=== mips_fetch_stage ===
### config.mk
export PLATFORM = sky130hd
export DESIGN_NAME = mips_fetch_stage
export DESIGN_NICKNAME = d
export VERILOG_FILES = /design/src/rtl/mips_fetch_stage.sv
export SDC_FILE = /design/constraint.sdc
export NUM_CORES = 1
export LEC_CHECK = 0
export CAP_MARGIN = 20
export CORE_MARGIN = 2
export CORE_UTILIZATION = 51
export DETAILED_ROUTE_END_ITERATION = 10
export GPL_ROUTABILITY_DRIVEN = 0
export PLACE_DENSITY = 0.8
export SKIP_CTS_REPAIR_TIMING = 1
export SYNTH_ARGS = -nofsm -noshare
export SYNTH_HDL_FRONTEND = slang
export SYNTH_SLANG_ARGS = --single-unit
### constraint.sdc
create_clock -name clk -period 4.2 [get_ports clk]
set_clock_uncertainty 0.1 [all_clocks]
set_input_delay 0.42 -clock clk [delete_from_list [all_inputs] [get_ports clk]]
set_output_delay 0.42 -clock clk [all_outputs]
set_load 0.05 [all_outputs]
### src/rtl/mips_fetch_stage.sv
// MIPS instruction-fetch stage: owns the PC, issues one word read at a time to
// instruction memory and buffers returned {instr, pc} pairs in a 2-entry FIFO.
module mips_fetch_stage #(
  parameter logic [31:0] RESET_PC = 32'h0000_0000
) (
  input  logic        clk,
  input  logic        rst_n,
  output logic        imem_req_valid,
  input  logic        imem_req_ready,
  output logic [31:0] imem_addr,
  input  logic        imem_rsp_valid,
  input  logic [31:0] imem_rdata,
  input  logic        redirect_valid,
  input  logic [31:0] redirect_pc,
  output logic        out_valid,
  input  logic        out_ready,
  output logic [31:0] out_instr,
  output logic [31:0] out_pc,
  output logic [31:0] out_pc4,
  output logic [1:0]  dbg_state
);

  // Handshakes: a transfer happens on a rising edge where valid and ready are
  // both high; valid (and its payload) never depends on ready and holds until
  // the transfer, except that a redirect may withdraw an unaccepted request.
  typedef enum logic [1:0] {
    S_IDLE = 2'd0,
    S_REQ  = 2'd1,
    S_WAIT = 2'd2,
    S_DROP = 2'd3
  } state_e;

  state_e      state_q, state_d;
  logic [31:0] pc_q, pc_d;
  logic [31:0] req_pc_q, req_pc_d;
  logic [1:0]  count_q, count_d;
  logic        rd_ptr_q, rd_ptr_d;
  logic        wr_ptr_q, wr_ptr_d;
  logic [31:0] instr_q [2];
  logic [31:0] epc_q   [2];

  logic accept;
  logic push;
  logic pop;

  assign imem_req_valid = (state_q == S_REQ) && (count_q != 2'd2);
  assign imem_addr      = pc_q;
  assign accept         = imem_req_valid && imem_req_ready;

  assign out_valid = (count_q != 2'd0);
  assign out_instr = instr_q[rd_ptr_q];
  assign out_pc    = epc_q[rd_ptr_q];
  assign out_pc4   = epc_q[rd_ptr_q] + 32'd4;
  assign dbg_state = state_q;

  // Fetch sequencing; a redirect overrides whatever the normal path decided.
  always_comb begin
    state_d  = state_q;
    pc_d     = pc_q;
    req_pc_d = req_pc_q;
    push     = 1'b0;
    case (state_q)
      S_IDLE: state_d = S_REQ;
      S_REQ: begin
        if (accept) begin
          req_pc_d = pc_q;
          pc_d     = pc_q + 32'd4;
          state_d  = S_WAIT;
        end
      end
      S_WAIT: begin
        if (imem_rsp_valid) begin
          push    = 1'b1;
          state_d = S_REQ;
        end
      end
      S_DROP: begin
        if (imem_rsp_valid) state_d = S_REQ;
      end
      default: state_d = S_IDLE;
    endcase
    if (redirect_valid) begin
      pc_d = redirect_pc & ~32'd3;
      push = 1'b0;
      case (state_q)
        S_REQ:   state_d = accept ? S_DROP : S_REQ;
        S_WAIT:  state_d = imem_rsp_valid ? S_REQ : S_DROP;
        S_DROP:  state_d = imem_rsp_valid ? S_REQ : S_DROP;
        default: state_d = S_REQ;
      endcase
    end
  end

  // Output buffer bookkeeping; a flush wins over a same-cycle pop.
  always_comb begin
    pop      = out_valid && out_ready && !redirect_valid;
    count_d  = count_q;
    rd_ptr_d = rd_ptr_q;
    wr_ptr_d = wr_ptr_q;
    if (redirect_valid) begin
      count_d  = 2'd0;
      rd_ptr_d = 1'b0;
      wr_ptr_d = 1'b0;
    end else begin
      case ({push, pop})
        2'b10:   count_d = count_q + 2'd1;
        2'b01:   count_d = count_q - 2'd1;
        default: count_d = count_q;
      endcase
      rd_ptr_d = rd_ptr_q ^ pop;
      wr_ptr_d = wr_ptr_q ^ push;
    end
  end

  always_ff @(posedge clk or negedge rst_n) begin
    if (!rst_n) begin
      state_q  <= S_IDLE;
      pc_q     <= RESET_PC;
      req_pc_q <= 32'd0;
      count_q  <= 2'd0;
      rd_ptr_q <= 1'b0;
      wr_ptr_q <= 1'b0;
      for (int i = 0; i < 2; i++) begin
        instr_q[i] <= 32'd0;
        epc_q[i]   <= 32'd0;
      end
    end else begin
      state_q  <= state_d;
      pc_q     <= pc_d;
      req_pc_q <= req_pc_d;
      count_q  <= count_d;
      rd_ptr_q <= rd_ptr_d;
      wr_ptr_q <= wr_ptr_d;
      if (push) begin
        instr_q[wr_ptr_q] <= imem_rdata;
        epc_q[wr_ptr_q]   <= req_pc_q;
      end
    end
  end

endmodule

=== gf2m_serial_mult_flat ===
[src/rtl/gf2m_serial_mult_if.sv]
// Operand/result bundle for the GF(2^M) serial multiplier.
// master = requester (point-arithmetic sequencer), slave = multiplier.
interface gf2m_serial_mult_if #(
  parameter int M = 233
);
  logic         start;
  logic [M-1:0] A;
  logic [M-1:0] B;
  logic         ready;
  logic         done;
  logic [M-1:0] Out;

  modport master (
    output start, A, B,
    input  ready, done, Out
  );

  modport slave (
    input  start, A, B,
    output ready, done, Out
  );
endinterface

[src/rtl/gf2m_serial_mult.sv]
// Bit-serial, MSB-first GF(2^M) multiplier, product = A*B mod (x^M + POLY).
// Optional macro GF2M_MULT_DIGIT2_EN: consume two multiplier bits per step
// (radix-4 digit-serial, ceil(M/2) steps). Results are identical either way.
//
// Handshake: a request is accepted on a rising edge where start=1 and
// ready=1 (ready is high only in IDLE); A and B are sampled on that edge and
// may change afterwards. start while ready=0 is dropped, never queued.
// done is a one-cycle pulse; Out is valid from that cycle and holds until
// the next completion or reset. Reset wins over a coincident start.
module gf2m_serial_mult #(
  parameter int           M    = 233,
  parameter logic [M-1:0] POLY = M'(1) | (M'(1) << 74)
) (
  input  logic                clk,
  input  logic                rst,
  gf2m_serial_mult_if.slave   bus,
  output logic [1:0]          state_dbg
);

`ifdef GF2M_MULT_DIGIT2_EN
  localparam int STEPS = (M + 1) / 2;
  // Odd M gets one leading zero so every step sees a full 2-bit digit.
  localparam int BW    = 2 * STEPS;
`else
  localparam int STEPS = M;
  localparam int BW    = M;
`endif
  localparam int CW = $clog2(STEPS) + 1;

  typedef enum logic [1:0] {
    IDLE = 2'd0,
    BUSY = 2'd1,
    DONE = 2'd2
  } state_t;

  state_t        state, state_n;
  logic [M-1:0]  a_reg;
  logic [BW-1:0] b_reg, b_n;
  logic [M-1:0]  acc, acc_n;
  logic [M-1:0]  out_reg;
  logic [CW-1:0] cnt;

  // Multiply by x and fold the x^M term back in; result has degree < M.
  function automatic logic [M-1:0] xtime(input logic [M-1:0] v);
    xtime = {v[M-2:0], 1'b0} ^ (v[M-1] ? POLY : '0);
  endfunction

  // One Horner step on the accumulator, consuming the current multiplier MSB(s).
  always_comb begin
`ifdef GF2M_MULT_DIGIT2_EN
    acc_n = xtime(xtime(acc) ^ (b_reg[BW-1] ? a_reg : '0))
            ^ (b_reg[BW-2] ? a_reg : '0);
    b_n   = b_reg << 2;
`else
    acc_n = xtime(acc) ^ (b_reg[BW-1] ? a_reg : '0);
    b_n   = b_reg << 1;
`endif
  end

  // Control state register.
  always_ff @(posedge clk) begin
    if (rst) state <= IDLE;
    else     state <= state_n;
  end

  // Next-state logic: fixed STEPS iterations regardless of operand values.
  always_comb begin
    state_n = state;
    case (state)
      IDLE:    if (bus.start) state_n = BUSY;
      BUSY:    if (cnt == '0) state_n = DONE;
      DONE:    state_n = IDLE;
      default: state_n = IDLE;
    endcase
  end

  // Datapath: operand capture, serial iteration, and result register load.
  always_ff @(posedge clk) begin
    if (rst) begin
      a_reg   <= '0;
      b_reg   <= '0;
      acc     <= '0;
      cnt     <= '0;
      out_reg <= '0;
    end else begin
      case (state)
        IDLE: begin
          if (bus.start) begin
            a_reg <= bus.A;
            b_reg <= BW'(bus.B);
            acc   <= '0;
            cnt   <= CW'(STEPS - 1);
          end
        end
        BUSY: begin
          acc   <= acc_n;
          b_reg <= b_n;
          if (cnt != '0) cnt <= cnt - CW'(1);
          // Last step: the registered result is loaded on entry into DONE.
          if (cnt == '0) out_reg <= acc_n;
        end
        default: ;
      endcase
    end
  end

  assign bus.ready = (state == IDLE);
  assign bus.done  = (state == DONE);
  assign bus.Out   = out_reg;
  assign state_dbg = state;

endmodule

[src/flat_wrapper.sv]
// flat-port wrapper written by rule: the top's interface ports become plain ports
module gf2m_serial_mult_flat 
#(
  parameter int           M    = 233,
  parameter logic [M-1:0] POLY = M'(1) | (M'(1) << 74)
)
  (clk, rst, state_dbg, bus_start, bus_A, bus_B, bus_ready, bus_done, bus_Out);
  gf2m_serial_mult_if #(.M(M)) bus_i ();
  input  logic clk;
  input  logic rst;
  output logic [1:0] state_dbg;
  input wire logic [$bits(bus_i.start)-1:0] bus_start;
  input wire logic [$bits(bus_i.A)-1:0] bus_A;
  input wire logic [$bits(bus_i.B)-1:0] bus_B;
  output wire logic [$bits(bus_i.ready)-1:0] bus_ready;
  output wire logic [$bits(bus_i.done)-1:0] bus_done;
  output wire logic [$bits(bus_i.Out)-1:0] bus_Out;
  assign bus_i.start = bus_start;
  assign bus_i.A = bus_A;
  assign bus_i.B = bus_B;
  assign bus_ready = bus_i.ready;
  assign bus_done = bus_i.done;
  assign bus_Out = bus_i.Out;
  gf2m_serial_mult #(.M(M), .POLY(POLY)) u_core (.clk(clk), .rst(rst), .bus(bus_i), .state_dbg(state_dbg));
endmodule
[config.mk]
export PLATFORM = sky130hd
export DESIGN_NAME = gf2m_serial_mult_flat
export DESIGN_NICKNAME = d
export VERILOG_FILES = /design/src/rtl/gf2m_serial_mult_if.sv /design/src/rtl/gf2m_serial_mult.sv /design/src/flat_wrapper.sv
export SDC_FILE = /design/constraint.sdc
export NUM_CORES = 2
export LEC_CHECK = 0
export CAP_MARGIN = 5
export CORE_MARGIN = 8
export CORE_UTILIZATION = 41
export CTS_CLUSTER_SIZE = 30
export DETAILED_ROUTE_END_ITERATION = 8
export MAX_ROUTING_LAYER = met4
export PLACE_DENSITY = 0.75
export SYNTH_ARGS = -nofsm -noshare
export SYNTH_HDL_FRONTEND = slang
export SYNTH_SLANG_ARGS = --single-unit
[constraint.sdc]
create_clock -name clk -period 3.9 [get_ports clk]
set_input_delay 0.78 -clock clk [delete_from_list [all_inputs] [get_ports clk]]
set_output_delay 0.78 -clock clk [all_outputs]
set_load 0.005 [all_outputs]
=== sextium_mem_arbiter ===
$ cat src/rtl/sextium_mem_arbiter.sv
// Two-requester arbiter sharing the Sextium RAM port A (CPU = 0, DMA/IO = 1).
// Define SEXTIUM_ARB_ROUND_ROBIN_EN for round-robin contention; default is fixed priority.
module sextium_mem_arbiter #(
    parameter int ADDR_W = 16,
    parameter int DATA_W = 16
) (
    input  logic              clock,
    input  logic              reset,
    input  logic              req0_read,
    input  logic              req0_write,
    input  logic [ADDR_W-1:0] req0_addr,
    input  logic [DATA_W-1:0] req0_wdata,
    output logic [DATA_W-1:0] req0_rdata,
    output logic              req0_ack,
    input  logic              req1_read,
    input  logic              req1_write,
    input  logic [ADDR_W-1:0] req1_addr,
    input  logic [DATA_W-1:0] req1_wdata,
    output logic [DATA_W-1:0] req1_rdata,
    output logic              req1_ack,
    output logic [ADDR_W-1:0] addr_bus,
    output logic [DATA_W-1:0] mem_bus_out,
    input  logic [DATA_W-1:0] mem_bus_in,
    output logic              mem_read,
    output logic              mem_write,
    input  logic              mem_ack,
    output logic              grant,
    output logic              busy
);

    typedef enum logic [1:0] {
        IDLE,
        ACCESS,
        RESP
    } state_t;

    state_t state;
    logic   op_write;
    logic   pend0;
    logic   pend1;
    logic   win;
    logic   win_write;
    logic [ADDR_W-1:0] win_addr;
    logic [DATA_W-1:0] win_wdata;

    assign pend0 = req0_read | req0_write;
    assign pend1 = req1_read | req1_write;

`ifdef SEXTIUM_ARB_ROUND_ROBIN_EN
    logic last_grant;

    always_comb begin
        win = ~pend0;
        if (pend0 && pend1)
            win = ~last_grant;
    end
`else
    always_comb begin
        win = ~pend0;
    end
`endif

    // Write wins when a requester raises read and write together.
    always_comb begin
        win_write = win ? req1_write : req0_write;
        win_addr  = win ? req1_addr  : req0_addr;
        win_wdata = win ? req1_wdata : req0_wdata;
    end

    always_ff @(posedge clock or negedge reset) begin
        if (!reset) begin
            state       <= IDLE;
            op_write    <= 1'b0;
            grant       <= 1'b0;
            busy        <= 1'b0;
            addr_bus    <= '0;
            mem_bus_out <= '0;
            mem_read    <= 1'b0;
            mem_write   <= 1'b0;
            req0_ack    <= 1'b0;
            req1_ack    <= 1'b0;
            req0_rdata  <= '0;
            req1_rdata  <= '0;
`ifdef SEXTIUM_ARB_ROUND_ROBIN_EN
            last_grant  <= 1'b1;
`endif
        end else begin
            req0_ack <= 1'b0;
            req1_ack <= 1'b0;
            unique case (state)
                IDLE: begin
                    if (pend0 || pend1) begin
                        state       <= ACCESS;
                        busy        <= 1'b1;
                        grant       <= win;
                        addr_bus    <= win_addr;
                        mem_bus_out <= win_wdata;
                        op_write    <= win_write;
                        mem_read    <= ~win_write;
                        mem_write   <= win_write;
`ifdef SEXTIUM_ARB_ROUND_ROBIN_EN
                        last_grant  <= win;
`endif
                    end
                end
                ACCESS: begin
                    if (mem_ack) begin
                        if (!op_write) begin
                            if (grant)
                                req1_rdata <= mem_bus_in;
                            else
                                req0_rdata <= mem_bus_in;
                        end
                        // Strobes drop here so the controller never re-acks.
                        mem_read  <= 1'b0;
                        mem_write <= 1'b0;
                        req0_ack  <= ~grant;
                        req1_ack  <= grant;
                        state     <= RESP;
                    end
                end
                RESP: begin
                    state <= IDLE;
                    busy  <= 1'b0;
                end
                default: begin
                    state <= IDLE;
                    busy  <= 1'b0;
                end
            endcase
        end
    end

endmodule

$ cat config.mk
export PLATFORM = sky130hd
export DESIGN_NAME = sextium_mem_arbiter
export DESIGN_NICKNAME = d
export VERILOG_FILES = /design/src/rtl/sextium_mem_arbiter.sv
export SDC_FILE = /design/constraint.sdc
export NUM_CORES = 1
export LEC_CHECK = 0
export CAP_MARGIN = 20
export CORE_MARGIN = 2
export CORE_UTILIZATION = 35
export CTS_BUF_LIST = sky130_fd_sc_hd__clkbuf_4 sky130_fd_sc_hd__clkbuf_8
export DETAILED_ROUTE_END_ITERATION = 6
export PLACE_DENSITY = 0.71
export SLEW_MARGIN = 25
export SYNTH_ARGS = -nofsm -noshare
export SYNTH_HDL_FRONTEND = slang
export SYNTH_SLANG_ARGS = --single-unit
$ cat constraint.sdc
create_clock -name clock -period 3.62 [get_ports clock]
set_clock_uncertainty 0.05 [all_clocks]
set_input_delay 0.724 -clock clock [delete_from_list [all_inputs] [get_ports clock]]
set_output_delay 0.724 -clock clock [all_outputs]
set_load 0.05 [all_outputs]
Figure 1. Track usage over the die (gf2m_serial_mult_flat).
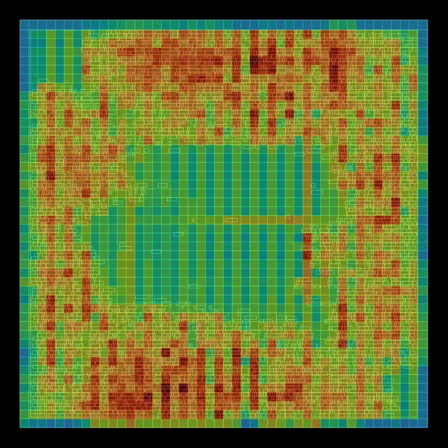
gr busiest metal: met2
met1 capacity usage during global routing: 0.2624
fin util: 0.5313
met3 layer usage reported by global route: 0.04300
WL/cell: 17.73 um

==> flow report, gf2m_serial_mult_flat <==
==========================================================================
NumNets Final                                                         5589
Relative slew slack                                                 0.1917
Total global routing overflow                                            0
Outcome                                                       finished clean
Count of non-CTS inverters in the layout                                 2
Antenna violations before repair                                        19
Post-DR vias/cell                                                    5.187
Non-Clock Buffer Area Fraction                                      0.1644
Multi-input gate share of the layout cell area                      0.3484
AND/OR/NAND/NOR Cells, Area Fraction                                0.2358
Part of the Yosys area used for sequential elements                 0.5046
Row cnt                                                                111
Primary FF master, synth                                           dfxtp_1
Worst slack at placement                                         0.9010 ns
Warning total across the stage logs                                     34
Setup-failing EPs final                                                  0
Cell variety after synth                                                40
Number of well-tap cells placed                                       1186
Crit path cell chain                                          clkdlybuf4s50_1
Mi-comb count                                                         3294
Number of cells produced by synthesis                                 4629
Cell count in the Yosys report                                        4629
Cell at the slowest stage of the critical path                clkdlybuf4s50_1
Flip-flops with a built-in enable                                        0
Achievable frequency                                            0.3671 GHz
Largest driver fanout on the critical path                               9
Share of post-route cells with drive strength above 1              0.05541
Final hold violations                                                    0
Chip Width                                                        318.1 um
Clock tree from TritonCTS                                             done
Number of warning messages in the yosys log                              0
Standard cell core area                                       0.09111 sq mm
Master cell of the clock root buffer                             clkbuf_16
Register share of the cell area                                     0.3901
Number of DRC violations after detailed-routing iteration 0           2733
==========================================================================
==> gf2m_serial_mult_flat: power breakdown <==
group / leakage (nW) / internal (mW) / switching, mW / total, mW
clock: 1.54 / 5.15 / 3.98 / 9.13
combinational: 8.08 / 1.24 / 2.00 / 3.25
sequential: 7.69 / 10.2 / 0.379 / 10.6
==> gf2m_serial_mult_flat: routing by layer <==
metal	wire [um]	vias to the layer above	track usage
li1	-	16383	-
met1	48150	15595	0.2624
met2	54000	1001	0.3533
met3	6553	236	0.04300
met4	4822	0	0.09724
met5	0	-	-
==> gf2m_serial_mult_flat: kinds of logic after synthesis <==
family	Yosys count
compound gates	947
xor+xnor	235
fa+ha+maj	1
buf+inv	392
flops	943
mux	1
simple gates	2110
==> gf2m_serial_mult_flat: worst max-delay path by stage <==
stage | cells after the start | endpoint | from | slack [ns]
final | 1 | state_dbg[0] | u_core.state_dbg[0] | 1.18
after global placement | 6 | u_core.b_reg[168] | bus_start | 0.97
after global routing | 5 | u_core.acc[44] | u_core.state_dbg[1] | 0.99
after detailed placement | 6 | u_core.b_reg[61] | bus_start | 0.90
after floorplan | 5 | u_core.a_reg[100] | rst | 1.83
after CTS | 1 | state_dbg[0] | u_core.state_dbg[0] | 1.10
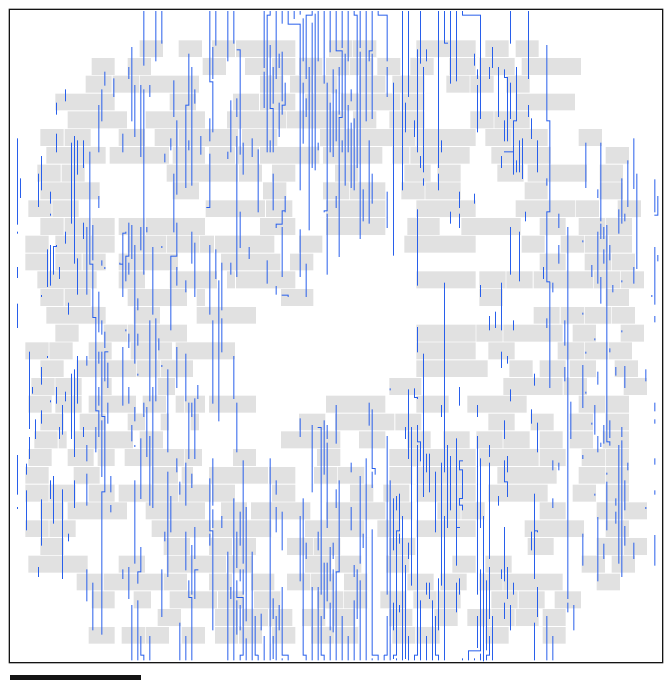
Figure 2: sextium_mem_arbiter, the metal 2 layer.
Bar = 20 um. Cells faint in the background.
wire length on this layer	3710 um
nets with wire on the layer	404
share of all routed wire	51%
main direction	vertical
longest straight run	56.8 um

Figure 3. M1 wires (sextium_mem_arbiter).
Bar = 20 um.
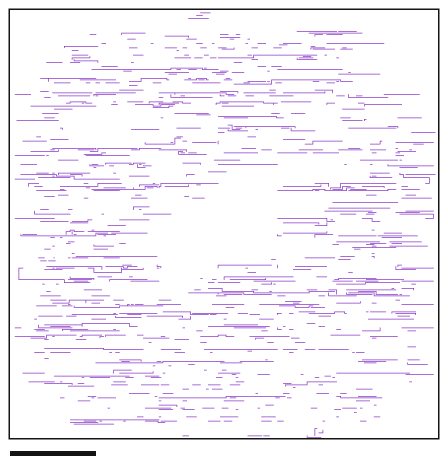
nets with wire on the layer	383
wire length on this layer	3020 um
share of all routed wire	41%
longest straight run	20.7 um
main direction	horizontal

==> flow report, sextium_mem_arbiter <==
===========================================================================
Warning total across the stage logs                                      26
Post-layout worst setup margin                                     1.109 ns
Outcome                                                        finished clean
Transition at the pin with the smallest max-transition slack      0.7953 ns
Primary FF master, synth                                            dfrtp_1
Area of the chip                                               0.009951 sq mm
Number of buffers added by the clock tree synthesis step                  9
Relative slew slack                                                  0.4681
Top area contributor share                                           0.5692
WL/cell                                                            15.43 um
Origin of the critical flop-to-flop path                           state[1]
Post-DR vias/cell                                                     4.639
Kind of launch point of the worst setup path                      flip-flop
Number of clock sinks                                                    73
Part of the Yosys area used for sequential elements                  0.5692
Via count                                                              2199
ANT cells                                                                 0
Cell count in the Yosys report                                          199
IR drop worst, VDD                                                0.6043 mV
Standard cell core area                                        0.008806 sq mm
Gr busiest metal                                                       met2
Placed instance count                                                   457
Critical Path Max Stage Delay                                       0.88 ns
===========================================================================
[sextium_mem_arbiter: power groups by stage]
stage / registers, mW / clock network, mW / logic (mW)
floorplan: 2.81 / 0 / 0.684
global placement: 1.46 / 0 / 3.02
detailed placement: 1.47 / 0 / 3.04
CTS: 1.46 / 0.804 / 3.05
global route: 1.51 / 0.842 / 3.14
finish: 1.45 / 0.786 / 3.02
[sextium_mem_arbiter: layout make-up]
| cell class | count | area, sq um |
|---|---|---|
| Clock buffer | 11 | 145.1 |
| Clock inverter | 5 | 102.6 |
| Fill cell | 719 | 3686 |
| Inverter | 4 | 15.01 |
| Multi-Input combinational cell | 114 | 1301 |
| Sequential cell | 73 | 1827 |
| Tap cell | 108 | 135.1 |
| Timing Repair Buffer | 159 | 1594 |
[sextium_mem_arbiter: kinds of logic after synthesis]
kind of cell           count (synthesis)  share of synthesized area
AND-OR/OR-AND                          5                    0.01676
buffers and inverters                 12                    0.02690
flip-flops                            73                     0.5692
multiplexers                          99                     0.3587
AND/OR/NAND/NOR                       10                    0.02846
[sextium_mem_arbiter: state kept, by name (all words and copies together), names as in the netlist, 2 cells and up]
name         cells
req0_rdata      16
mem_bus_out     16
req1_rdata      16
addr_bus        16
state            2
Figure 4. Track usage over the die (mips_fetch_stage).
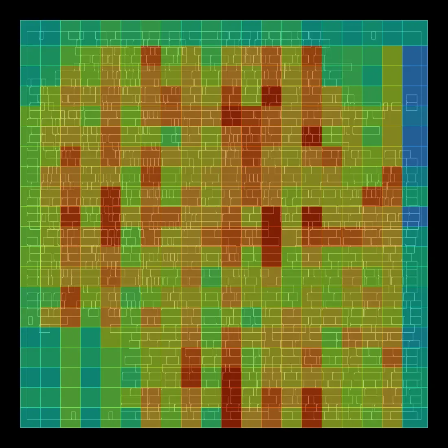
met1 capacity usage during global routing: 0.3253
met3 layer usage reported by global route: 0.04164
gr busiest metal: met2
total routing resource utilization after global routing: 0.2291

Figure 5. M1 wires (mips_fetch_stage).
Bar = 50 um.
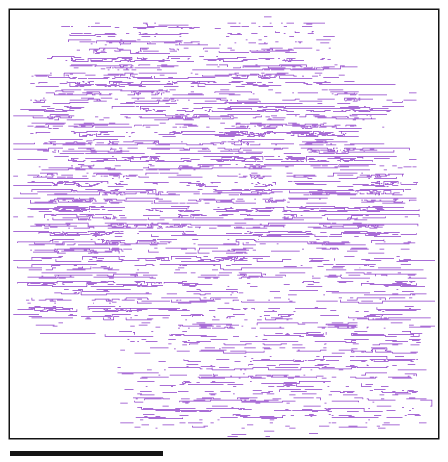
share of all routed wire	45%
nets with wire on the layer	927
wire length on this layer	9840 um
longest straight run	42.8 um

==> flow report, mips_fetch_stage <==
====================================================================================================
Crit path DRT                                                                                3.68 ns
Worst-case register-to-register setup slack                                                  1.95 ns
Number of buffers on the longest clock path                                                        2
Mean area per synthesized cell                                                           11.47 sq um
Total area of multi-input combinational cells                                           0.004466 sq mm
P_leak                                                                                      5.586 nW
Register-to-Register Path Depth                                                                    5
Share of post-route cells with drive strength above 1                                         0.2596
WL/cell                                                                                     17.72 um
Final hold violations                                                                              0
Kind of launch point of the worst setup path                                               flip-flop
Most frequent cells in the layout                                                       dfrtp_1 (189), clkdlybuf4s50_1 (182), mux2_2 (176)
Post-DR vias/cell                                                                              5.498
Buffers added on ports                                                                           193
NumNets Final                                                                                   1078
Sequential cell area                                                                    0.004758 sq mm
Final cell count without fillers                                                                1246
Flip-flops with a built-in enable                                                                  0
Clock Power Share                                                                              0.232
Critical Path Max Stage Delay                                                                0.71 ns
Area of the mapped netlist                                                              0.009403 sq mm
Outcome                                                                                 finished clean
Setup repair after global routing missed its margin                                               no
Clock-pin slew reported for the worst setup and hold paths after clock tree synthesis        0.08 ns
Chip Width                                                                                  139.8 um
Clock Latency Late Sink                                                                      0.43 ns
Clock group total power                                                                      1.65 mW
Power Dens Cells                                                                        579.5 mW/mm^2
Largest registers in the final layout                                                   instr_q x64, epc_q x60
Master cell of the clock root buffer                                                       clkbuf_16
Relative slew slack                                                                           0.4658
Yosys stat chip area                                                                    0.009403 sq mm
End of the worst register-to-register path                                              imem_addr[6]
Achievable frequency                                                                      0.2532 GHz
Cell at the slowest stage of the critical path                                          clkdlybuf4s50_1
# Max-Cap Violations                                                                               0
Beginning of the critical path                                                              rd_ptr_q
CP Capture Type                                                                           output pin
Number of cells produced by synthesis                                                            820
Worst path depth                                                                                   8
IR drop worst, VDD                                                                         0.4588 mV
Post-layout period usage of the worst path                                                    0.9402
====================================================================================================
-- mips_fetch_stage: Yosys cell counts (8+ instances only) --
master and n:
nand3_1 24, o21ai_0 35, buf_2 10, nand4_1 11, xnor2_1 36, nor4_1 8
dfrtp_1 190, inv_1 13, buf_4 8, clkbuf_1 23, and3_1 8, mux2_2 176
nor2_1 17, nand2_1 149, mux2i_1 9, nor3_1 14, xor2_1 18
-- mips_fetch_stage: metrics by stage --
step           utilization  power, mW  cell area [sq um]  setup WS [ns]  hold slack (ns)
2_1_floorplan            -      4.443               9503        0.05196          0.02441
3_3_place_gp        0.6423      5.416              11580         0.7024           0.3786
3_5_place_dp        0.6423      5.460              11580         0.7025           0.3862
4_1_cts             0.6757      7.115              12180         0.2359          0.05656
5_1_grt             0.6793      7.364              12240        0.08747           0.2389
6_report            0.6793      7.096              12240         0.2513           0.2464
-- mips_fetch_stage: per-layer routing --
metal	up-vias	part of all wire
met4	0	0.013
met5	-	0
met3	20	0.059
li1	3215	-
met1	3398	0.45
met2	217	0.48

=== aud_mode_ctrl ===
Figure 6. The metal 2 layer (aud_mode_ctrl).
Bar = 20 um. Cells faint in the background.
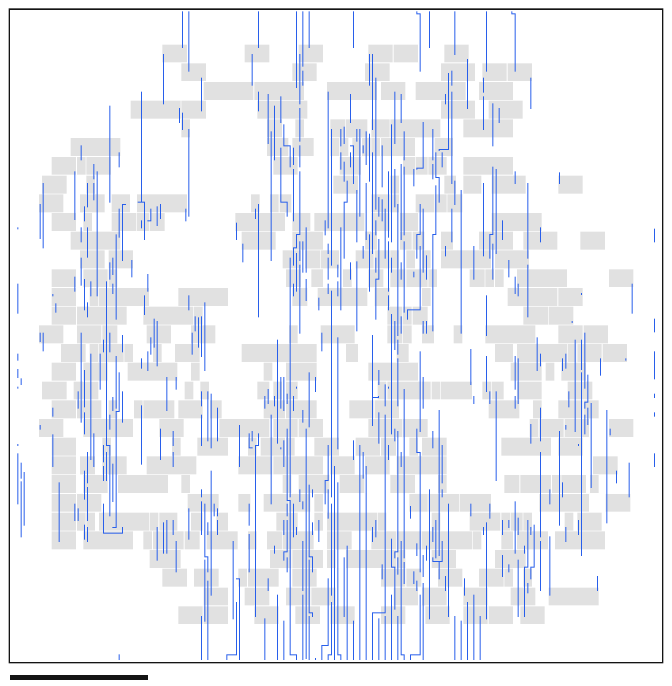

`src/rtl/aud_pkg.sv`:
```
// rtl/aud_pkg.sv - shared types and defaults for the audio mode controller
//
// Holds the controller state encoding, the latched playback speed record,
// the default SRAM address width and last writable address, and the helper
// that turns the raw speed switches into a speed record.

package aud_pkg;

  localparam int AUD_ADDR_W = 20;
  localparam logic [AUD_ADDR_W-1:0] AUD_MAX_ADDR = 20'hFFFFF;

  typedef enum logic [2:0] {
    S_INIT       = 3'd0,
    S_IDLE       = 3'd1,
    S_PLAY       = 3'd2,
    S_PLAY_PAUSE = 3'd3,
    S_REC        = 3'd4,
    S_REC_PAUSE  = 3'd5
  } aud_state_t;

  typedef struct packed {
    logic       fast;
    logic       slow_0;
    logic       slow_1;
    logic [2:0] speed;
  } speed_cfg_t;

  // sw[4] = fast, sw[3] = slow linear (else slow constant), sw[2:0] = factor-1.
  // Fast overrides both slow flavours.
  function automatic speed_cfg_t decode_speed(input logic [4:0] sw);
    speed_cfg_t cfg;
    cfg.fast   = sw[4];
    cfg.slow_1 = ~sw[4] & sw[3];
    cfg.slow_0 = ~sw[4] & ~sw[3];
    cfg.speed  = sw[2:0];
    return cfg;
  endfunction

endpackage

```
`src/rtl/aud_key_edge.sv`:
```
// rtl/aud_key_edge.sv - rising-edge detector for one debounced key
//
// Ports:
//   clk   in  system clock
//   rst   in  synchronous active-high reset
//   level in  debounced key level
//   rise  out high in the single cycle where level goes 0 -> 1
//
// The previous level is registered; rise is combinational from it so the
// consuming state machine adds the only register on the command path.

module aud_key_edge (
  input  logic clk,
  input  logic rst,
  input  logic level,
  output logic rise
);

  logic prev;

  always_ff @(posedge clk) begin
    if (rst) prev <= 1'b0;
    else     prev <= level;
  end

  assign rise = level & ~prev;

endmodule

```
`src/rtl/aud_mode_ctrl.sv`:
```
// rtl/aud_mode_ctrl.sv - record/playback mode controller for the audio path
//
// Optional feature macro: AUD_CTRL_LOOP_EN (end of playback restarts the
// player instead of returning to idle).
//
// Ports:
//   i_clk, i_rst                 clock, synchronous active-high reset
//   i_key_play/rec/pause/stop    debounced key levels
//   i_i2c_done                   codec init complete
//   i_rec_addr, i_play_addr      recorder write / player read address
//   i_speed_sw                   raw playback speed switches
//   o_i2c_start                  one-cycle codec init pulse
//   o_dsp_start/pause/stop       one-cycle player commands
//   o_rec_start/pause/stop       one-cycle recorder commands
//   o_sram_sel                   1 while the recorder owns the SRAM
//   o_end_addr                   end address of the last recording
//   o_fast, o_slow_0, o_slow_1, o_speed  latched speed configuration
//   o_state                      current state encoding

import aud_pkg::*;

module aud_mode_ctrl #(
  parameter int                ADDR_W   = AUD_ADDR_W,
  parameter logic [ADDR_W-1:0] MAX_ADDR = AUD_MAX_ADDR
) (
  input  logic              i_clk,
  input  logic              i_rst,
  input  logic              i_key_play,
  input  logic              i_key_rec,
  input  logic              i_key_pause,
  input  logic              i_key_stop,
  input  logic              i_i2c_done,
  input  logic [ADDR_W-1:0] i_rec_addr,
  input  logic [ADDR_W-1:0] i_play_addr,
  input  logic [4:0]        i_speed_sw,
  output logic              o_i2c_start,
  output logic              o_dsp_start,
  output logic              o_dsp_pause,
  output logic              o_dsp_stop,
  output logic              o_rec_start,
  output logic              o_rec_pause,
  output logic              o_rec_stop,
  output logic              o_sram_sel,
  output logic [ADDR_W-1:0] o_end_addr,
  output logic              o_fast,
  output logic              o_slow_0,
  output logic              o_slow_1,
  output logic [2:0]        o_speed,
  output logic [2:0]        o_state
);

  logic play_rise, rec_rise, pause_rise, stop_rise;

  aud_key_edge u_edge_play  (.clk(i_clk), .rst(i_rst), .level(i_key_play),  .rise(play_rise));
  aud_key_edge u_edge_rec   (.clk(i_clk), .rst(i_rst), .level(i_key_rec),   .rise(rec_rise));
  aud_key_edge u_edge_pause (.clk(i_clk), .rst(i_rst), .level(i_key_pause), .rise(pause_rise));
  aud_key_edge u_edge_stop  (.clk(i_clk), .rst(i_rst), .level(i_key_stop),  .rise(stop_rise));

  aud_state_t state;
  speed_cfg_t spd;
  logic       init_sent;   // codec init pulse already issued since reset
`ifdef AUD_CTRL_LOOP_EN
  logic       loop_pend;   // end of play hit last cycle; restart the player now
`endif

  always_ff @(posedge i_clk) begin
    if (i_rst) begin
      state       <= S_INIT;
      init_sent   <= 1'b0;
      o_i2c_start <= 1'b0;
      o_dsp_start <= 1'b0;
      o_dsp_pause <= 1'b0;
      o_dsp_stop  <= 1'b0;
      o_rec_start <= 1'b0;
      o_rec_pause <= 1'b0;
      o_rec_stop  <= 1'b0;
      o_sram_sel  <= 1'b0;
      o_end_addr  <= '0;
      spd         <= '0;
`ifdef AUD_CTRL_LOOP_EN
      loop_pend   <= 1'b0;
`endif
    end else begin
      // Commands are strobes: cleared every cycle unless a branch raises one.
      o_i2c_start <= 1'b0;
      o_dsp_start <= 1'b0;
      o_dsp_pause <= 1'b0;
      o_dsp_stop  <= 1'b0;
      o_rec_start <= 1'b0;
      o_rec_pause <= 1'b0;
      o_rec_stop  <= 1'b0;
`ifdef AUD_CTRL_LOOP_EN
      loop_pend   <= 1'b0;
`endif
      case (state)
        S_INIT: begin
          // The done check waits for the pulse so a done level left high
          // across reset still sees a fresh init request first.
          if (!init_sent) begin
            o_i2c_start <= 1'b1;
            init_sent   <= 1'b1;
          end else if (i_i2c_done) begin
            state <= S_IDLE;
          end
        end
        S_IDLE: begin
          if (play_rise) begin
            spd         <= decode_speed(i_speed_sw);
            o_dsp_start <= 1'b1;
            state       <= S_PLAY;
          end else if (rec_rise) begin
            o_rec_start <= 1'b1;
            o_sram_sel  <= 1'b1;
            state       <= S_REC;
          end
        end
        S_PLAY: begin
          if (stop_rise) begin
            o_dsp_stop <= 1'b1;
            state      <= S_IDLE;
          end else if (pause_rise) begin
            o_dsp_pause <= 1'b1;
            state       <= S_PLAY_PAUSE;
`ifdef AUD_CTRL_LOOP_EN
          end else if (loop_pend) begin
            o_dsp_start <= 1'b1;
          end else if (i_play_addr >= o_end_addr) begin
            o_dsp_stop <= 1'b1;
            loop_pend  <= 1'b1;
`else
          end else if (i_play_addr >= o_end_addr) begin
            o_dsp_stop <= 1'b1;
            state      <= S_IDLE;
`endif
          end
        end
        S_PLAY_PAUSE: begin
          if (stop_rise) begin
            o_dsp_stop <= 1'b1;
            state      <= S_IDLE;
          end else if (play_rise) begin
            spd         <= decode_speed(i_speed_sw);
            o_dsp_start <= 1'b1;
            state       <= S_PLAY;
          end
        end
        S_REC: begin
          // Hitting the last SRAM word ends the recording exactly like stop.
          if (stop_rise || (i_rec_addr == MAX_ADDR)) begin
            o_rec_stop <= 1'b1;
            o_end_addr <= i_rec_addr;
            o_sram_sel <= 1'b0;
            state      <= S_IDLE;
          end else if (pause_rise) begin
            o_rec_pause <= 1'b1;
            state       <= S_REC_PAUSE;
          end
        end
        S_REC_PAUSE: begin
          if (stop_rise) begin
            o_rec_stop <= 1'b1;
            o_end_addr <= i_rec_addr;
            o_sram_sel <= 1'b0;
            state      <= S_IDLE;
          end else if (rec_rise) begin
            o_rec_start <= 1'b1;
            state       <= S_REC;
          end
        end
        default: begin
          o_sram_sel <= 1'b0;
          state      <= S_INIT;
        end
      endcase
    end
  end

  assign o_fast   = spd.fast;
  assign o_slow_0 = spd.slow_0;
  assign o_slow_1 = spd.slow_1;
  assign o_speed  = spd.speed;
  assign o_state  = state;

endmodule
```
`config.mk`:
```
export PLATFORM = sky130hd
export DESIGN_NAME = aud_mode_ctrl
export DESIGN_NICKNAME = d
export VERILOG_FILES = /design/src/rtl/aud_pkg.sv /design/src/rtl/aud_key_edge.sv /design/src/rtl/aud_mode_ctrl.sv
export SDC_FILE = /design/constraint.sdc
export NUM_CORES = 1
export LEC_CHECK = 0
export CAP_MARGIN = 15
export CORE_MARGIN = 4
export CORE_UTILIZATION = 30
export CTS_CLUSTER_DIAMETER = 40
export DETAILED_ROUTE_END_ITERATION = 12
export GPL_TIMING_DRIVEN = 0
export PLACE_DENSITY = 0.58
export SLEW_MARGIN = 15
export SYNTH_ARGS = -nofsm -noshare
export SYNTH_HDL_FRONTEND = slang
export SYNTH_HIERARCHICAL = 1
export SYNTH_SLANG_ARGS = --single-unit
```
`constraint.sdc`:
```
create_clock -name i_clk -period 4.8 [get_ports i_clk]
set_input_delay 0.96 -clock i_clk [delete_from_list [all_inputs] [get_ports i_clk]]
set_output_delay 0.96 -clock i_clk [all_outputs]
set_load 0.01 [all_outputs]
```
=== fetch_unit ===
==> src/rtl/fetch_unit.sv <==
// Instruction-fetch stage: steps the PC, reads words from ROM over req/ack, and
// holds each word for the decoder; jumps redirect the PC and flush in-flight fetches.
module fetch_unit #(
    parameter int ADDR_W = 16,
    parameter int DATA_W = 16
) (
    input  logic              clk,
    input  logic              reset,
    input  logic [ADDR_W-1:0] pc_value,
    output logic              pc_inc,
    output logic              pc_load,
    output logic [ADDR_W-1:0] pc_in,
    output logic              rom_req,
    output logic [ADDR_W-1:0] rom_addr,
    input  logic              rom_ack,
    input  logic [DATA_W-1:0] rom_data,
    output logic [DATA_W-1:0] instr,
    output logic [ADDR_W-1:0] instr_addr,
    output logic              instr_valid,
    input  logic              instr_ready,
    input  logic              jump,
    input  logic [ADDR_W-1:0] jump_target
);

    typedef enum logic [2:0] {
        IDLE,
        REQ,
        HOLD,
        DRAIN,
        REDIRECT
    } state_t;

    state_t            state_q, state_d;
    logic [ADDR_W-1:0] target_q;
    logic [DATA_W-1:0] instr_q;
    logic [ADDR_W-1:0] instrAddr_q;
    logic              firstHold_q, firstHold_d;
    logic              capture;

    always_ff @(posedge clk or negedge reset) begin
        if (!reset) begin
            state_q     <= IDLE;
            target_q    <= '0;
            instr_q     <= '0;
            instrAddr_q <= '0;
            firstHold_q <= 1'b0;
        end else begin
            state_q     <= state_d;
            firstHold_q <= firstHold_d;
            if (jump) begin
                target_q <= jump_target;
            end
            if (capture) begin
                instr_q     <= rom_data;
                instrAddr_q <= pc_value;
            end
        end
    end

    // A jump always wins; a ROM request in flight must still see its ack before redirecting.
    always_comb begin
        state_d = state_q;
        capture = 1'b0;
        case (state_q)
            IDLE: begin
                state_d = jump ? REDIRECT : REQ;
            end
            REQ: begin
                if (jump) begin
                    state_d = rom_ack ? REDIRECT : DRAIN;
                end else if (rom_ack) begin
                    state_d = HOLD;
                    capture = 1'b1;
                end
            end
            HOLD: begin
                if (jump) begin
                    state_d = REDIRECT;
                end else if (instr_ready) begin
                    state_d = REQ;
                end
            end
            DRAIN: begin
                if (rom_ack) begin
                    state_d = REDIRECT;
                end
            end
            REDIRECT: begin
                state_d = jump ? REDIRECT : REQ;
            end
            default: begin
                state_d = IDLE;
            end
        endcase
    end

    // pc_inc must fire only on the first HOLD cycle so a stalled decoder does not skip words.
    assign firstHold_d = (state_q == REQ) && (state_d == HOLD);

    assign rom_req     = (state_q == REQ) || (state_q == DRAIN);
    assign rom_addr    = rom_req ? pc_value : '0;
    assign pc_inc      = (state_q == HOLD) && firstHold_q;
    assign pc_load     = (state_q == REDIRECT);
    assign pc_in       = pc_load ? target_q : '0;
    assign instr_valid = (state_q == HOLD);
    assign instr       = instr_q;
    assign instr_addr  = instrAddr_q;

endmodule

==> config.mk <==
export PLATFORM = sky130hd
export DESIGN_NAME = fetch_unit
export DESIGN_NICKNAME = d
export VERILOG_FILES = /design/src/rtl/fetch_unit.sv
export SDC_FILE = /design/constraint.sdc
export NUM_CORES = 1
export LEC_CHECK = 0
export CAP_MARGIN = 20
export CORE_MARGIN = 8
export CORE_UTILIZATION = 33
export CTS_CLUSTER_DIAMETER = 50
export DETAILED_ROUTE_END_ITERATION = 12
export GPL_TIMING_DRIVEN = 0
export PLACE_DENSITY_LB_ADDON = 0.3
export SKIP_LAST_GASP = 1
export SLEW_MARGIN = 15
export SYNTH_ARGS = -nofsm -noshare
export SYNTH_HDL_FRONTEND = slang
export SYNTH_SLANG_ARGS = --single-unit
==> constraint.sdc <==
create_clock -name clk -period 1.7 [get_ports clk]
set_clock_uncertainty 0.1 [all_clocks]
set_input_delay 0.34 -clock clk [delete_from_list [all_inputs] [get_ports clk]]
set_output_delay 0.34 -clock clk [all_outputs]
set_load 0.02 [all_outputs]
=== step_dir_decoder ===
**config.mk**
```make
export PLATFORM = sky130hd
export DESIGN_NAME = step_dir_decoder
export DESIGN_NICKNAME = d
export VERILOG_FILES = /design/src/rtl/step_dir_decoder.sv
export SDC_FILE = /design/constraint.sdc
export NUM_CORES = 1
export LEC_CHECK = 0
export CAP_MARGIN = 0
export CORE_ASPECT_RATIO = 0.9
export CORE_UTILIZATION = 58
export CTS_BUF_LIST = sky130_fd_sc_hd__clkbuf_2 sky130_fd_sc_hd__clkbuf_4 sky130_fd_sc_hd__clkbuf_8
export DETAILED_ROUTE_END_ITERATION = 7
export GPL_TIMING_DRIVEN = 0
export PLACE_DENSITY = 0.88
export REMOVE_ABC_BUFFERS = 1
export SYNTH_ARGS = -nofsm -noshare
export SYNTH_HDL_FRONTEND = slang
export SYNTH_SLANG_ARGS = --single-unit
```
**constraint.sdc**
```tcl
create_clock -name CLK_10MHZ -period 6.9 [get_ports CLK_10MHZ]
set_input_delay 1.725 -clock CLK_10MHZ [delete_from_list [all_inputs] [get_ports CLK_10MHZ]]
set_output_delay 1.725 -clock CLK_10MHZ [all_outputs]
set_load 0.005 [all_outputs]
```
**src/rtl/step_dir_decoder.sv**
```systemverilog
// Step/dir receiver: synchronizes step/dir, tracks signed position, step rate per 4 ms window,
// moving status, segment completion and direction-setup errors. STEP_GLITCH_FILTER_EN adds a step glitch filter.
module step_dir_decoder #(
    parameter int POS_W      = 16,
    parameter int IDLE_TICKS = 8,
    parameter int DIR_SETUP  = 2
`ifdef STEP_GLITCH_FILTER_EN
    , parameter int FILT_LEN = 4
`endif
) (
    input  logic             CLK_10MHZ,
    input  logic             RST_N,
    input  logic             clock_4ms,
    input  logic             step_in,
    input  logic             dir_in,
    input  logic [15:0]      deltaPos,
    input  logic             newPosSignal,
    input  logic             clr_err,
    output logic [POS_W-1:0] position,
    output logic [7:0]       steps_per_tick,
    output logic             moving,
    output logic [15:0]      seg_remaining,
    output logic             seg_done,
    output logic             dir_err
);
    localparam int SC_W = $clog2(DIR_SETUP + 1);
    localparam int IT_W = $clog2(IDLE_TICKS + 1);

    typedef enum logic [1:0] {S_IDLE, S_ARMED, S_RUN} seg_state_e;

    logic [1:0]       step_sync_q;
    logic [1:0]       dir_sync_q;
    logic             step_prev_q;
    logic             dir_prev_q;
    logic             step_edge;
    logic             dir_change;
    logic [SC_W-1:0]  setup_q;
    logic             setup_viol;
    logic [POS_W-1:0] position_q;
    logic [7:0]       edge_cnt_q;
    logic [7:0]       edge_cnt_d;
    logic [7:0]       spt_q;
    logic [IT_W-1:0]  idle_q;
    logic [IT_W-1:0]  idle_d;
    logic             moving_q;
    seg_state_e       state_q;
    logic [15:0]      seg_rem_q;
    logic             seg_done_q;
    logic             dir_err_q;

    always_ff @(posedge CLK_10MHZ) begin
        if (!RST_N) begin
            step_sync_q <= 2'b00;
            dir_sync_q  <= 2'b00;
            dir_prev_q  <= 1'b0;
        end else begin
            step_sync_q <= {step_sync_q[0], step_in};
            dir_sync_q  <= {dir_sync_q[0], dir_in};
            dir_prev_q  <= dir_sync_q[1];
        end
    end

`ifdef STEP_GLITCH_FILTER_EN
    localparam int FC_W = $clog2(FILT_LEN + 1);
    logic [FC_W-1:0] filt_cnt_q;

    // A new level is accepted only after it has been stable for FILT_LEN further clocks.
    assign step_edge = (step_sync_q[1] != step_prev_q) && (filt_cnt_q == FC_W'(FILT_LEN));

    always_ff @(posedge CLK_10MHZ) begin
        if (!RST_N) begin
            step_prev_q <= 1'b0;
            filt_cnt_q  <= '0;
        end else if (step_sync_q[1] == step_prev_q) begin
            filt_cnt_q  <= '0;
        end else if (filt_cnt_q == FC_W'(FILT_LEN)) begin
            step_prev_q <= step_sync_q[1];
            filt_cnt_q  <= '0;
        end else begin
            filt_cnt_q  <= filt_cnt_q + 1'b1;
        end
    end
`else
    assign step_edge = step_sync_q[1] ^ step_prev_q;

    always_ff @(posedge CLK_10MHZ) begin
        if (!RST_N) begin
            step_prev_q <= 1'b0;
        end else begin
            step_prev_q <= step_sync_q[1];
        end
    end
`endif

    assign dir_change = dir_sync_q[1] ^ dir_prev_q;
    // An edge coincident with the dir change itself has zero setup time.
    assign setup_viol = step_edge && (dir_change || (setup_q < SC_W'(DIR_SETUP)));

    always_ff @(posedge CLK_10MHZ) begin
        if (!RST_N) begin
            setup_q   <= SC_W'(DIR_SETUP);
            dir_err_q <= 1'b0;
        end else begin
            if (dir_change) begin
                setup_q <= '0;
            end else if (setup_q < SC_W'(DIR_SETUP)) begin
                setup_q <= setup_q + 1'b1;
            end
            if (setup_viol) begin
                dir_err_q <= 1'b1;
            end else if (clr_err) begin
                dir_err_q <= 1'b0;
            end
        end
    end

    always_ff @(posedge CLK_10MHZ) begin
        if (!RST_N) begin
            position_q <= '0;
        end else if (step_edge) begin
            position_q <= dir_sync_q[1] ? position_q + POS_W'(1) : position_q - POS_W'(1);
        end
    end

    always_comb begin
        edge_cnt_d = edge_cnt_q;
        if (step_edge && edge_cnt_q != 8'hFF) begin
            edge_cnt_d = edge_cnt_q + 8'd1;
        end
    end

    always_comb begin
        idle_d = idle_q;
        if (step_edge) begin
            idle_d = '0;
        end else if (clock_4ms && idle_q < IT_W'(IDLE_TICKS)) begin
            idle_d = idle_q + 1'b1;
        end
    end

    always_ff @(posedge CLK_10MHZ) begin
        if (!RST_N) begin
            edge_cnt_q <= 8'd0;
            spt_q      <= 8'd0;
            idle_q     <= IT_W'(IDLE_TICKS);
            moving_q   <= 1'b0;
        end else begin
            if (clock_4ms) begin
                spt_q      <= edge_cnt_d;
                edge_cnt_q <= 8'd0;
            end else begin
                edge_cnt_q <= edge_cnt_d;
            end
            idle_q   <= idle_d;
            moving_q <= (idle_d < IT_W'(IDLE_TICKS));
        end
    end

    // A reload always wins over a coincident edge; a zero-length segment completes at once.
    always_ff @(posedge CLK_10MHZ) begin
        if (!RST_N) begin
            state_q    <= S_IDLE;
            seg_rem_q  <= 16'd0;
            seg_done_q <= 1'b0;
        end else begin
            seg_done_q <= 1'b0;
            if (newPosSignal) begin
                if (deltaPos == 16'd0) begin
                    state_q    <= S_IDLE;
                    seg_rem_q  <= 16'd0;
                    seg_done_q <= 1'b1;
                end else begin
                    state_q    <= S_ARMED;
                    seg_rem_q  <= deltaPos;
                end
            end else if (step_edge && state_q != S_IDLE) begin
                seg_rem_q <= seg_rem_q - 16'd1;
                if (seg_rem_q == 16'd1) begin
                    state_q    <= S_IDLE;
                    seg_done_q <= 1'b1;
                end else begin
                    state_q    <= S_RUN;
                end
            end
        end
    end

    assign position       = position_q;
    assign steps_per_tick = spt_q;
    assign moving         = moving_q;
    assign seg_remaining  = seg_rem_q;
    assign seg_done       = seg_done_q;
    assign dir_err        = dir_err_q;
endmodule

```

## Gallery

The metal 3 layer.
Bar = 20 um. Cells faint in the background.
(a)
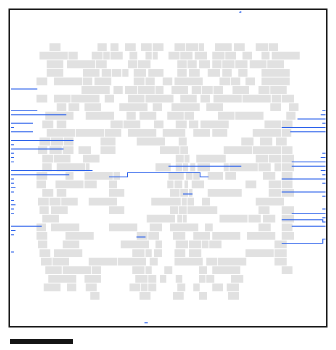
(b)
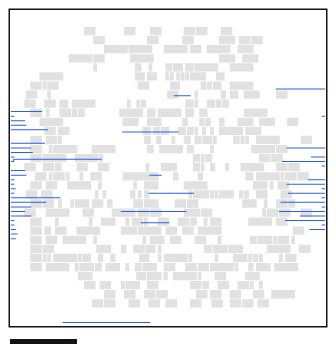
(c)
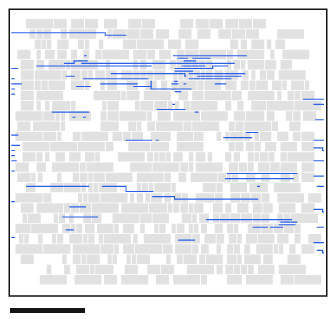
For aud_mode_ctrl, see (b).
For fetch_unit, see (a).
For step_dir_decoder, see (c).
- smallest die: (c)

Key to (b):
share of all routed wire	5.8%
longest straight run	26.2 um

Figure 7. Track usage over the die (aud_mode_ctrl).
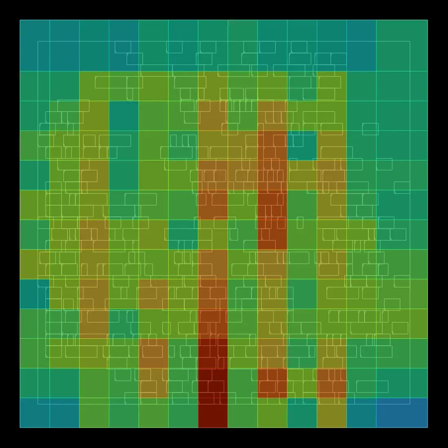
GR Layer Usage met2: 0.2114
WL/cell: 13.66 um
fin util: 0.4626
met3 layer usage reported by global route: 0.03506
total routing resource utilization after global routing: 0.1382

About Figure 6:
share of all routed wire	46%
nets with wire on the layer	345
main direction	vertical
via count: 2009
Final Routed Wirelength: 6022 um

==> flow report, aud_mode_ctrl <==
===========================================================================
Clock group total power                                            0.291 mW
Amount of wire on met3 after detailed routing                        350 um
Hold slack                                                        0.4783 ns
P_leak                                                             1.242 nW
Total global routing overflow                                             0
CP Class                                                          in -> reg
Worst path depth                                                          8
Largest area class, layout                                     combinational gates
Standard cell core area                                        0.007292 sq mm
Sequential Power Share                                                0.451
Final hold violations                                                     0
CP Capture Type                                                   flip-flop
Number of buffers added by the clock tree synthesis step                  5
Critical Path Max Stage Delay                                       0.50 ns
Number of well-tap cells placed                                          99
Gr busiest metal                                                       met2
Sequential cell area                                            840.8 sq um
Kind of launch point of the worst setup path                     input port
Number of buffers and inverters on the critical path                      1
Post-layout period usage of the worst path                           0.5889
Multi-input gate share of the layout cell area                       0.3750
First-pass GRT wire length                                          9660 um
Minimum clock period after layout                                  2.827 ns
Crit path cell chain                                           clkdlybuf4s50_1, ha_1, and3_1, or3b_1, a21oi_1, a211oi_1, a211oi_1, o211a_1
Mi-comb count                                                           170
Transition at the pin with the smallest max-transition slack      0.5537 ns
Post-cts gate resize count                                                0
Placed cell area                                               0.003261 sq mm
Crit path DRT                                                       4.99 ns
Final Instance Area                                            0.003373 sq mm
Cell at the slowest stage of the critical path                     a211oi_1
Detail Route met2 WL                                                2741 um
Number of DRC violations after detailed-routing iteration 0              48
Outcome                                                        finished clean
Worst slack at placement                                           1.691 ns
IR drop worst, VDD                                                0.1218 mV
Initial Util                                                         0.3094
Register bank with the most flops                                o_end_addr
Path type of the worst min-delay path                            reg -> reg
===========================================================================
[aud_mode_ctrl: cells in the mapped netlist (all sizes together)]
cell	n
a221o	1
o32a	1
nand3b	1
nand4	7
a31oi	4
a2111oi	1
or3b	1
nor3	4
a31o	1
nor2b	11
o211a	1
ha	20
or3	1
inv	25
dfxtp	42
nand2b	6
a22oi	1
nand2	6
nor2	41
and3	3
nand3	2
a221oi	1
a21o	3
buf	6
o31ai	1
o21ai	6
a41oi	1
or4	1
a21oi	10
or2b	1
nor4b	1
clkbuf	4
mux2i	25
nor3b	2
a211oi	4
o32ai	1
[aud_mode_ctrl: worst reg2reg max path, cell delays in order (launching register included)]
cell and delay [ns]:
dfxtp_1 0.36, inv_1 0.05, ha_1 0.28, and3_1 0.19
or3b_1 0.18, a21oi_1 0.06, a211oi_1 0.50, a211oi_1 0.17
o211a_1 0.23
[aud_mode_ctrl: final timing paths]
kind | start | to | slack, ns
worst max-delay path | i_play_addr[14] | o_dsp_stop | 1.97
worst min-delay path | init_sent | o_i2c_start | 0.48
worst max register to register | o_end_addr[14] | o_dsp_stop | 2.66
worst min register to register | init_sent | o_i2c_start | 0.48
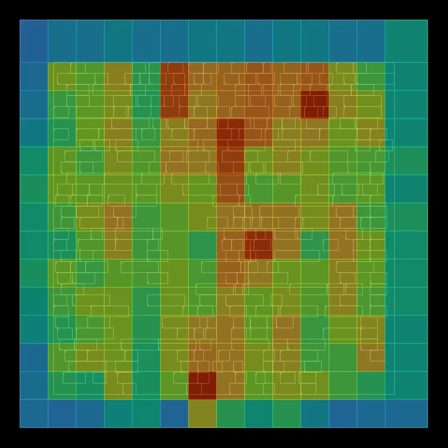
Figure 8: fetch_unit, track usage over the die.
fin util: 0.5824
total routing resource utilization after global routing: 0.1323
gr busiest metal: met2
met3 layer usage reported by global route: 0.03737
met1 capacity usage during global routing: 0.1471

Figure 9. Local utilization (fetch_unit).
The die is cut into 10 by 10 equal tiles; white is low, dark blue is high, 0 to 100% covered.
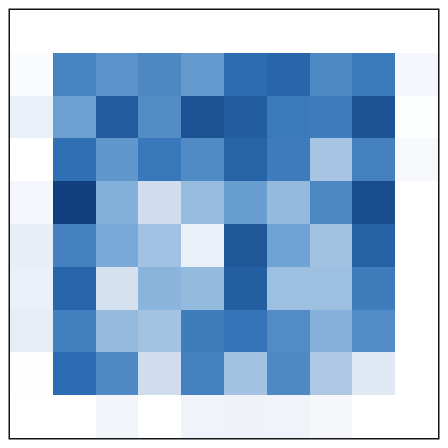
tiles over 75% full	14%
emptiest ninth of the die	lower right
nearly empty tiles	23%
fullest tile	94%
mean over tiles	39%

==> flow report, fetch_unit <==
====================================================================================================
Initial Util                                                                                  0.3421
Mean area per synthesized cell                                                           14.43 sq um
Post-layout worst setup margin                                                            -0.1431 ns
Met1 routed wirelength after detailed routing                                                2615 um
Initial DRT Pass Iterations                                                                        4
Most frequent cell after synthesis                                                           dfrtp_1
Flop count                                                                                        52
Layout clock buffer count                                                                          7
CTS H-tree lvls                                                                                    2
Sequential Power Share                                                                         0.301
Clock Latency Late Sink                                                                      0.30 ns
Post-synth regs                                                                                   52
Vertical extent of the die                                                                  100.2 um
Row cnt                                                                                           30
Detail Route Antenna Nets                                                                          0
Via count of the first global-routing pass                                                      2038
Logic family by area                                                                    multiplexers
Violations in the final reports                                                         negative setup slack
Multi-input gate share of the layout cell area                                                0.2682
Outcome                                                                                 complete, but fails checks
Mi-comb count                                                                                    100
Warning total across the stage logs                                                               28
Power Dens Cells                                                                        1651 mW/mm^2
Power Internal                                                                              4.190 mW
Clock-pin slew reported for the worst setup and hold paths after clock tree synthesis        0.09 ns
Cells on Worst Hold Path                                                                           1
Count of unresolved DRC violations after routing                                                   0
ANT cells                                                                                          0
AND/OR/NAND/NOR Cells, Area Fraction                                                          0.1226
Cell at the slowest stage of the critical path                                               dfrtp_2
Clock tree from TritonCTS                                                                       done
Setup-failing EPs final                                                                           67
Sequential cell area                                                                    0.001305 sq mm
====================================================================================================
==> fetch_unit: flip-flops by register name, summed over array words and instances (netlist names) <==
| signal | count |
|---|---|
| instr | 16 |
| instr_addr | 16 |
| target_q | 16 |
| state_q | 3 |
| firstHold_q | 1 |
==> fetch_unit: stage by stage <==
stage | hold slack [ns] | std cells | utilization | cell area, sq um | worst slack [ns]
final | 0.4063 | 398 | 0.5824 | 3979 | -0.1431
after CTS | 0.4105 | 395 | 0.5696 | 3891 | -0.1699
after global placement | 0.3807 | 378 | 0.5357 | 3660 | -1.443
after floorplan | -0.05559 | 162 | - | 2338 | 0.06898
after detailed placement | 0.3196 | 378 | 0.5353 | 3657 | -0.7860
after global routing | 0.4278 | 398 | 0.5824 | 3979 | -0.2114
==> fetch_unit: cells in the final DEF, fill, tap and decap left out, drive strengths merged, types with 2 or more instances in the layout <==
master         synthesis  layout
buf                    6      54
dfrtp                 52      52
clkdlybuf4s50          0      51
mux2                  48      48
dlygate4sd2            0      32
and2                  18      18
and3                  16      16
clkbuf                 4      10
nor2                   4       4
nor2b                  2       3
nand3                  2       2
Figure 10. M1 wires (step_dir_decoder).
Bar = 20 um.
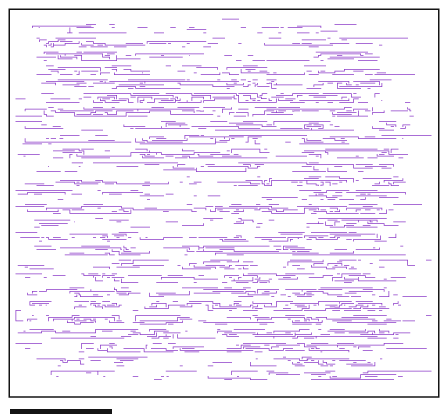
main direction	horizontal
share of all routed wire	45%
wire length on this layer	3870 um
nets with wire on the layer	492

Figure 11. Track usage over the die (step_dir_decoder).
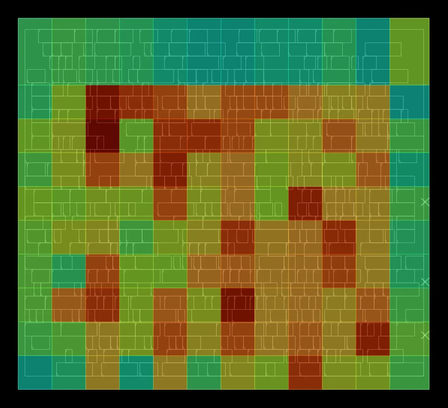
fin util: 0.7614
met3 layer usage reported by global route: 0.06501
total routing resource utilization after global routing: 0.2723
GR Layer Usage met2: 0.4617
WL/cell: 15.20 um

==> flow report, step_dir_decoder <==
===========================================================================
Crit path DRT                                                       7.18 ns
Critical Path Max Stage Delay                                       1.17 ns
Final Routed Wirelength                                             8525 um
Master cell of the clock root buffer                               clkbuf_8
Row cnt                                                                  26
Top area contributor share                                           0.3714
Share of post-route cells with drive strength above 1               0.05499
Hold-fix buffers at CTS                                                   0
Outcome                                                        complete, but fails checks
IR drop worst, VDD                                                0.1665 mV
Maximum clock skew at final layout                               0.01400 ns
Number of cells produced by synthesis                                   425
Number of filler cells placed in the layout                             445
Via count                                                              3420
AND/OR/NAND/NOR Cells, Area Fraction                                 0.2454
Most frequent cells after synthesis                            dfxtp_1 (65), nor2_1 (51), a21oi_1 (37), nand2_1 (36), nand3_1 (20)
Final hold violations                                                     0
Cell variety after synth                                                 56
Warning total across the stage logs                                      26
Kind of launch point of the worst setup path                     input port
Post-layout period usage of the worst path                           0.6534
Largest driver fanout on the critical path                               35
Transition at the pin with the smallest max-transition slack       1.098 ns
CTS H-tree lvls                                                           3
Logic family by area                                           simple AND/OR/NAND/NOR gates
Antenna violations before repair                                          0
Hold slack                                                        0.4366 ns
Setup repair after global routing missed its margin                      no
Sw Share                                                             0.3239
Setup-failing EPs final                                                   0
Primary FF master, synth                                            dfxtp_1
Met1 capacity usage during global routing                            0.3403
Seq group                                                          0.422 mW
Cell count in the Yosys report                                          425
Number of buffers added by the clock tree synthesis step                  9
Count of unresolved DRC violations after routing                          6
Violations in the final reports                                design-rule violations
Clock tree from TritonCTS                                              done
Total I/O pin count                                                      66
Number of clock sinks                                                    65
Gr busiest metal                                                       met2
Xor/xnor share                                                      0.04964
===========================================================================
-- step_dir_decoder: worst paths after layout --
| check | from | to | slack (ns) |
|---|---|---|---|
| worst min-delay path | dir_sync_q[0] | dir_sync_q[1] | 0.44 |
| worst min register to register | dir_sync_q[0] | dir_sync_q[1] | 0.44 |
| worst max-delay path | RST_N | position[7] | 2.39 |
| worst max register to register | dir_sync_q[1] | position[14] | 4.23 |
-- step_dir_decoder: cell type report --
class / instances / area [sq um] / area share
inverter: 13 / 48.80 / 0.01113
clock buffer: 10 / 137.6 / 0.03139
timing repair buffer: 66 / 665.6 / 0.1518
multi-input combinational: 331 / 2101 / 0.4792
sequential: 65 / 1301 / 0.2968
clock inverter: 6 / 42.54 / 0.009703
tap: 70 / 87.58 / 0.01998
-- step_dir_decoder: registers in the layout (all words and copies together), names as in the netlist, 2 cells and up --
register / count
state_q: 2
edge_cnt_q: 8
dir_sync_q: 2
idle_q: 4
step_sync_q: 2
setup_q: 2
seg_remaining: 16
steps_per_tick: 8
position: 16

=== decode_stage_flat ===
Figure 12. The metal 2 layer (decode_stage_flat).
Bar = 50 um. Cells faint in the background.
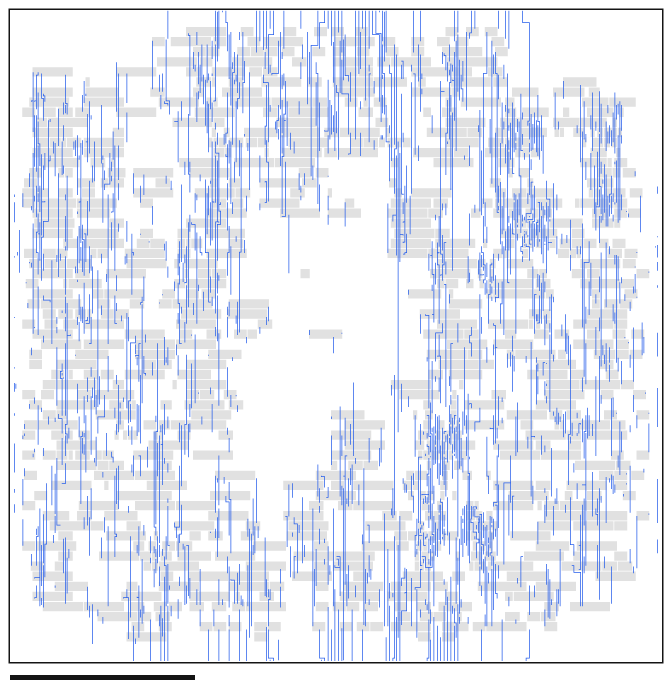

<file path="src/rtl/decode_stage_pkg.sv">
// rtl/decode_stage_pkg.sv - RV32I decode types, control word and shared helpers
package decode_stage_pkg;

  localparam int XLEN = 32;
  localparam logic [6:0] FUNCT7_MEXT = 7'b0000001;
  localparam logic [6:0] FUNCT7_ALT  = 7'b0100000;

  typedef enum logic [6:0] {
    op_lui   = 7'b0110111,
    op_auipc = 7'b0010111,
    op_jal   = 7'b1101111,
    op_jalr  = 7'b1100111,
    op_br    = 7'b1100011,
    op_load  = 7'b0000011,
    op_store = 7'b0100011,
    op_imm   = 7'b0010011,
    op_reg   = 7'b0110011
  } rv32i_opcode;

  // Encodings line up with funct3 for add/sll/xor/srl/or/and
  typedef enum logic [2:0] {
    alu_add = 3'b000, alu_sll = 3'b001, alu_sra = 3'b010, alu_sub = 3'b011,
    alu_xor = 3'b100, alu_srl = 3'b101, alu_or  = 3'b110, alu_and = 3'b111
  } alu_ops;

  typedef enum logic [2:0] {
    mul = 3'b000, mulh = 3'b001, mulhsu = 3'b010, mulhu = 3'b011,
    div = 3'b100, divu = 3'b101, rem    = 3'b110, remu  = 3'b111
  } m_funct3_t;

  typedef enum logic {alumux1_rs1, alumux1_pc} alumux1_sel_t;
  typedef enum logic [2:0] {i_imm, u_imm, b_imm, s_imm, j_imm, rs2_out} alumux2_sel_t;
  typedef enum logic [2:0] {rf_alu, rf_br_en, rf_u_imm, rf_load, rf_pc_plus4} regfilemux_sel_t;
  typedef enum logic {cmp_rs2, cmp_imm} cmpmux_sel_t;

  typedef struct packed {
    rv32i_opcode     opcode;
    alu_ops          aluop;
    alumux1_sel_t    alumux1_sel;
    alumux2_sel_t    alumux2_sel;
    regfilemux_sel_t regfilemux_sel;
    cmpmux_sel_t     cmpmux_sel;
    logic [2:0]      cmpop;
    logic            load_regfile;
    logic            mem_read;
    logic            mem_write;
    logic [2:0]      funct3;
    logic [4:0]      source_reg1;
    logic [4:0]      source_reg2;
    logic [4:0]      dest_reg;
    logic            use_rs1;
    logic            use_rs2;
    logic            mul_div;
    m_funct3_t       md_op;
    logic [XLEN-1:0] curr_pc;
    logic [XLEN-1:0] pc_plus4;
  } rv32i_ctrl_word;

  // True when the instruction actually reads register r (x0 never creates a dependency)
  function automatic logic reads_reg(input rv32i_ctrl_word c, input logic [4:0] r);
    return (r != 5'd0) &&
           ((c.use_rs1 && (c.source_reg1 == r)) || (c.use_rs2 && (c.source_reg2 == r)));
  endfunction

endpackage

</file>
<file path="src/rtl/decode_stage_if.sv">
// rtl/decode_stage_if.sv - fetch-side and execute-side handshakes of the decode stage
interface decode_stage_if;
  import decode_stage_pkg::*;

  logic            flush;
  logic            if_valid;
  logic            if_ready;
  logic [31:0]     if_instr;
  logic [XLEN-1:0] if_pc;
  logic            id_valid;
  logic            id_ready;
  rv32i_ctrl_word  id_ctrl;
  logic            id_illegal;

  modport master (
    output flush, if_valid, if_instr, if_pc, id_ready,
    input  if_ready, id_valid, id_ctrl, id_illegal
  );

  modport slave (
    input  flush, if_valid, if_instr, if_pc, id_ready,
    output if_ready, id_valid, id_ctrl, id_illegal
  );

endinterface

</file>
<file path="src/rtl/decode_rom.sv">
// rtl/decode_rom.sv - combinational RV32I(+M) instruction decode into a control word
module decode_rom
  import decode_stage_pkg::*;
#(
  parameter bit ENABLE_M_EXT = 1'b1
) (
  input  logic [31:0]     instr,
  input  logic [XLEN-1:0] pc,
  output rv32i_ctrl_word  ctrl,
  output logic            illegal
);

  logic [6:0] opcode;
  logic [2:0] funct3;
  logic [6:0] funct7;
  logic [4:0] rs1, rs2, rd;

  assign opcode = instr[6:0];
  assign rd     = instr[11:7];
  assign funct3 = instr[14:12];
  assign rs1    = instr[19:15];
  assign rs2    = instr[24:20];
  assign funct7 = instr[31:25];

  rv32i_ctrl_word raw;
  logic           bad;

  // Per-opcode field decode; unused source fields stay at zero
  always_comb begin
    raw          = '0;
    bad          = 1'b0;
    raw.opcode   = rv32i_opcode'(opcode);
    raw.funct3   = funct3;
    raw.curr_pc  = pc;
    raw.pc_plus4 = pc + XLEN'(4);
    case (opcode)
      op_lui: begin
        raw.dest_reg       = rd;
        raw.load_regfile   = 1'b1;
        raw.alumux2_sel    = u_imm;
        raw.regfilemux_sel = rf_u_imm;
      end
      op_auipc: begin
        raw.dest_reg       = rd;
        raw.load_regfile   = 1'b1;
        raw.alumux1_sel    = alumux1_pc;
        raw.alumux2_sel    = u_imm;
      end
      op_jal: begin
        raw.dest_reg       = rd;
        raw.load_regfile   = 1'b1;
        raw.alumux1_sel    = alumux1_pc;
        raw.alumux2_sel    = j_imm;
        raw.regfilemux_sel = rf_pc_plus4;
      end
      op_jalr: begin
        raw.dest_reg       = rd;
        raw.load_regfile   = 1'b1;
        raw.use_rs1        = 1'b1;
        raw.source_reg1    = rs1;
        raw.regfilemux_sel = rf_pc_plus4;
      end
      op_br: begin
        raw.use_rs1     = 1'b1;
        raw.use_rs2     = 1'b1;
        raw.source_reg1 = rs1;
        raw.source_reg2 = rs2;
        raw.alumux1_sel = alumux1_pc;
        raw.alumux2_sel = b_imm;
        raw.cmpop       = funct3;
      end
      op_load: begin
        raw.dest_reg       = rd;
        raw.load_regfile   = 1'b1;
        raw.use_rs1        = 1'b1;
        raw.source_reg1    = rs1;
        raw.mem_read       = 1'b1;
        raw.regfilemux_sel = rf_load;
        bad                = (funct3 == 3'd3) || (funct3 == 3'd6) || (funct3 == 3'd7);
      end
      op_store: begin
        raw.use_rs1     = 1'b1;
        raw.use_rs2     = 1'b1;
        raw.source_reg1 = rs1;
        raw.source_reg2 = rs2;
        raw.alumux2_sel = s_imm;
        raw.mem_write   = 1'b1;
        bad             = (funct3 >= 3'd3);
      end
      op_imm: begin
        raw.dest_reg     = rd;
        raw.load_regfile = 1'b1;
        raw.use_rs1      = 1'b1;
        raw.source_reg1  = rs1;
        case (funct3)
          3'b010: begin
            raw.cmpop          = 3'b100;
            raw.cmpmux_sel     = cmp_imm;
            raw.regfilemux_sel = rf_br_en;
          end
          3'b011: begin
            raw.cmpop          = 3'b110;
            raw.cmpmux_sel     = cmp_imm;
            raw.regfilemux_sel = rf_br_en;
          end
          3'b101:  raw.aluop = funct7[5] ? alu_sra : alu_srl;
          default: raw.aluop = alu_ops'(funct3);
        endcase
      end
      op_reg: begin
        raw.dest_reg     = rd;
        raw.load_regfile = 1'b1;
        raw.use_rs1      = 1'b1;
        raw.use_rs2      = 1'b1;
        raw.source_reg1  = rs1;
        raw.source_reg2  = rs2;
        raw.alumux2_sel  = rs2_out;
        if (funct7 == FUNCT7_MEXT) begin
          raw.mul_div = 1'b1;
          raw.md_op   = m_funct3_t'(funct3);
          bad         = !ENABLE_M_EXT;
        end else if ((funct7 == 7'd0) || (funct7 == FUNCT7_ALT)) begin
          case (funct3)
            3'b010: begin
              raw.cmpop          = 3'b100;
              raw.regfilemux_sel = rf_br_en;
            end
            3'b011: begin
              raw.cmpop          = 3'b110;
              raw.regfilemux_sel = rf_br_en;
            end
            3'b000:  raw.aluop = (funct7 == FUNCT7_ALT) ? alu_sub : alu_add;
            3'b101:  raw.aluop = (funct7 == FUNCT7_ALT) ? alu_sra : alu_srl;
            default: raw.aluop = alu_ops'(funct3);
          endcase
        end else begin
          bad = 1'b1;
        end
      end
      default: bad = 1'b1;
    endcase
  end

  // Illegal words keep only their PCs so EX can trap; writes to x0 are suppressed
  always_comb begin
    ctrl    = raw;
    illegal = bad;
    if (bad) begin
      ctrl          = '0;
      ctrl.curr_pc  = pc;
      ctrl.pc_plus4 = pc + XLEN'(4);
    end else if (raw.dest_reg == 5'd0) begin
      ctrl.load_regfile = 1'b0;
    end
  end

endmodule

</file>
<file path="src/rtl/decode_stage.sv">
// rtl/decode_stage.sv - registered ID stage: decode ROM, output FIFO and load-use interlock
module decode_stage
  import decode_stage_pkg::*;
#(
  parameter int BUF_DEPTH      = 2,
  parameter int LOAD_USE_STALL = 1,
  parameter bit ENABLE_M_EXT   = 1'b1
) (
  input logic           clk,
  input logic           rst,
  decode_stage_if.slave bus
);

  localparam int PTR_W   = (BUF_DEPTH > 1) ? $clog2(BUF_DEPTH) : 1;
  localparam int CNT_W   = 3;
  localparam int STALL_W = 4;

  rv32i_ctrl_word     rom_ctrl;
  logic               rom_illegal;
  rv32i_ctrl_word     ctrl_mem [BUF_DEPTH];
  logic               ill_mem  [BUF_DEPTH];
  logic [PTR_W-1:0]   wr_ptr, rd_ptr;
  logic [CNT_W-1:0]   count;
  logic [STALL_W-1:0] stall_cnt;
  logic [4:0]         last_load_rd;
  rv32i_ctrl_word     head;
  logic               hazard, push, pop;

  function automatic logic [PTR_W-1:0] next_ptr(input logic [PTR_W-1:0] p);
    return (p == PTR_W'(BUF_DEPTH - 1)) ? '0 : p + 1'b1;
  endfunction

  decode_rom #(.ENABLE_M_EXT(ENABLE_M_EXT)) u_rom (
    .instr   (bus.if_instr),
    .pc      (bus.if_pc),
    .ctrl    (rom_ctrl),
    .illegal (rom_illegal)
  );

  assign head   = ctrl_mem[rd_ptr];
  assign hazard = (stall_cnt != '0) && reads_reg(head, last_load_rd);

  assign bus.id_valid   = !rst && !bus.flush && (count != '0) && !hazard;
  assign pop            = bus.id_valid && bus.id_ready;
  assign bus.if_ready   = !rst && !bus.flush && ((count < CNT_W'(BUF_DEPTH)) || pop);
  assign push           = bus.if_valid && bus.if_ready;
  assign bus.id_ctrl    = head;
  assign bus.id_illegal = ill_mem[rd_ptr];

  // FIFO storage: the decoded word is captured at the accept edge
  always_ff @(posedge clk) begin
    if (push) begin
      ctrl_mem[wr_ptr] <= rom_ctrl;
      ill_mem[wr_ptr]  <= rom_illegal;
    end
  end

  // Pointers, occupancy and load-use stall state; flush empties the FIFO ahead of any push
  always_ff @(posedge clk) begin
    if (rst) begin
      wr_ptr       <= '0;
      rd_ptr       <= '0;
      count        <= '0;
      stall_cnt    <= '0;
      last_load_rd <= '0;
    end else if (bus.flush) begin
      wr_ptr    <= '0;
      rd_ptr    <= '0;
      count     <= '0;
      stall_cnt <= '0;
    end else begin
      if (push) wr_ptr <= next_ptr(wr_ptr);
      if (pop)  rd_ptr <= next_ptr(rd_ptr);
      case ({push, pop})
        2'b10:   count <= count + 1'b1;
        2'b01:   count <= count - 1'b1;
        default: count <= count;
      endcase
      if (pop && (head.opcode == op_load) && (head.dest_reg != 5'd0)) begin
        stall_cnt    <= STALL_W'(LOAD_USE_STALL);
        last_load_rd <= head.dest_reg;
      end else if (stall_cnt != '0) begin
        stall_cnt <= stall_cnt - 1'b1;
      end
    end
  end

endmodule

</file>
<file path="src/flat_wrapper.sv">
// flat-port wrapper written by rule: the top's interface ports become plain ports
module decode_stage_flat import decode_stage_pkg::*;
#(
  parameter int BUF_DEPTH      = 2,
  parameter int LOAD_USE_STALL = 1,
  parameter bit ENABLE_M_EXT   = 1'b1
)
  (clk, rst, bus_flush, bus_if_valid, bus_if_instr, bus_if_pc, bus_id_ready, bus_if_ready, bus_id_valid, bus_id_ctrl, bus_id_illegal);
  decode_stage_if bus_i ();
  input logic clk;
  input logic rst;
  input wire logic [$bits(bus_i.flush)-1:0] bus_flush;
  input wire logic [$bits(bus_i.if_valid)-1:0] bus_if_valid;
  input wire logic [$bits(bus_i.if_instr)-1:0] bus_if_instr;
  input wire logic [$bits(bus_i.if_pc)-1:0] bus_if_pc;
  input wire logic [$bits(bus_i.id_ready)-1:0] bus_id_ready;
  output wire logic [$bits(bus_i.if_ready)-1:0] bus_if_ready;
  output wire logic [$bits(bus_i.id_valid)-1:0] bus_id_valid;
  output wire logic [$bits(bus_i.id_ctrl)-1:0] bus_id_ctrl;
  output wire logic [$bits(bus_i.id_illegal)-1:0] bus_id_illegal;
  assign bus_i.flush = bus_flush;
  assign bus_i.if_valid = bus_if_valid;
  assign bus_i.if_instr = bus_if_instr;
  assign bus_i.if_pc = bus_if_pc;
  assign bus_i.id_ready = bus_id_ready;
  assign bus_if_ready = bus_i.if_ready;
  assign bus_id_valid = bus_i.id_valid;
  assign bus_id_ctrl = bus_i.id_ctrl;
  assign bus_id_illegal = bus_i.id_illegal;
  decode_stage #(.BUF_DEPTH(BUF_DEPTH), .LOAD_USE_STALL(LOAD_USE_STALL), .ENABLE_M_EXT(ENABLE_M_EXT)) u_core (.clk(clk), .rst(rst), .bus(bus_i));
endmodule
</file>
<file path="config.mk">
export PLATFORM = sky130hd
export DESIGN_NAME = decode_stage_flat
export DESIGN_NICKNAME = d
export VERILOG_FILES = /design/src/rtl/decode_stage_pkg.sv /design/src/rtl/decode_stage_if.sv /design/src/rtl/decode_rom.sv /design/src/rtl/decode_stage.sv /design/src/flat_wrapper.sv
export SDC_FILE = /design/constraint.sdc
export NUM_CORES = 1
export LEC_CHECK = 0
export CORE_MARGIN = 3
export CORE_UTILIZATION = 35
export DETAILED_ROUTE_END_ITERATION = 8
export PLACE_DENSITY = 0.54
export SETUP_SLACK_MARGIN = 0.3
export SYNTH_ARGS = -nofsm -noshare
export SYNTH_HDL_FRONTEND = slang
export SYNTH_SLANG_ARGS = --single-unit
</file>
<file path="constraint.sdc">
create_clock -name clk -period 19.9 [get_ports clk]
set_input_delay 5.97 -clock clk [delete_from_list [all_inputs] [get_ports clk]]
set_output_delay 5.97 -clock clk [all_outputs]
set_load 0.05 [all_outputs]
</file>
=== conversor_c2_sm ===
### src/rtl/conversor_c2_sm.sv
// Bit-serial two's-complement to sign-magnitude converter.
// Scans the operand LSB-first: bits are copied until the first one, then inverted if negative.
module conversor_c2_sm #(
    parameter int unsigned WIDTH = 4
) (
    input  logic             clk,
    input  logic             rst_n,
    input  logic             start,
    input  logic [WIDTH-1:0] entrada,
    output logic             busy,
    output logic             done,
    output logic             sinal,
    output logic [WIDTH-1:0] magnitude,
    output logic             extremo
);

    localparam int unsigned CW = $clog2(WIDTH);
    localparam logic [CW-1:0] ULTIMO = CW'(WIDTH - 1);
    localparam logic [WIDTH-1:0] SO_MSB = {1'b1, {(WIDTH - 1){1'b0}}};

    typedef enum logic {
        OCIOSO,
        CONVERTE
    } estado_t;

    estado_t          estado;
    logic [WIDTH-1:0] op;
    logic [WIDTH-1:0] res;
    logic [CW-1:0]    cnt;
    logic             sinal_int;
    logic             visto_um;

    logic             out_bit;
    logic [WIDTH-1:0] res_prox;
    logic             extremo_prox;

    // Inversion only kicks in for negatives, strictly after the first one has passed.
    always_comb begin
        out_bit      = op[0] ^ (sinal_int & visto_um);
        res_prox     = {out_bit, res[WIDTH-1:1]};
        extremo_prox = sinal_int & (res_prox == SO_MSB);
    end

    always_ff @(posedge clk or negedge rst_n) begin
        if (!rst_n) begin
            estado    <= OCIOSO;
            op        <= '0;
            res       <= '0;
            cnt       <= '0;
            sinal_int <= 1'b0;
            visto_um  <= 1'b0;
            busy      <= 1'b0;
            done      <= 1'b0;
            sinal     <= 1'b0;
            magnitude <= '0;
            extremo   <= 1'b0;
        end else begin
            done <= 1'b0;
            case (estado)
                OCIOSO: begin
                    if (start) begin
                        op        <= entrada;
                        sinal_int <= entrada[WIDTH-1];
                        visto_um  <= 1'b0;
                        cnt       <= '0;
                        res       <= '0;
                        busy      <= 1'b1;
                        estado    <= CONVERTE;
                    end
                end
                CONVERTE: begin
                    op       <= {1'b0, op[WIDTH-1:1]};
                    visto_um <= visto_um | op[0];
                    res      <= res_prox;
                    if (cnt == ULTIMO) begin
                        sinal     <= sinal_int;
                        magnitude <= res_prox;
                        extremo   <= extremo_prox;
                        done      <= 1'b1;
                        busy      <= 1'b0;
                        estado    <= OCIOSO;
                    end else begin
                        cnt <= cnt + CW'(1);
                    end
                end
                default: begin
                    estado <= OCIOSO;
                    busy   <= 1'b0;
                end
            endcase
        end
    end

endmodule
### config.mk
export PLATFORM = sky130hd
export DESIGN_NAME = conversor_c2_sm
export DESIGN_NICKNAME = d
export VERILOG_FILES = /design/src/rtl/conversor_c2_sm.sv
export SDC_FILE = /design/constraint.sdc
export NUM_CORES = 1
export LEC_CHECK = 0
export CAP_MARGIN = 25
export CELL_PAD_IN_SITES_DETAIL_PLACEMENT = 0
export CELL_PAD_IN_SITES_GLOBAL_PLACEMENT = 1
export CORE_MARGIN = 1.5
export CORE_UTILIZATION = 40
export DETAILED_ROUTE_END_ITERATION = 8
export PLACE_DENSITY = 0.76
export SLEW_MARGIN = 10
export SYNTH_ARGS = -nofsm -noshare
export SYNTH_HDL_FRONTEND = slang
export SYNTH_SLANG_ARGS = --single-unit
### constraint.sdc
create_clock -name clk -period 1.4 [get_ports clk]
set_input_delay 0.28 -clock clk [delete_from_list [all_inputs] [get_ports clk]]
set_output_delay 0.28 -clock clk [all_outputs]
set_load 0.1 [all_outputs]
=== drive_sequencer ===
===== src/rtl/drive_sequencer.sv =====
// drive_sequencer: go -> accel -> cruise -> decel -> done motor run sequencer.
// Optional SEQ_WATCHDOG_EN adds an ACCEL/DECEL phase watchdog (fault_cause=10).
module drive_sequencer #(
  parameter int CRUISE_US = 2000000,
  parameter int WDOG_US   = 1200000,
  parameter int CNT_W     = 22
) (
  input  logic       clk_1mhz,
  input  logic       reset_n,
  input  logic       go,
  input  logic       stop_req,
  input  logic       estop,
  input  logic       fault_clr,
  input  logic       accelerated,
  input  logic       accel_pwm,
  input  logic       decelerated,
  input  logic       decel_pwm,
  output logic       accel_start,
  output logic       decel_start,
  output logic       pwm_out,
  output logic       busy,
  output logic       done,
  output logic       fault,
  output logic [1:0] fault_cause,
  output logic [2:0] state
);

  typedef enum logic [2:0] {
    S_IDLE   = 3'd0,
    S_ACCEL  = 3'd1,
    S_CRUISE = 3'd2,
    S_DECEL  = 3'd3,
    S_DONE   = 3'd4,
    S_FAULT  = 3'd5
  } state_e;

  localparam logic [CNT_W-1:0] CRUISE_LAST =
    CNT_W'(CRUISE_US - 1);
  localparam int MAX_US =
    (CRUISE_US > WDOG_US) ? CRUISE_US : WDOG_US;

  if ((64'd1 << CNT_W) <= 64'(MAX_US)) begin : g_cnt_w_chk
    $error("CNT_W too narrow for phase durations");
  end

  state_e           state_q, state_d;
  logic [CNT_W-1:0] cnt_q, cnt_d;
  logic [1:0]       cause_q, cause_d;
  logic             go_prev_q, acc_prev_q, dec_prev_q;
  logic             stop_lat_q, stop_lat_d;
  logic             pwm_q, pwm_d;
  logic             as_q, as_d;
  logic             ds_q, ds_d;
  logic             go_rise, acc_rise, dec_rise;

  assign go_rise  = go & ~go_prev_q;
  assign acc_rise = accelerated & ~acc_prev_q;
  assign dec_rise = decelerated & ~dec_prev_q;

`ifdef SEQ_WATCHDOG_EN
  localparam logic [CNT_W-1:0] WDOG_LAST =
    CNT_W'(WDOG_US - 1);
  logic wd_exp;
  assign wd_exp = (cnt_q == WDOG_LAST);
`endif

  always_comb begin
    state_d = state_q;
    cause_d = cause_q;
    unique case (state_q)
      S_IDLE: begin
        if (go_rise) state_d = S_ACCEL;
      end
      S_ACCEL: begin
        if (acc_rise) begin
          state_d = (stop_lat_q | stop_req) ?
                    S_DECEL : S_CRUISE;
        end
`ifdef SEQ_WATCHDOG_EN
        else if (wd_exp) begin
          state_d = S_FAULT;
          cause_d = 2'b10;
        end
`endif
      end
      S_CRUISE: begin
        if (cnt_q == CRUISE_LAST || stop_req)
          state_d = S_DECEL;
      end
      S_DECEL: begin
        if (dec_rise) state_d = S_DONE;
`ifdef SEQ_WATCHDOG_EN
        else if (wd_exp) begin
          state_d = S_FAULT;
          cause_d = 2'b10;
        end
`endif
      end
      S_DONE: begin
        if (!go) state_d = S_IDLE;
      end
      S_FAULT: begin
        if (fault_clr && !estop) begin
          state_d = S_IDLE;
          cause_d = 2'b00;
        end
      end
      default: state_d = S_IDLE;
    endcase
    // estop overrides every other transition
    if (estop && state_q != S_IDLE) begin
      state_d = S_FAULT;
      cause_d = 2'b01;
    end
  end

  always_comb begin
    cnt_d = '0;
    if (state_d == state_q)
      cnt_d = (&cnt_q) ? cnt_q : cnt_q + 1'b1;
    stop_lat_d = (state_q == S_ACCEL) &
                 (stop_lat_q | stop_req);
    as_d = (state_d == S_ACCEL) & (state_q != S_ACCEL);
    ds_d = (state_d == S_DECEL) & (state_q != S_DECEL);
    pwm_d = 1'b0;
    unique case (state_d)
      S_ACCEL:  pwm_d = accel_pwm;
      S_CRUISE: pwm_d = 1'b1;
      S_DECEL:  pwm_d = decel_pwm;
      default:  pwm_d = 1'b0;
    endcase
  end

  always_ff @(posedge clk_1mhz or negedge reset_n) begin
    if (!reset_n) begin
      state_q    <= S_IDLE;
      cnt_q      <= '0;
      cause_q    <= 2'b00;
      go_prev_q  <= 1'b1;
      acc_prev_q <= 1'b0;
      dec_prev_q <= 1'b0;
      stop_lat_q <= 1'b0;
      pwm_q      <= 1'b0;
      as_q       <= 1'b0;
      ds_q       <= 1'b0;
    end else begin
      state_q    <= state_d;
      cnt_q      <= cnt_d;
      cause_q    <= cause_d;
      go_prev_q  <= go;
      acc_prev_q <= accelerated;
      dec_prev_q <= decelerated;
      stop_lat_q <= stop_lat_d;
      pwm_q      <= pwm_d;
      as_q       <= as_d;
      ds_q       <= ds_d;
    end
  end

  assign accel_start = as_q;
  assign decel_start = ds_q;
  assign pwm_out     = pwm_q;
  assign fault_cause = cause_q;
  assign state       = state_q;
  assign busy        = (state_q == S_ACCEL) ||
                       (state_q == S_CRUISE) ||
                       (state_q == S_DECEL);
  assign done        = (state_q == S_DONE);
  assign fault       = (state_q == S_FAULT);

endmodule


===== config.mk =====
export PLATFORM = sky130hd
export DESIGN_NAME = drive_sequencer
export DESIGN_NICKNAME = d
export VERILOG_FILES = /design/src/rtl/drive_sequencer.sv
export SDC_FILE = /design/constraint.sdc
export NUM_CORES = 1
export LEC_CHECK = 0
export ABC_AREA = 1
export CORE_ASPECT_RATIO = 0.6
export CORE_MARGIN = 2
export CORE_UTILIZATION = 45
export CTS_CLUSTER_DIAMETER = 40
export DETAILED_ROUTE_END_ITERATION = 10
export PLACE_DENSITY = 0.65
export SYNTH_ARGS = -nofsm -noshare
export SYNTH_HDL_FRONTEND = slang
export SYNTH_SLANG_ARGS = --single-unit

===== constraint.sdc =====
create_clock -name clk_1mhz -period 2.5 [get_ports clk_1mhz]
set_clock_uncertainty 0.1 [all_clocks]
set_input_delay 0.375 -clock clk_1mhz [delete_from_list [all_inputs] [get_ports clk_1mhz]]
set_output_delay 0.375 -clock clk_1mhz [all_outputs]
set_load 0.1 [all_outputs]

=== coarse_switch_sequencer_flat ===
## config.mk

```make
export PLATFORM = sky130hd
export DESIGN_NAME = coarse_switch_sequencer_flat
export DESIGN_NICKNAME = d
export VERILOG_FILES = /design/src/rtl/coarse_switch_sequencer_pkg.sv /design/src/rtl/coarse_switch_sequencer_if.sv /design/src/rtl/coarse_switch_sequencer_settle_timer.sv /design/src/rtl/coarse_switch_sequencer.sv /design/src/flat_wrapper.sv
export SDC_FILE = /design/constraint.sdc
export NUM_CORES = 1
export LEC_CHECK = 0
export ABC_CLOCK_PERIOD_IN_PS = 2500
export CORE_ASPECT_RATIO = 1.2
export CORE_MARGIN = 4
export CORE_UTILIZATION = 51
export CTS_CLUSTER_DIAMETER = 200
export DETAILED_ROUTE_END_ITERATION = 6
export PLACE_DENSITY = 0.85
export SETUP_SLACK_MARGIN = 0.02
export SLEW_MARGIN = 10
export SYNTH_ARGS = -nofsm -noshare
export SYNTH_HDL_FRONTEND = slang
export SYNTH_SLANG_ARGS = --single-unit
```

## constraint.sdc

```tcl
create_clock -name clk -period 2.5 [get_ports clk]
set_clock_uncertainty 0.15 [all_clocks]
set_input_delay 0.75 -clock clk [delete_from_list [all_inputs] [get_ports clk]]
set_output_delay 0.75 -clock clk [all_outputs]
set_load 0.01 [all_outputs]
```

## src/rtl/coarse_switch_sequencer_pkg.sv

```systemverilog
// Shared CDU coarse-system definitions: FSM states, switch bit positions and quadrant sign table.
package coarse_switch_sequencer_pkg;

    typedef enum logic [2:0] {
        ST_IDLE   = 3'd0,
        ST_BBM    = 3'd1,
        ST_SECT   = 3'd2,
        ST_SUM    = 3'd3,
        ST_BIAS   = 3'd4,
        ST_SAMPLE = 3'd5,
        ST_REL    = 3'd6,
        ST_DONE   = 3'd7
    } state_t;

    localparam int SW_W  = 14;
    localparam int SW_D1 = 0;
    localparam int SW_D2 = 1;
    localparam int SW_D3 = 2;
    localparam int SW_D4 = 3;
    localparam int SW_D5 = 4;
    localparam int SW_D6 = 5;
    localparam int SW_D7 = 6;
    localparam int SW_D8 = 7;
    localparam int SW_D9 = 8;
    localparam int SW_D10 = 9;
    localparam int SW_D11 = 10;
    localparam int SW_D12 = 11;
    localparam int SW_D13 = 12;
    localparam int SW_D14 = 13;

    localparam logic [SW_W-1:0] SW_ALL_OPEN = 14'h3FFF;

    // {D5, D7} sign drive per quadrant, packed as {q3, q2, q1, q0}
    localparam logic [7:0] QUAD_SIGN_TABLE = {2'b10, 2'b11, 2'b01, 2'b00};

    function automatic logic [SW_W-1:0] sw_bit(input int idx);
        logic [SW_W-1:0] m;
        m = '0;
        m[idx] = 1'b1;
        return m;
    endfunction

    function automatic logic [SW_W-1:0] bbm_drive(input logic [1:0] quad);
        logic [1:0]      sign;
        logic [SW_W-1:0] d;
        sign = QUAD_SIGN_TABLE[{quad, 1'b0} +: 2];
        d = SW_ALL_OPEN;
        d[SW_D5] = sign[1];
        d[SW_D7] = sign[0];
        return d;
    endfunction

endpackage

```

## src/rtl/coarse_switch_sequencer_if.sv

```systemverilog
// Request/result and switch-drive bundle between the read-counter logic and the coarse sequencer.
interface coarse_switch_sequencer_if;
    logic        start_i;
    logic [3:0]  angle_i;
    logic        cmp_a_i;
    logic        cmp_b_i;
    logic        ready_o;
    logic        done_o;
    logic        err_a_o;
    logic        err_b_o;
    logic [13:0] d_n_o;

    modport master (
        output start_i, angle_i, cmp_a_i, cmp_b_i,
        input  ready_o, done_o, err_a_o, err_b_o, d_n_o
    );

    modport slave (
        input  start_i, angle_i, cmp_a_i, cmp_b_i,
        output ready_o, done_o, err_a_o, err_b_o, d_n_o
    );
endinterface

```

## src/rtl/coarse_switch_sequencer_settle_timer.sv

```systemverilog
// Reusable phase-settle down-counter: load S-1 on phase entry, expired at zero, never wraps.
module settle_timer #(
    parameter int SETTLE_CYCLES = 16
) (
    input  logic clk,
    input  logic rst,
    input  logic load,
    input  logic count_en,
    output logic expired
);
    localparam int CNT_W = $clog2(SETTLE_CYCLES + 1);
    localparam logic [CNT_W-1:0] LOAD_VAL = CNT_W'(SETTLE_CYCLES - 1);

    logic [CNT_W-1:0] count;

    always_ff @(posedge clk) begin
        if (rst) begin
            count <= '0;
        end else if (load) begin
            count <= LOAD_VAL;
        end else if (count_en && (count != '0)) begin
            count <= count - CNT_W'(1);
        end
    end

    assign expired = (count == '0);
endmodule

```

## src/rtl/coarse_switch_sequencer.sv

```systemverilog
// Break-before-make sequencer for the coarse analog switches D1..D14 with comparator sampling.
module coarse_switch_sequencer
    import coarse_switch_sequencer_pkg::*;
#(
    parameter int SETTLE_CYCLES = 16
) (
    input logic                     clk,
    input logic                     rst,
    coarse_switch_sequencer_if.slave bus
);
    state_t          state;
    logic [3:0]      angle_q;
    logic [1:0]      sync_p0;
    logic [1:0]      sync_p1;
    logic [SW_W-1:0] d_n;
    logic            ready;
    logic            done;
    logic            err_a;
    logic            err_b;
    logic            timer_load;
    logic            timer_en;
    logic            expired;
    logic [1:0]      quad;
    logic [1:0]      sect;
    logic [SW_W-1:0] sect_mask;
    logic [SW_W-1:0] fb_mask;

    assign quad      = angle_q[3:2];
    assign sect      = angle_q[1:0];
    assign sect_mask = sw_bit(SW_D1 + int'(sect));
    assign fb_mask   = sect[1] ? sw_bit(SW_D14) : sw_bit(SW_D11);

    // Timer is reloaded entering SECT (from BBM) and on each expiry hand-off to the next settle phase
    assign timer_load = (state == ST_BBM) ||
                        (((state == ST_SECT) || (state == ST_SUM)) && expired);
    assign timer_en   = (state == ST_SECT) || (state == ST_SUM) || (state == ST_BIAS);

    settle_timer #(.SETTLE_CYCLES(SETTLE_CYCLES)) u_timer (
        .clk      (clk),
        .rst      (rst),
        .load     (timer_load),
        .count_en (timer_en),
        .expired  (expired)
    );

    // Comparator synchroniser: p0 captures the async inputs, p1 is the stable copy
    always_ff @(posedge clk) begin
        if (rst) begin
            sync_p0 <= '0;
            sync_p1 <= '0;
        end else begin
            sync_p0 <= {bus.cmp_b_i, bus.cmp_a_i};
            sync_p1 <= sync_p0;
        end
    end

    always_ff @(posedge clk) begin
        if ((state == ST_IDLE) && bus.start_i) begin
            angle_q <= bus.angle_i;
        end
    end

    always_ff @(posedge clk) begin
        if (rst) begin
            state <= ST_IDLE;
            d_n   <= SW_ALL_OPEN;
            ready <= 1'b1;
            done  <= 1'b0;
            err_a <= 1'b0;
            err_b <= 1'b0;
        end else begin
            case (state)
                ST_IDLE: begin
                    done <= 1'b0;
                    if (bus.start_i) begin
                        state <= ST_BBM;
                        ready <= 1'b0;
                        d_n   <= bbm_drive(bus.angle_i[3:2]);
                    end
                end
                ST_BBM: begin
                    state <= ST_SECT;
                    d_n   <= bbm_drive(quad) & ~sect_mask;
                end
                ST_SECT: begin
                    if (expired) begin
                        state <= ST_SUM;
                        d_n   <= d_n & ~(sw_bit(SW_D9) | sw_bit(SW_D12) | fb_mask);
                    end
                end
                ST_SUM: begin
                    if (expired) begin
                        state <= ST_BIAS;
                        d_n   <= d_n & ~(sw_bit(SW_D10) | sw_bit(SW_D13));
                    end
                end
                ST_BIAS: begin
                    if (expired) begin
                        state <= ST_SAMPLE;
                    end
                end
                ST_SAMPLE: begin
                    state <= ST_REL;
                    err_a <= sync_p1[0];
                    err_b <= sync_p1[1];
                    d_n   <= bbm_drive(quad) & ~sect_mask;
                end
                ST_REL: begin
                    state <= ST_DONE;
                    d_n   <= SW_ALL_OPEN;
                    done  <= 1'b1;
                end
                ST_DONE: begin
                    state <= ST_IDLE;
                    done  <= 1'b0;
                    ready <= 1'b1;
                end
                default: begin
                    state <= ST_IDLE;
                    d_n   <= SW_ALL_OPEN;
                    ready <= 1'b1;
                    done  <= 1'b0;
                end
            endcase
        end
    end

    assign bus.d_n_o   = d_n;
    assign bus.ready_o = ready;
    assign bus.done_o  = done;
    assign bus.err_a_o = err_a;
    assign bus.err_b_o = err_b;
endmodule
```

## src/flat_wrapper.sv

```systemverilog
// flat-port wrapper written by rule: the top's interface ports become plain ports
module coarse_switch_sequencer_flat import coarse_switch_sequencer_pkg::*;
#(
    parameter int SETTLE_CYCLES = 16
)
  (clk, rst, bus_start_i, bus_angle_i, bus_cmp_a_i, bus_cmp_b_i, bus_ready_o, bus_done_o, bus_err_a_o, bus_err_b_o, bus_d_n_o);
  coarse_switch_sequencer_if bus_i ();
  input logic clk;
  input logic rst;
  input wire logic [$bits(bus_i.start_i)-1:0] bus_start_i;
  input wire logic [$bits(bus_i.angle_i)-1:0] bus_angle_i;
  input wire logic [$bits(bus_i.cmp_a_i)-1:0] bus_cmp_a_i;
  input wire logic [$bits(bus_i.cmp_b_i)-1:0] bus_cmp_b_i;
  output wire logic [$bits(bus_i.ready_o)-1:0] bus_ready_o;
  output wire logic [$bits(bus_i.done_o)-1:0] bus_done_o;
  output wire logic [$bits(bus_i.err_a_o)-1:0] bus_err_a_o;
  output wire logic [$bits(bus_i.err_b_o)-1:0] bus_err_b_o;
  output wire logic [$bits(bus_i.d_n_o)-1:0] bus_d_n_o;
  assign bus_i.start_i = bus_start_i;
  assign bus_i.angle_i = bus_angle_i;
  assign bus_i.cmp_a_i = bus_cmp_a_i;
  assign bus_i.cmp_b_i = bus_cmp_b_i;
  assign bus_ready_o = bus_i.ready_o;
  assign bus_done_o = bus_i.done_o;
  assign bus_err_a_o = bus_i.err_a_o;
  assign bus_err_b_o = bus_i.err_b_o;
  assign bus_d_n_o = bus_i.d_n_o;
  coarse_switch_sequencer #(.SETTLE_CYCLES(SETTLE_CYCLES)) u_core (.clk(clk), .rst(rst), .bus(bus_i));
endmodule
```

Figure 13. M1 wires (drive_sequencer).
Bar = 20 um.
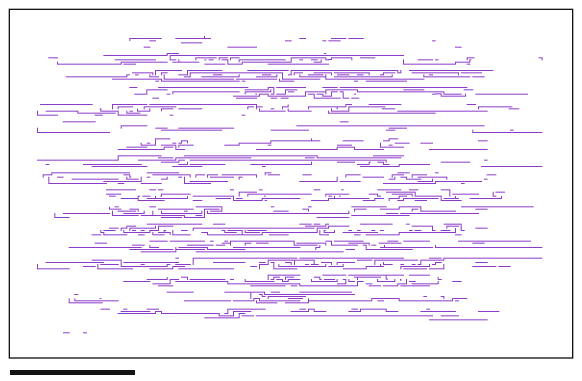
wire length on this layer	2470 um
main direction	horizontal
nets with wire on the layer	267

Figure 14. Track usage over the die (drive_sequencer).
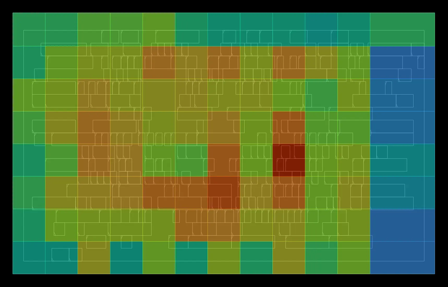
met1 capacity usage during global routing: 0.3437
GR Layer Usage met2: 0.2059

==> flow report, drive_sequencer <==
======================================================================
Kind of launch point of the worst setup path                 flip-flop
Number of clock sinks                                               33
Outcome                                                   finished clean
CP Capture Type                                              flip-flop
Number of buffers and inverters on the critical path                 1
Antenna violations before repair                                     0
Crit path DRT                                                  2.57 ns
Via count                                                         1634
Area of the chip                                          0.004966 sq mm
First-pass GRT wire length                                     7176 um
Total routing resource utilization after global routing         0.1903
Hold slack                                                   0.3857 ns
Area of the mapped netlist                                0.001981 sq mm
Final Routed Wirelength                                        4190 um
Share of post-route cells with drive strength above 1           0.2410
Cell count in the Yosys report                                     254
Post-synth top area cell                                       dfrtp_1
# Max-Cap Violations                                                 0
Top area contributor share                                      0.4043
Row cnt                                                             18
Number of cells produced by synthesis                              254
Origin of the critical flop-to-flop path                      cnt_q[0]
CP Class                                                    reg -> reg
Crit path cell chain                                      ha_1, nand2_1, inv_2, nand2_1, nor2_4, nand3_2, nand4_1, nor2_1, nand3_1, nand2_1, nor2_1
======================================================================
==> drive_sequencer: cell type report <==
class / instances / area [sq um]
Multi-Input combinational cell: 183 / 988.4
Sequential cell: 33 / 830.8
Clock buffer: 6 / 72.57
Inverter: 33 / 123.9
Timing Repair Buffer: 21 / 192.7
Tap cell: 60 / 75.07
Fill cell: 406 / 1873
Clock inverter: 2 / 10.01
==> drive_sequencer: through the flow <==
stage	utilization	instance area, sq um	worst slack (ns)
2_1_floorplan	-	1992	0.1132
3_3_place_gp	0.5306	2211	0.3096
3_5_place_dp	0.5306	2211	0.2746
4_1_cts	0.5505	2293	0.4020
5_1_grt	0.5505	2293	0.1315
6_report	0.5505	2293	0.3799
==> drive_sequencer: logic make-up (layout without fill, tap and decap cells) <==
logic type                 after synthesis  in the layout  share of synthesized area
and+or+nand+nor                        151            151                     0.3714
buffers and inverters                   38             62                    0.08717
DFF                                     33             33                     0.4176
AOI/OAI and AO/OA                       16             16                    0.05243
xor gates and xnor gates                13             13                    0.05749
adders and majority gates                1              1                   0.006316
other                                    1              1                   0.001893
muxes                                    1              1                   0.005685
Figure 15. The metal 3 layer (decode_stage_flat).
Bar = 50 um. Cells faint in the background.
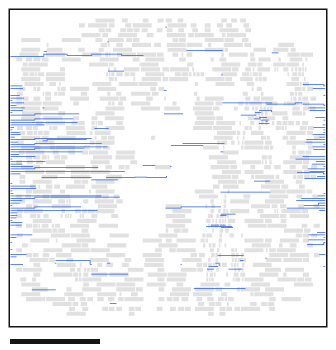
nets with wire on the layer	128
wire length on this layer	1810 um

About Figure 12:
share of all routed wire	48%
nets with wire on the layer	835
wire length on this layer	11000 um
via count: 6115
Final Routed Wirelength: 22860 um
GR Layer Usage met2: 0.2421

==> flow report, decode_stage_flat <==
================================================================
Crit path DRT                                           13.93 ns
Count of unresolved DRC violations after routing               0
Largest net degree at the start of global routing             77
CP Class                                               in -> out
Met1 routed wirelength after detailed routing            9559 um
Slew Limit Fails                                               0
Initial DRT Pass Iterations                                    4
Xor/xnor share                                           0.03645
Outcome                                             finished clean
Cells on Worst Hold Path                                       2
Row cnt                                                       61
Placed instance count                                       1200
Path type of the worst min-delay path                 reg -> reg
Top area contributor share                                0.6606
================================================================
## decode_stage_flat: cell type report
class,instances,area [sq um]
clock buffers,32,694.4
clock inverters,17,126.4
fillers,2511,14940
inverters,19,71.32
multi-input cells,379,2949
flip-flops and latches,237,6970
well taps,378,473.0
repair buffers,187,1862
## decode_stage_flat: critical path, cell delays in order
cell	delay, ns
clkdlybuf4s50_1	0.54
or2_2	0.47
a21oi_1	0.37
a41oi_2	0.25
nor2_2	0.17
clkdlybuf4s50_1	0.82
## decode_stage_flat: Yosys cell counts (5+ instances only)
cell type	number
and3_1	9
dfxtp_1	15
o21ai_0	9
edfxtp_1	222
and2_1	16
inv_1	18
nand2_1	26
a21oi_1	17
xnor2_1	29
clkbuf_1	17
nor4_1	7
nand3_1	19
nor3_1	22
nor2b_1	8
nor2_1	35
xor2_1	13
nand4_1	5
mux2_2	108
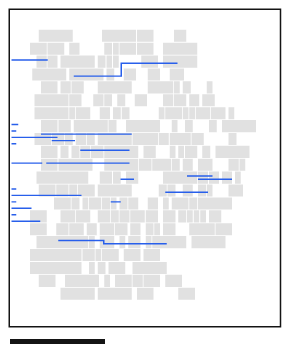
Figure 16: coarse_switch_sequencer_flat, the metal 3 layer.
Bar = 20 um. Cells faint in the background.
share of all routed wire	5.5%
main direction	horizontal
nets with wire on the layer	19
longest straight run	18.9 um
wire length on this layer	175 um
Final Routed Wirelength: 3213 um
met3 layer usage reported by global route: 0.06395
via count: 1261

Figure 17. The metal 2 layer (coarse_switch_sequencer_flat).
Bar = 20 um. Cells faint in the background.
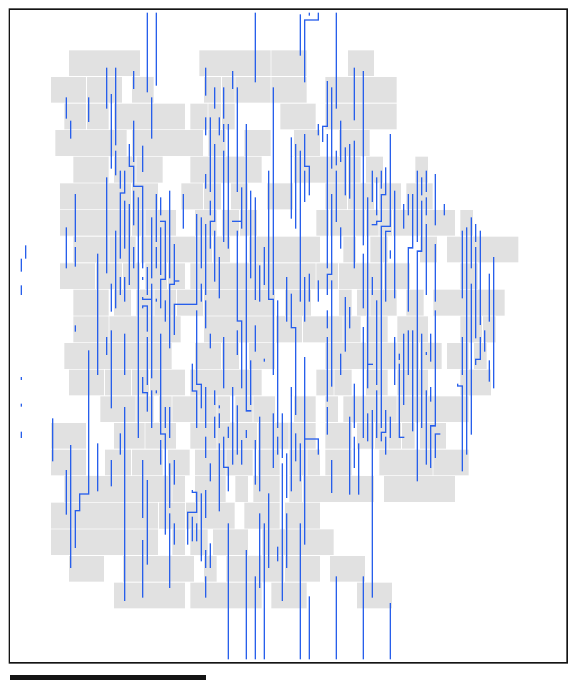
nets with wire on the layer	177
longest straight run	29.2 um
main direction	vertical
share of all routed wire	50%

==> flow report, coarse_switch_sequencer_flat <==
====================================================================
Outcome                                                 finished clean
Minimum clock period after layout                           2.183 ns
Buffers added on ports                                            26
Path type of the worst min-delay path                     reg -> reg
Top area contributor share                                    0.3699
WL/cell                                                     14.47 um
Topmost layer with routed signal wires                          met4
Mean area per synthesized cell                           8.966 sq um
Amount of wire on met3 after detailed routing                 175 um
Xor/xnor share                                               0.01199
Yosys stat chip area                                    0.001461 sq mm
Share of post-route cells with drive strength above 1         0.1011
Flip-flops with a built-in enable                                  4
Warning total across the stage logs                               26
Critical Path Max Stage Delay                                0.56 ns
Placed wire-length estimate after detailed placement         2281 um
Number of buffers and inverters on the critical path               1
Post-layout period usage of the worst path                    0.8734
CP Class                                                  reg -> out
NumNets Final                                                    197
Register-to-Register Path Depth                                    6
====================================================================
-- coarse_switch_sequencer_flat: registers in the layout (all words and copies together) (netlist names) --
signal                count
u_core.u_timer.count      5
u_core.bus.err_b_o        1
u_core.state              3
u_core.bus.d_n_o         11
u_core.bus.err_a_o        1
u_core.sync_p0            2
u_core.bus.ready_o        1
u_core.sync_p1            2
u_core.bus.done_o         1
u_core.angle_q            4
-- coarse_switch_sequencer_flat: cell type report --
class | instances | share of cell area
multi-input cells | 113 | 0.3966
inverters | 5 | 0.01051
repair buffers | 31 | 0.1668
well taps | 34 | 0.02383
clock buffers | 5 | 0.02102
flip-flops and latches | 31 | 0.3700
clock inverters | 3 | 0.01121
Figure 18. M1 wires (conversor_c2_sm).
Bar = 10 um.
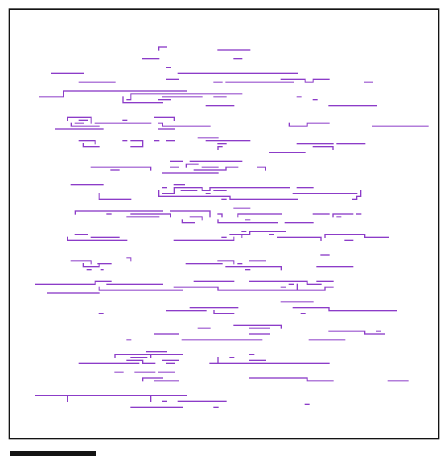
wire length on this layer	623 um
main direction	horizontal
longest straight run	17.5 um
share of all routed wire	47%
met1 capacity usage during global routing: 0.1647
Final Routed Wirelength: 1330 um
via count: 555

==> flow report, conversor_c2_sm <==
=======================================================================
Non-Clock Buffer Area Fraction                                   0.2162
Sequential cell area                                        500.5 sq um
Largest driver fanout on the critical path                            4
Master cell of the clock root buffer                           clkbuf_4
Relative slew slack                                              0.8252
Post-layout period usage of the worst path                       0.9491
Post-cts gate resize count                                            0
Total area of multi-input combinational cells               334.1 sq um
Setup-failing EPs final                                               0
Number of buffers added by the clock tree synthesis step              3
Critical Path Max Stage Delay                                   0.43 ns
Vertical extent of the die                                     49.69 um
Placed wire-length estimate after detailed placement            1028 um
Multi-input gate share of the layout cell area                   0.2802
Setup TNS                                                          0 ns
Outcome                                                    finished clean
Antenna violations before repair                                      0
Part of the Yosys area used for sequential elements              0.5739
Slew Limit Fails                                                      0
Path type of the worst min-delay path                       in -> async
Count of unresolved DRC violations after routing                      0
Largest net degree at the start of global routing                    21
Final Instance Area                                        0.001192 sq mm
Clock Latency Late Sink                                         0.30 ns
Flip-flops with a built-in enable                                     0
Beginning of the critical path                                   cnt[0]
=======================================================================
[conversor_c2_sm: flip-flops by register name (all words and copies together) (netlist names)]
signal / cells
sinal: 1
res: 3
magnitude: 4
sinal_int: 1
busy: 1
cnt: 2
estado: 1
done: 1
extremo: 1
op: 4
visto_um: 1
[conversor_c2_sm: logic make-up (layout without fill, tap and decap cells)]
group	Yosys count	in the layout	share of synthesized area
fa+ha+maj	1	1	0.01434
flops	20	20	0.5739
buf+inv	6	26	0.04305
simple gates	13	13	0.08465
xor+xnor	3	3	0.03013
compound gates	12	12	0.09181
mux	11	11	0.1621
[conversor_c2_sm: layer usage]
layer  vias up  GRT usage  routed length [um]
li1        267          -                   -
met1       275     0.1647                 622
met2        11     0.2067                 633
met3         2    0.04242                  61
met4         0    0.08333                  12
met5         -          0                   0

## Gallery

Local utilization.
panel A
The die is cut into 9 by 6 equal tiles; white is low, dark blue is high, 0 to 100% covered.
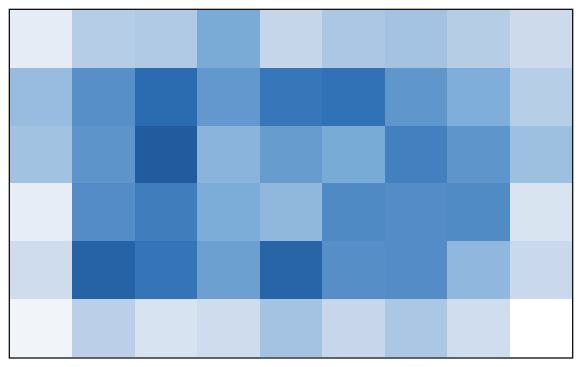
panel B
The die is cut into 10 by 10 equal tiles; white is low, dark blue is high, 0 to 100% covered.
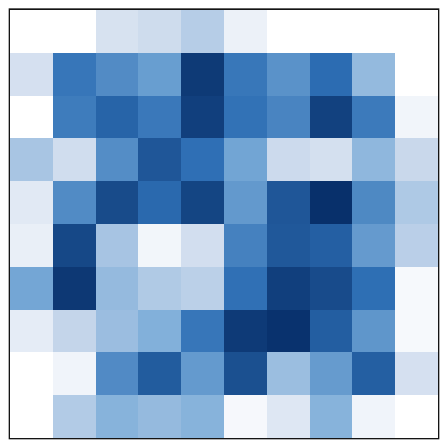
panel C
The die is cut into 6 by 7 equal tiles; white is low, dark blue is high, 0 to 100% covered.
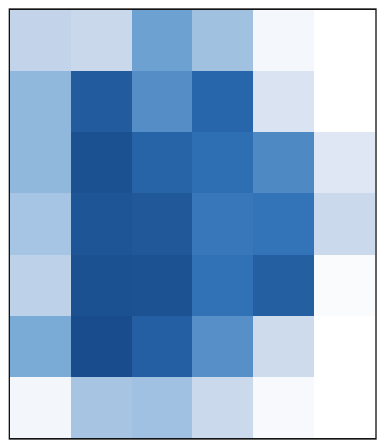
Panel C is coarse_switch_sequencer_flat.
Panel A is drive_sequencer.
Panel B is conversor_c2_sm.


=== vga_frame_scheduler ===
Figure 19. M1 wires (vga_frame_scheduler).
Bar = 20 um.
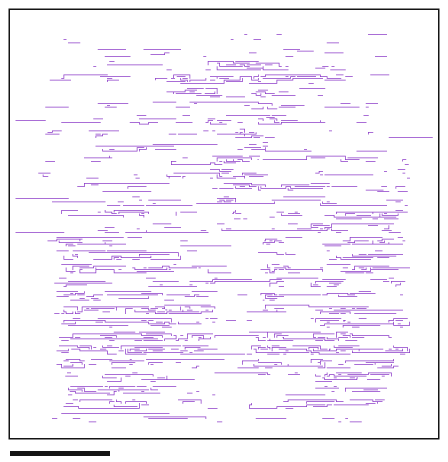
Figure 20. The metal 2 layer (vga_frame_scheduler).
Bar = 20 um. Cells faint in the background.
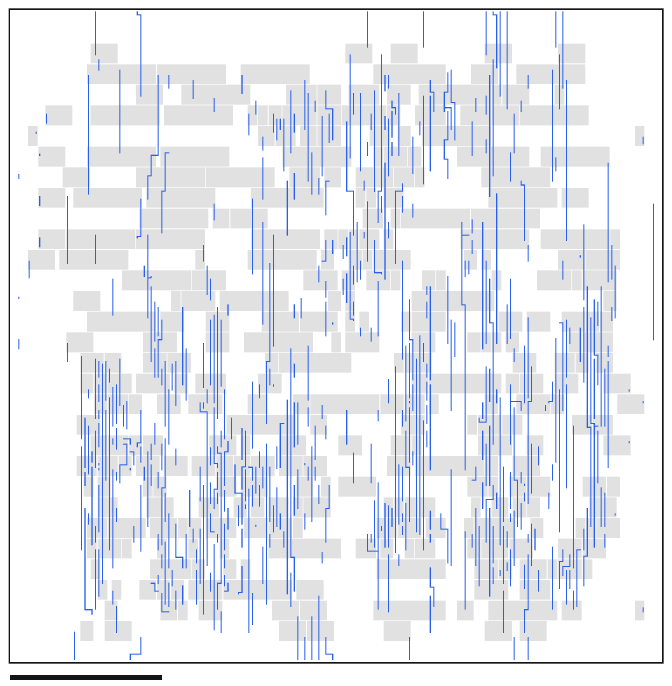
===== src/rtl/vga_cfg_pkg.sv =====
// Shared constants for the VGA configuration path: background codes,
// default raster size and the switch-to-background priority encoder.
package vga_cfg_pkg;

    localparam int BG_W = 3;

    localparam logic [BG_W-1:0] BG_BLACK = 3'd0;
    localparam logic [BG_W-1:0] BG_WHITE = 3'd1;
    localparam logic [BG_W-1:0] BG_BLUE  = 3'd2;
    localparam logic [BG_W-1:0] BG_RED   = 3'd3;
    localparam logic [BG_W-1:0] BG_GREEN = 3'd4;
    localparam logic [BG_W-1:0] BG_NONE  = 3'd7;

    localparam int H_ACTIVE_DEF = 640;
    localparam int V_ACTIVE_DEF = 480;

    // sw = {green, red, blue, white, black}; black wins, green loses.
    function automatic logic [BG_W-1:0] bg_encode(input logic [4:0] sw);
        logic [BG_W-1:0] code;
        if (sw[0]) begin
            code = BG_BLACK;
        end else if (sw[1]) begin
            code = BG_WHITE;
        end else if (sw[2]) begin
            code = BG_BLUE;
        end else if (sw[3]) begin
            code = BG_RED;
        end else if (sw[4]) begin
            code = BG_GREEN;
        end else begin
            code = BG_NONE;
        end
        return code;
    endfunction

endpackage


===== src/rtl/vga_sync_edge.sv =====
// Two-flop synchroniser for a bundle of asynchronous inputs, with a
// falling-edge pulse derived from bit 0 of the bundle.
module vga_sync_edge #(
    parameter int W = 1
) (
    input  logic         clk,
    input  logic         rst_n,
    input  logic [W-1:0] din,
    output logic [W-1:0] dout,
    output logic         fall
);

    logic [W-1:0] meta_r;
    logic [W-1:0] sync_r;
    logic         prev_r;

    // Metastability chain plus one-cycle history of bit 0.
    always_ff @(posedge clk or negedge rst_n) begin
        if (!rst_n) begin
            meta_r <= '0;
            sync_r <= '0;
            prev_r <= 1'b0;
        end else begin
            meta_r <= din;
            sync_r <= meta_r;
            prev_r <= sync_r[0];
        end
    end

    assign dout = sync_r;
    assign fall = prev_r & ~sync_r[0];

endmodule


===== src/rtl/vga_frame_scheduler.sv =====
// Commits background selection and sprite position only at the start of
// vertical sync so the pixel pipeline never sees a mid-frame change.
module vga_frame_scheduler
    import vga_cfg_pkg::*;
#(
    parameter int H_ACTIVE        = H_ACTIVE_DEF,
    parameter int V_ACTIVE        = V_ACTIVE_DEF,
    parameter int SPRITE_SIZE     = 64,
    parameter int STEP            = 4,
    parameter int DEBOUNCE_FRAMES = 2
) (
    input  logic            iVGA_CLK,
    input  logic            iRST_n,
    input  logic            iVS,
    input  logic            sw_black,
    input  logic            sw_white,
    input  logic            sw_blue,
    input  logic            sw_red,
    input  logic            sw_green,
    input  logic            btn_up,
    input  logic            btn_down,
    input  logic            btn_left,
    input  logic            btn_right,
    output logic [BG_W-1:0] oBG_SEL,
    output logic            oBG_CHANGED,
    output logic [9:0]      oSPRITE_X,
    output logic [9:0]      oSPRITE_Y,
    output logic            oFRAME_TICK,
    output logic            oBUSY
);

    localparam int CNT_W = $clog2(DEBOUNCE_FRAMES + 1);

    localparam logic [0:0] ST_IDLE  = 1'b0;
    localparam logic [0:0] ST_ARMED = 1'b1;

    localparam logic signed [10:0] X_MAX_S = 11'(H_ACTIVE - SPRITE_SIZE);
    localparam logic signed [10:0] Y_MAX_S = 11'(V_ACTIVE - SPRITE_SIZE);
    localparam logic signed [10:0] STEP_S  = 11'(STEP);
    localparam logic [9:0]         X_RST   = 10'((H_ACTIVE - SPRITE_SIZE) / 2);
    localparam logic [9:0]         Y_RST   = 10'((V_ACTIVE - SPRITE_SIZE) / 2);

    logic [9:0]       in_sync_s;
    logic             tick_s;
    logic [BG_W-1:0]  req_s;
    logic             up_s, down_s, left_s, right_s;

    logic [0:0]       state_r, state_n;
    logic [BG_W-1:0]  cand_r, cand_n;
    logic [CNT_W-1:0] cnt_r, cnt_n, cnt_inc_s;
    logic [BG_W-1:0]  bg_sel_r, bg_sel_n;
    logic             commit_s;
    logic             bg_changed_r, frame_tick_r, busy_r;
    logic [9:0]       x_r, x_n, y_r, y_n;
    logic signed [10:0] dx_s, dy_s;

    // Bit 0 is VS so its falling edge becomes the frame tick.
    vga_sync_edge #(.W(10)) u_sync (
        .clk   (iVGA_CLK),
        .rst_n (iRST_n),
        .din   ({btn_right, btn_left, btn_down, btn_up,
                 sw_green, sw_red, sw_blue, sw_white, sw_black, iVS}),
        .dout  (in_sync_s),
        .fall  (tick_s)
    );

    assign req_s   = bg_encode(in_sync_s[5:1]);
    assign up_s    = in_sync_s[6];
    assign down_s  = in_sync_s[7];
    assign left_s  = in_sync_s[8];
    assign right_s = in_sync_s[9];

    assign cnt_inc_s = (cnt_r == {CNT_W{1'b1}}) ? cnt_r : cnt_r + CNT_W'(1);

    function automatic logic [9:0] clamp_pos(input logic [9:0] pos,
                                             input logic signed [10:0] d,
                                             input logic signed [10:0] hi);
        logic signed [10:0] sum;
        logic [9:0]         res;
        sum = $signed({1'b0, pos}) + d;
        if (sum < 11'sd0) begin
            res = 10'd0;
        end else if (sum > hi) begin
            res = hi[9:0];
        end else begin
            res = sum[9:0];
        end
        return res;
    endfunction

    // Background debounce FSM; only a frame tick can move it.
    always_comb begin
        state_n  = state_r;
        cand_n   = cand_r;
        cnt_n    = cnt_r;
        bg_sel_n = bg_sel_r;
        commit_s = 1'b0;
        if (tick_s) begin
            case (state_r)
                ST_IDLE: begin
                    if (req_s == BG_NONE || req_s == bg_sel_r) begin
                        state_n = ST_IDLE;
                    end else if (DEBOUNCE_FRAMES <= 1) begin
                        bg_sel_n = req_s;
                        commit_s = 1'b1;
                        cnt_n    = '0;
                    end else begin
                        cand_n  = req_s;
                        cnt_n   = CNT_W'(1);
                        state_n = ST_ARMED;
                    end
                end
                ST_ARMED: begin
                    if (req_s == BG_NONE || req_s == bg_sel_r) begin
                        state_n = ST_IDLE;
                        cnt_n   = '0;
                    end else if (req_s != cand_r) begin
                        cand_n = req_s;
                        cnt_n  = CNT_W'(1);
                    end else if ((32'(cnt_r) + 32'd1) >= $unsigned(DEBOUNCE_FRAMES)) begin
                        bg_sel_n = cand_r;
                        commit_s = 1'b1;
                        state_n  = ST_IDLE;
                        cnt_n    = '0;
                    end else begin
                        cnt_n = cnt_inc_s;
                    end
                end
                default: begin
                    state_n = ST_IDLE;
                    cnt_n   = '0;
                end
            endcase
        end else begin
            state_n = state_r;
        end
    end

    // Sprite step per tick; opposing buttons cancel, edges clamp.
    always_comb begin
        dx_s = 11'sd0;
        dy_s = 11'sd0;
        x_n  = x_r;
        y_n  = y_r;
        if (right_s && !left_s) begin
            dx_s = STEP_S;
        end else if (left_s && !right_s) begin
            dx_s = -STEP_S;
        end else begin
            dx_s = 11'sd0;
        end
        if (down_s && !up_s) begin
            dy_s = STEP_S;
        end else if (up_s && !down_s) begin
            dy_s = -STEP_S;
        end else begin
            dy_s = 11'sd0;
        end
        if (tick_s) begin
            x_n = clamp_pos(x_r, dx_s, X_MAX_S);
            y_n = clamp_pos(y_r, dy_s, Y_MAX_S);
        end else begin
            x_n = x_r;
            y_n = y_r;
        end
    end

    // State and output registers.
    always_ff @(posedge iVGA_CLK or negedge iRST_n) begin
        if (!iRST_n) begin
            state_r      <= ST_IDLE;
            cand_r       <= BG_NONE;
            cnt_r        <= '0;
            bg_sel_r     <= BG_WHITE;
            bg_changed_r <= 1'b0;
            frame_tick_r <= 1'b0;
            busy_r       <= 1'b0;
            x_r          <= X_RST;
            y_r          <= Y_RST;
        end else begin
            state_r      <= state_n;
            cand_r       <= cand_n;
            cnt_r        <= cnt_n;
            bg_sel_r     <= bg_sel_n;
            bg_changed_r <= commit_s;
            frame_tick_r <= tick_s;
            busy_r       <= (state_n == ST_ARMED);
            x_r          <= x_n;
            y_r          <= y_n;
        end
    end

    assign oBG_SEL     = bg_sel_r;
    assign oBG_CHANGED = bg_changed_r;
    assign oFRAME_TICK = frame_tick_r;
    assign oBUSY       = busy_r;
    assign oSPRITE_X   = x_r;
    assign oSPRITE_Y   = y_r;

endmodule


===== config.mk =====
export PLATFORM = sky130hd
export DESIGN_NAME = vga_frame_scheduler
export DESIGN_NICKNAME = d
export VERILOG_FILES = /design/src/rtl/vga_cfg_pkg.sv /design/src/rtl/vga_sync_edge.sv /design/src/rtl/vga_frame_scheduler.sv
export SDC_FILE = /design/constraint.sdc
export NUM_CORES = 1
export LEC_CHECK = 0
export CORE_MARGIN = 2
export CORE_UTILIZATION = 45
export DETAILED_ROUTE_END_ITERATION = 8
export PLACE_DENSITY_LB_ADDON = 0.08
export SYNTH_ARGS = -nofsm -noshare
export SYNTH_HDL_FRONTEND = slang
export SYNTH_SLANG_ARGS = --single-unit

===== constraint.sdc =====
create_clock -name iVGA_CLK -period 9.64 [get_ports iVGA_CLK]
set_clock_uncertainty 0.1 [all_clocks]
set_input_delay 0.964 -clock iVGA_CLK [delete_from_list [all_inputs] [get_ports iVGA_CLK]]
set_output_delay 0.964 -clock iVGA_CLK [all_outputs]
set_load 0.02 [all_outputs]

==> flow report <==
====================================================================================================
Area of the mapped netlist                                                              0.003024 sq mm
Chip Width                                                                                  85.98 um
Amount of wire on met3 after detailed routing                                                 212 um
Final clock-cell share                                                                       0.02826
Post-layout worst setup margin                                                              6.209 ns
Seq group                                                                                   0.347 mW
Count of unresolved DRC violations after routing                                                   0
Hold slack                                                                                 0.2483 ns
Worst slack at placement                                                                    6.223 ns
CP Capture Type                                                                            flip-flop
Power consumed by combinational cells                                                       0.360 mW
Via count of the first global-routing pass                                                      2157
Sequential Power Share                                                                         0.417
Multi-input gate share of the layout cell area                                                0.4738
Initial DRT Pass Iterations                                                                        4
Vertical extent of the die                                                                  85.98 um
NumNets Final                                                                                    359
CTS H-tree lvls                                                                                    2
Net switching power figure                                                                 0.3427 mW
Most frequent cell after synthesis                                                           dfrtp_1
Post-DR vias/cell                                                                              5.654
Number of DRC violations after detailed-routing iteration 0                                       99
Standard cell core area                                                                 0.006422 sq mm
P_leak                                                                                      1.454 nW
Topmost layer with routed signal wires                                                          met4
Initial Util                                                                                  0.4709
Total routing resource utilization after global routing                                       0.1728
Number of buffers outside the clock class in the layout                                           33
Total area of multi-input combinational cells                                           0.001615 sq mm
Slew Limit Fails                                                                                   0
Largest driver fanout on the critical path                                                        24
Clock tree from TritonCTS                                                                       done
Cell at the slowest stage of the critical path                                                  ha_1
Count of non-CTS inverters in the layout                                                          17
Most common cell after layout, fill and taps aside                                           dfrtp_1
Crit path cell chain                                                                    inv_1, ha_1, xor2_1, ha_1, nor3b_2, a2111oi_0, a21oi_1, xnor2_1, o211ai_1, or3b_1, o21ai_1
Placed wire-length estimate after detailed placement                                         4115 um
Non-Clock Buffer Area Fraction                                                               0.09541
Met3 layer usage reported by global route                                                    0.02791
Yosys stat chip area                                                                    0.003024 sq mm
Clock-pin slew reported for the worst setup and hold paths after clock tree synthesis        0.09 ns
Number of clock sinks                                                                             48
Crit path DRT                                                                                9.76 ns
ANT cells                                                                                          0
Most frequent cells in the layout                                                       dfrtp_1 (39), clkdlybuf4s50_1 (32), nand2_1 (30)
Top area contributor share                                                                    0.3227
Cell variety after synth                                                                          70
Primary FF master, synth                                                                     dfrtp_1
# Post-CTS Setup Buffers                                                                           0
Outcome                                                                                 finished clean
Final hold violations                                                                              0
Most frequent cells after synthesis                                                     dfrtp_1 (39), nand2_1 (30), inv_1 (17), nor2_1 (16), o21ai_0 (14)
Power Total                                                                                0.8322 mW
Hold-fix buffers at CTS                                                                            0
Final Instance Area                                                                     0.003410 sq mm
Minimum clock period after layout                                                           3.431 ns
Number of buffers added by the clock tree synthesis step                                           5
Clock group total power                                                                     0.126 mW
Placed instance count                                                                            405
====================================================================================================
## Picture notes: Figure 19
longest straight run	21.6 um
share of all routed wire	48%
via count: 2335
met1 capacity usage during global routing: 0.2450
Final Routed Wirelength: 5960 um

## Picture notes: Figure 20
nets with wire on the layer	275
longest straight run	28.9 um
share of all routed wire	47%
main direction	vertical
GR Layer Usage met2: 0.2685

==> final timing paths <==
| path | startpoint | end | slack [ns] | cells past startpoint |
|---|---|---|---|---|
| max | u_sync.dout[7] | oSPRITE_Y[3] | 6.21 | 11 |
| max in group asynchronous | iRST_n | u_sync.prev_r | 8.07 | 1 |
| min | u_sync.meta_r[1] | u_sync.dout[1] | 0.25 | 0 |
| min in group asynchronous | iRST_n | oSPRITE_X[9] | 0.74 | 1 |
| max reg2reg | u_sync.dout[7] | oSPRITE_Y[3] | 6.21 | 11 |
| min reg2reg | u_sync.meta_r[1] | u_sync.dout[1] | 0.25 | 0 |
==> worst max-delay path: cells and delay by family (launching register included) <==
family,cells,cell delay (ns)
fa+ha+maj,2,0.94
xor+xnor,2,0.35
simple gates,2,0.63
compound gates,4,0.90
flops,1,0.37
buf+inv,1,0.07
==> kinds of logic after synthesis <==
group | share of synthesized area
AND/OR/NAND/NOR | 0.1820
AND-OR/OR-AND | 0.2197
flip-flops | 0.4009
buffers and inverters | 0.06868
XOR/XNOR | 0.05213
adder cells (fa/ha/maj) | 0.04965
multiplexers | 0.02565
other | 0.001240


==> notes/layouts.md <==
Pictures saved along the way, in no particular order.

M1 wires.
shot_01.png
Bar = 20 um.
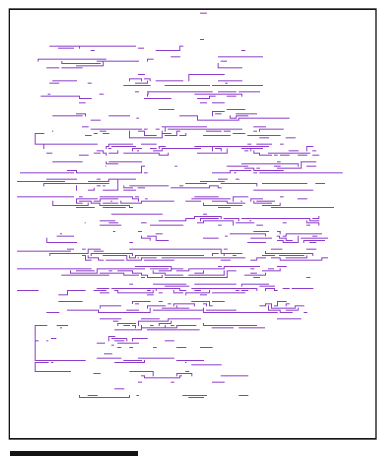
shot_02.png
Bar = 100 um.
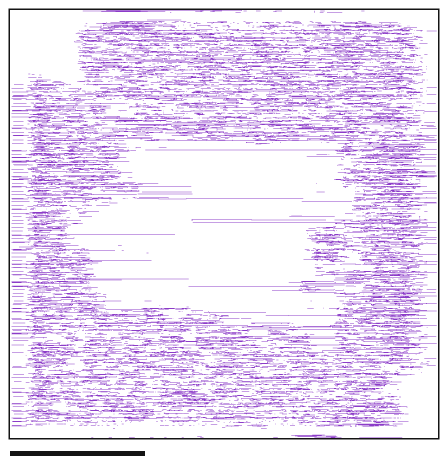
shot_03.png
Bar = 20 um.
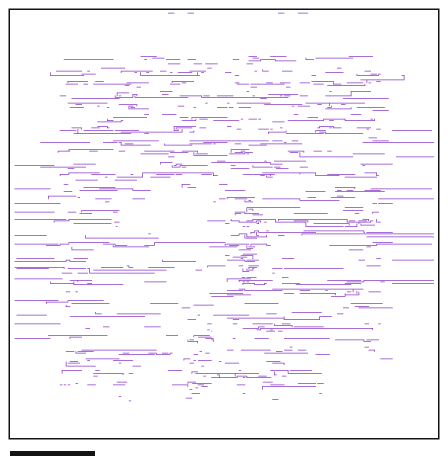
shot_04.png
Bar = 50 um.
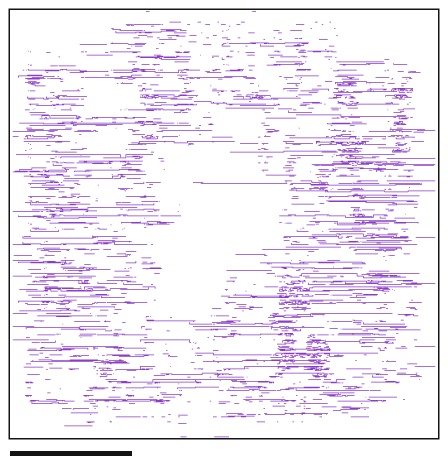
shot_05.png
Bar = 20 um.
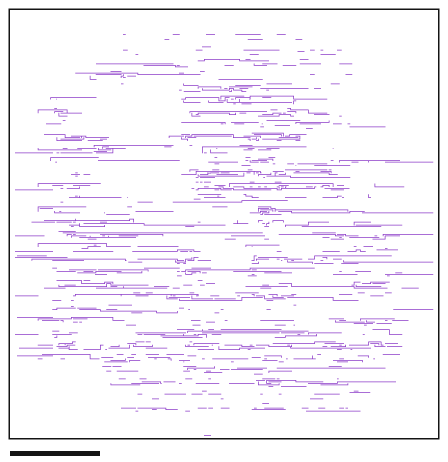
- largest die: shot_02.png
gf2m_serial_mult_flat is shot_02.png.
fetch_unit is shot_03.png.
decode_stage_flat is shot_04.png.
aud_mode_ctrl is shot_05.png.
coarse_switch_sequencer_flat is shot_01.png.


==> notes/layouts.md <==
Pictures saved along the way, in no particular order.

The metal 2 layer.
image #1
Bar = 20 um. Cells faint in the background.
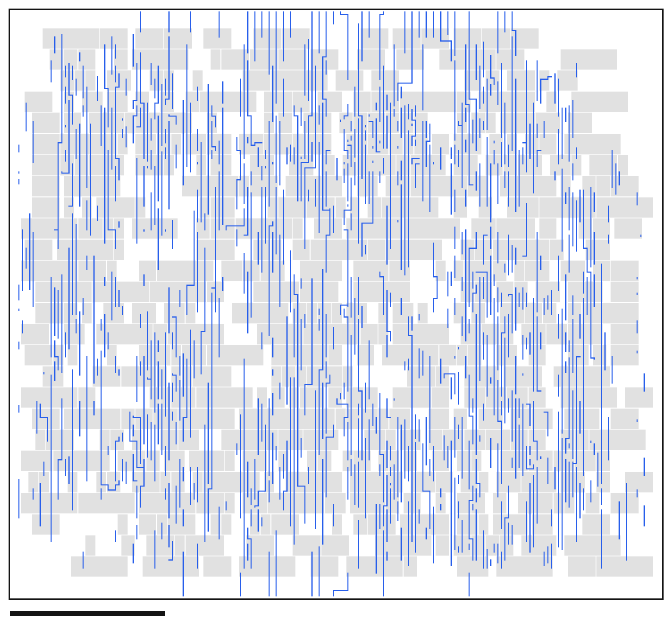
image #2
Bar = 20 um. Cells faint in the background.
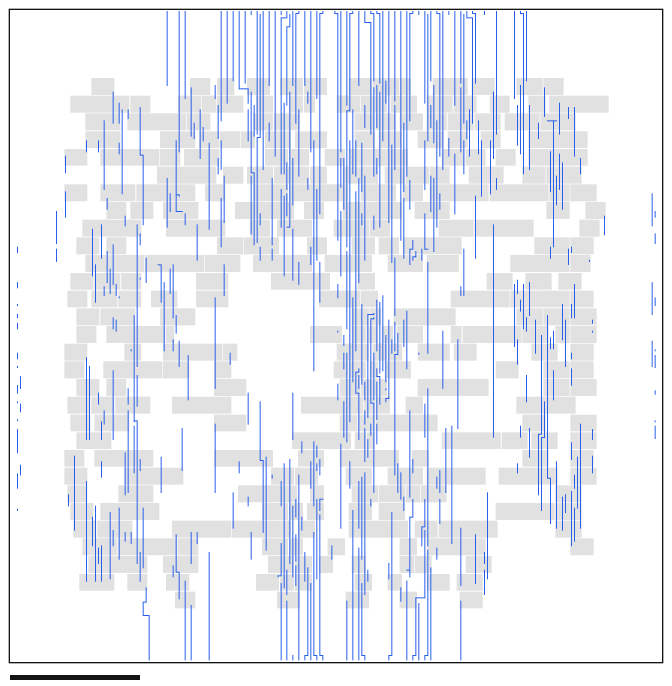
image #3
Bar = 50 um. Cells faint in the background.
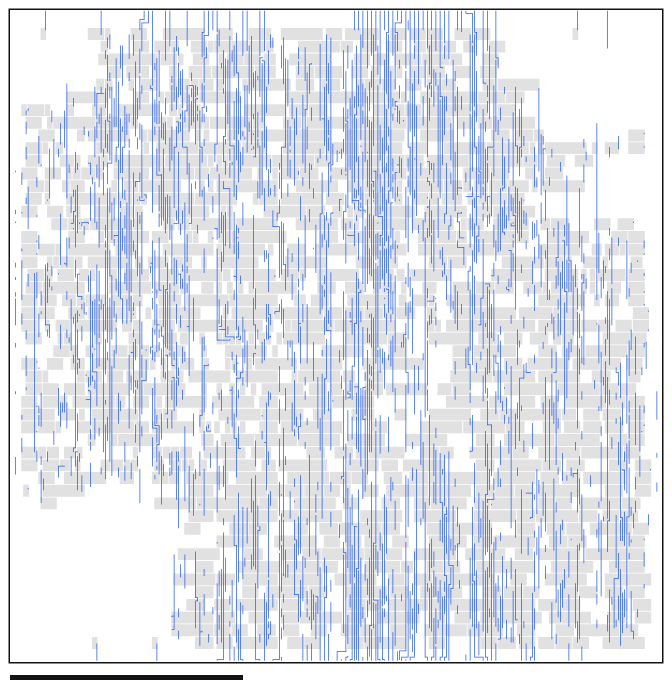
| from | picture |
|---|---|
| fetch_unit | image #2 |
| mips_fetch_stage | image #3 |
| step_dir_decoder | image #1 |
- largest die: image #3
- smallest die: image #1

Power figures rest on the tool's default switching activity, not on a simulated workload.
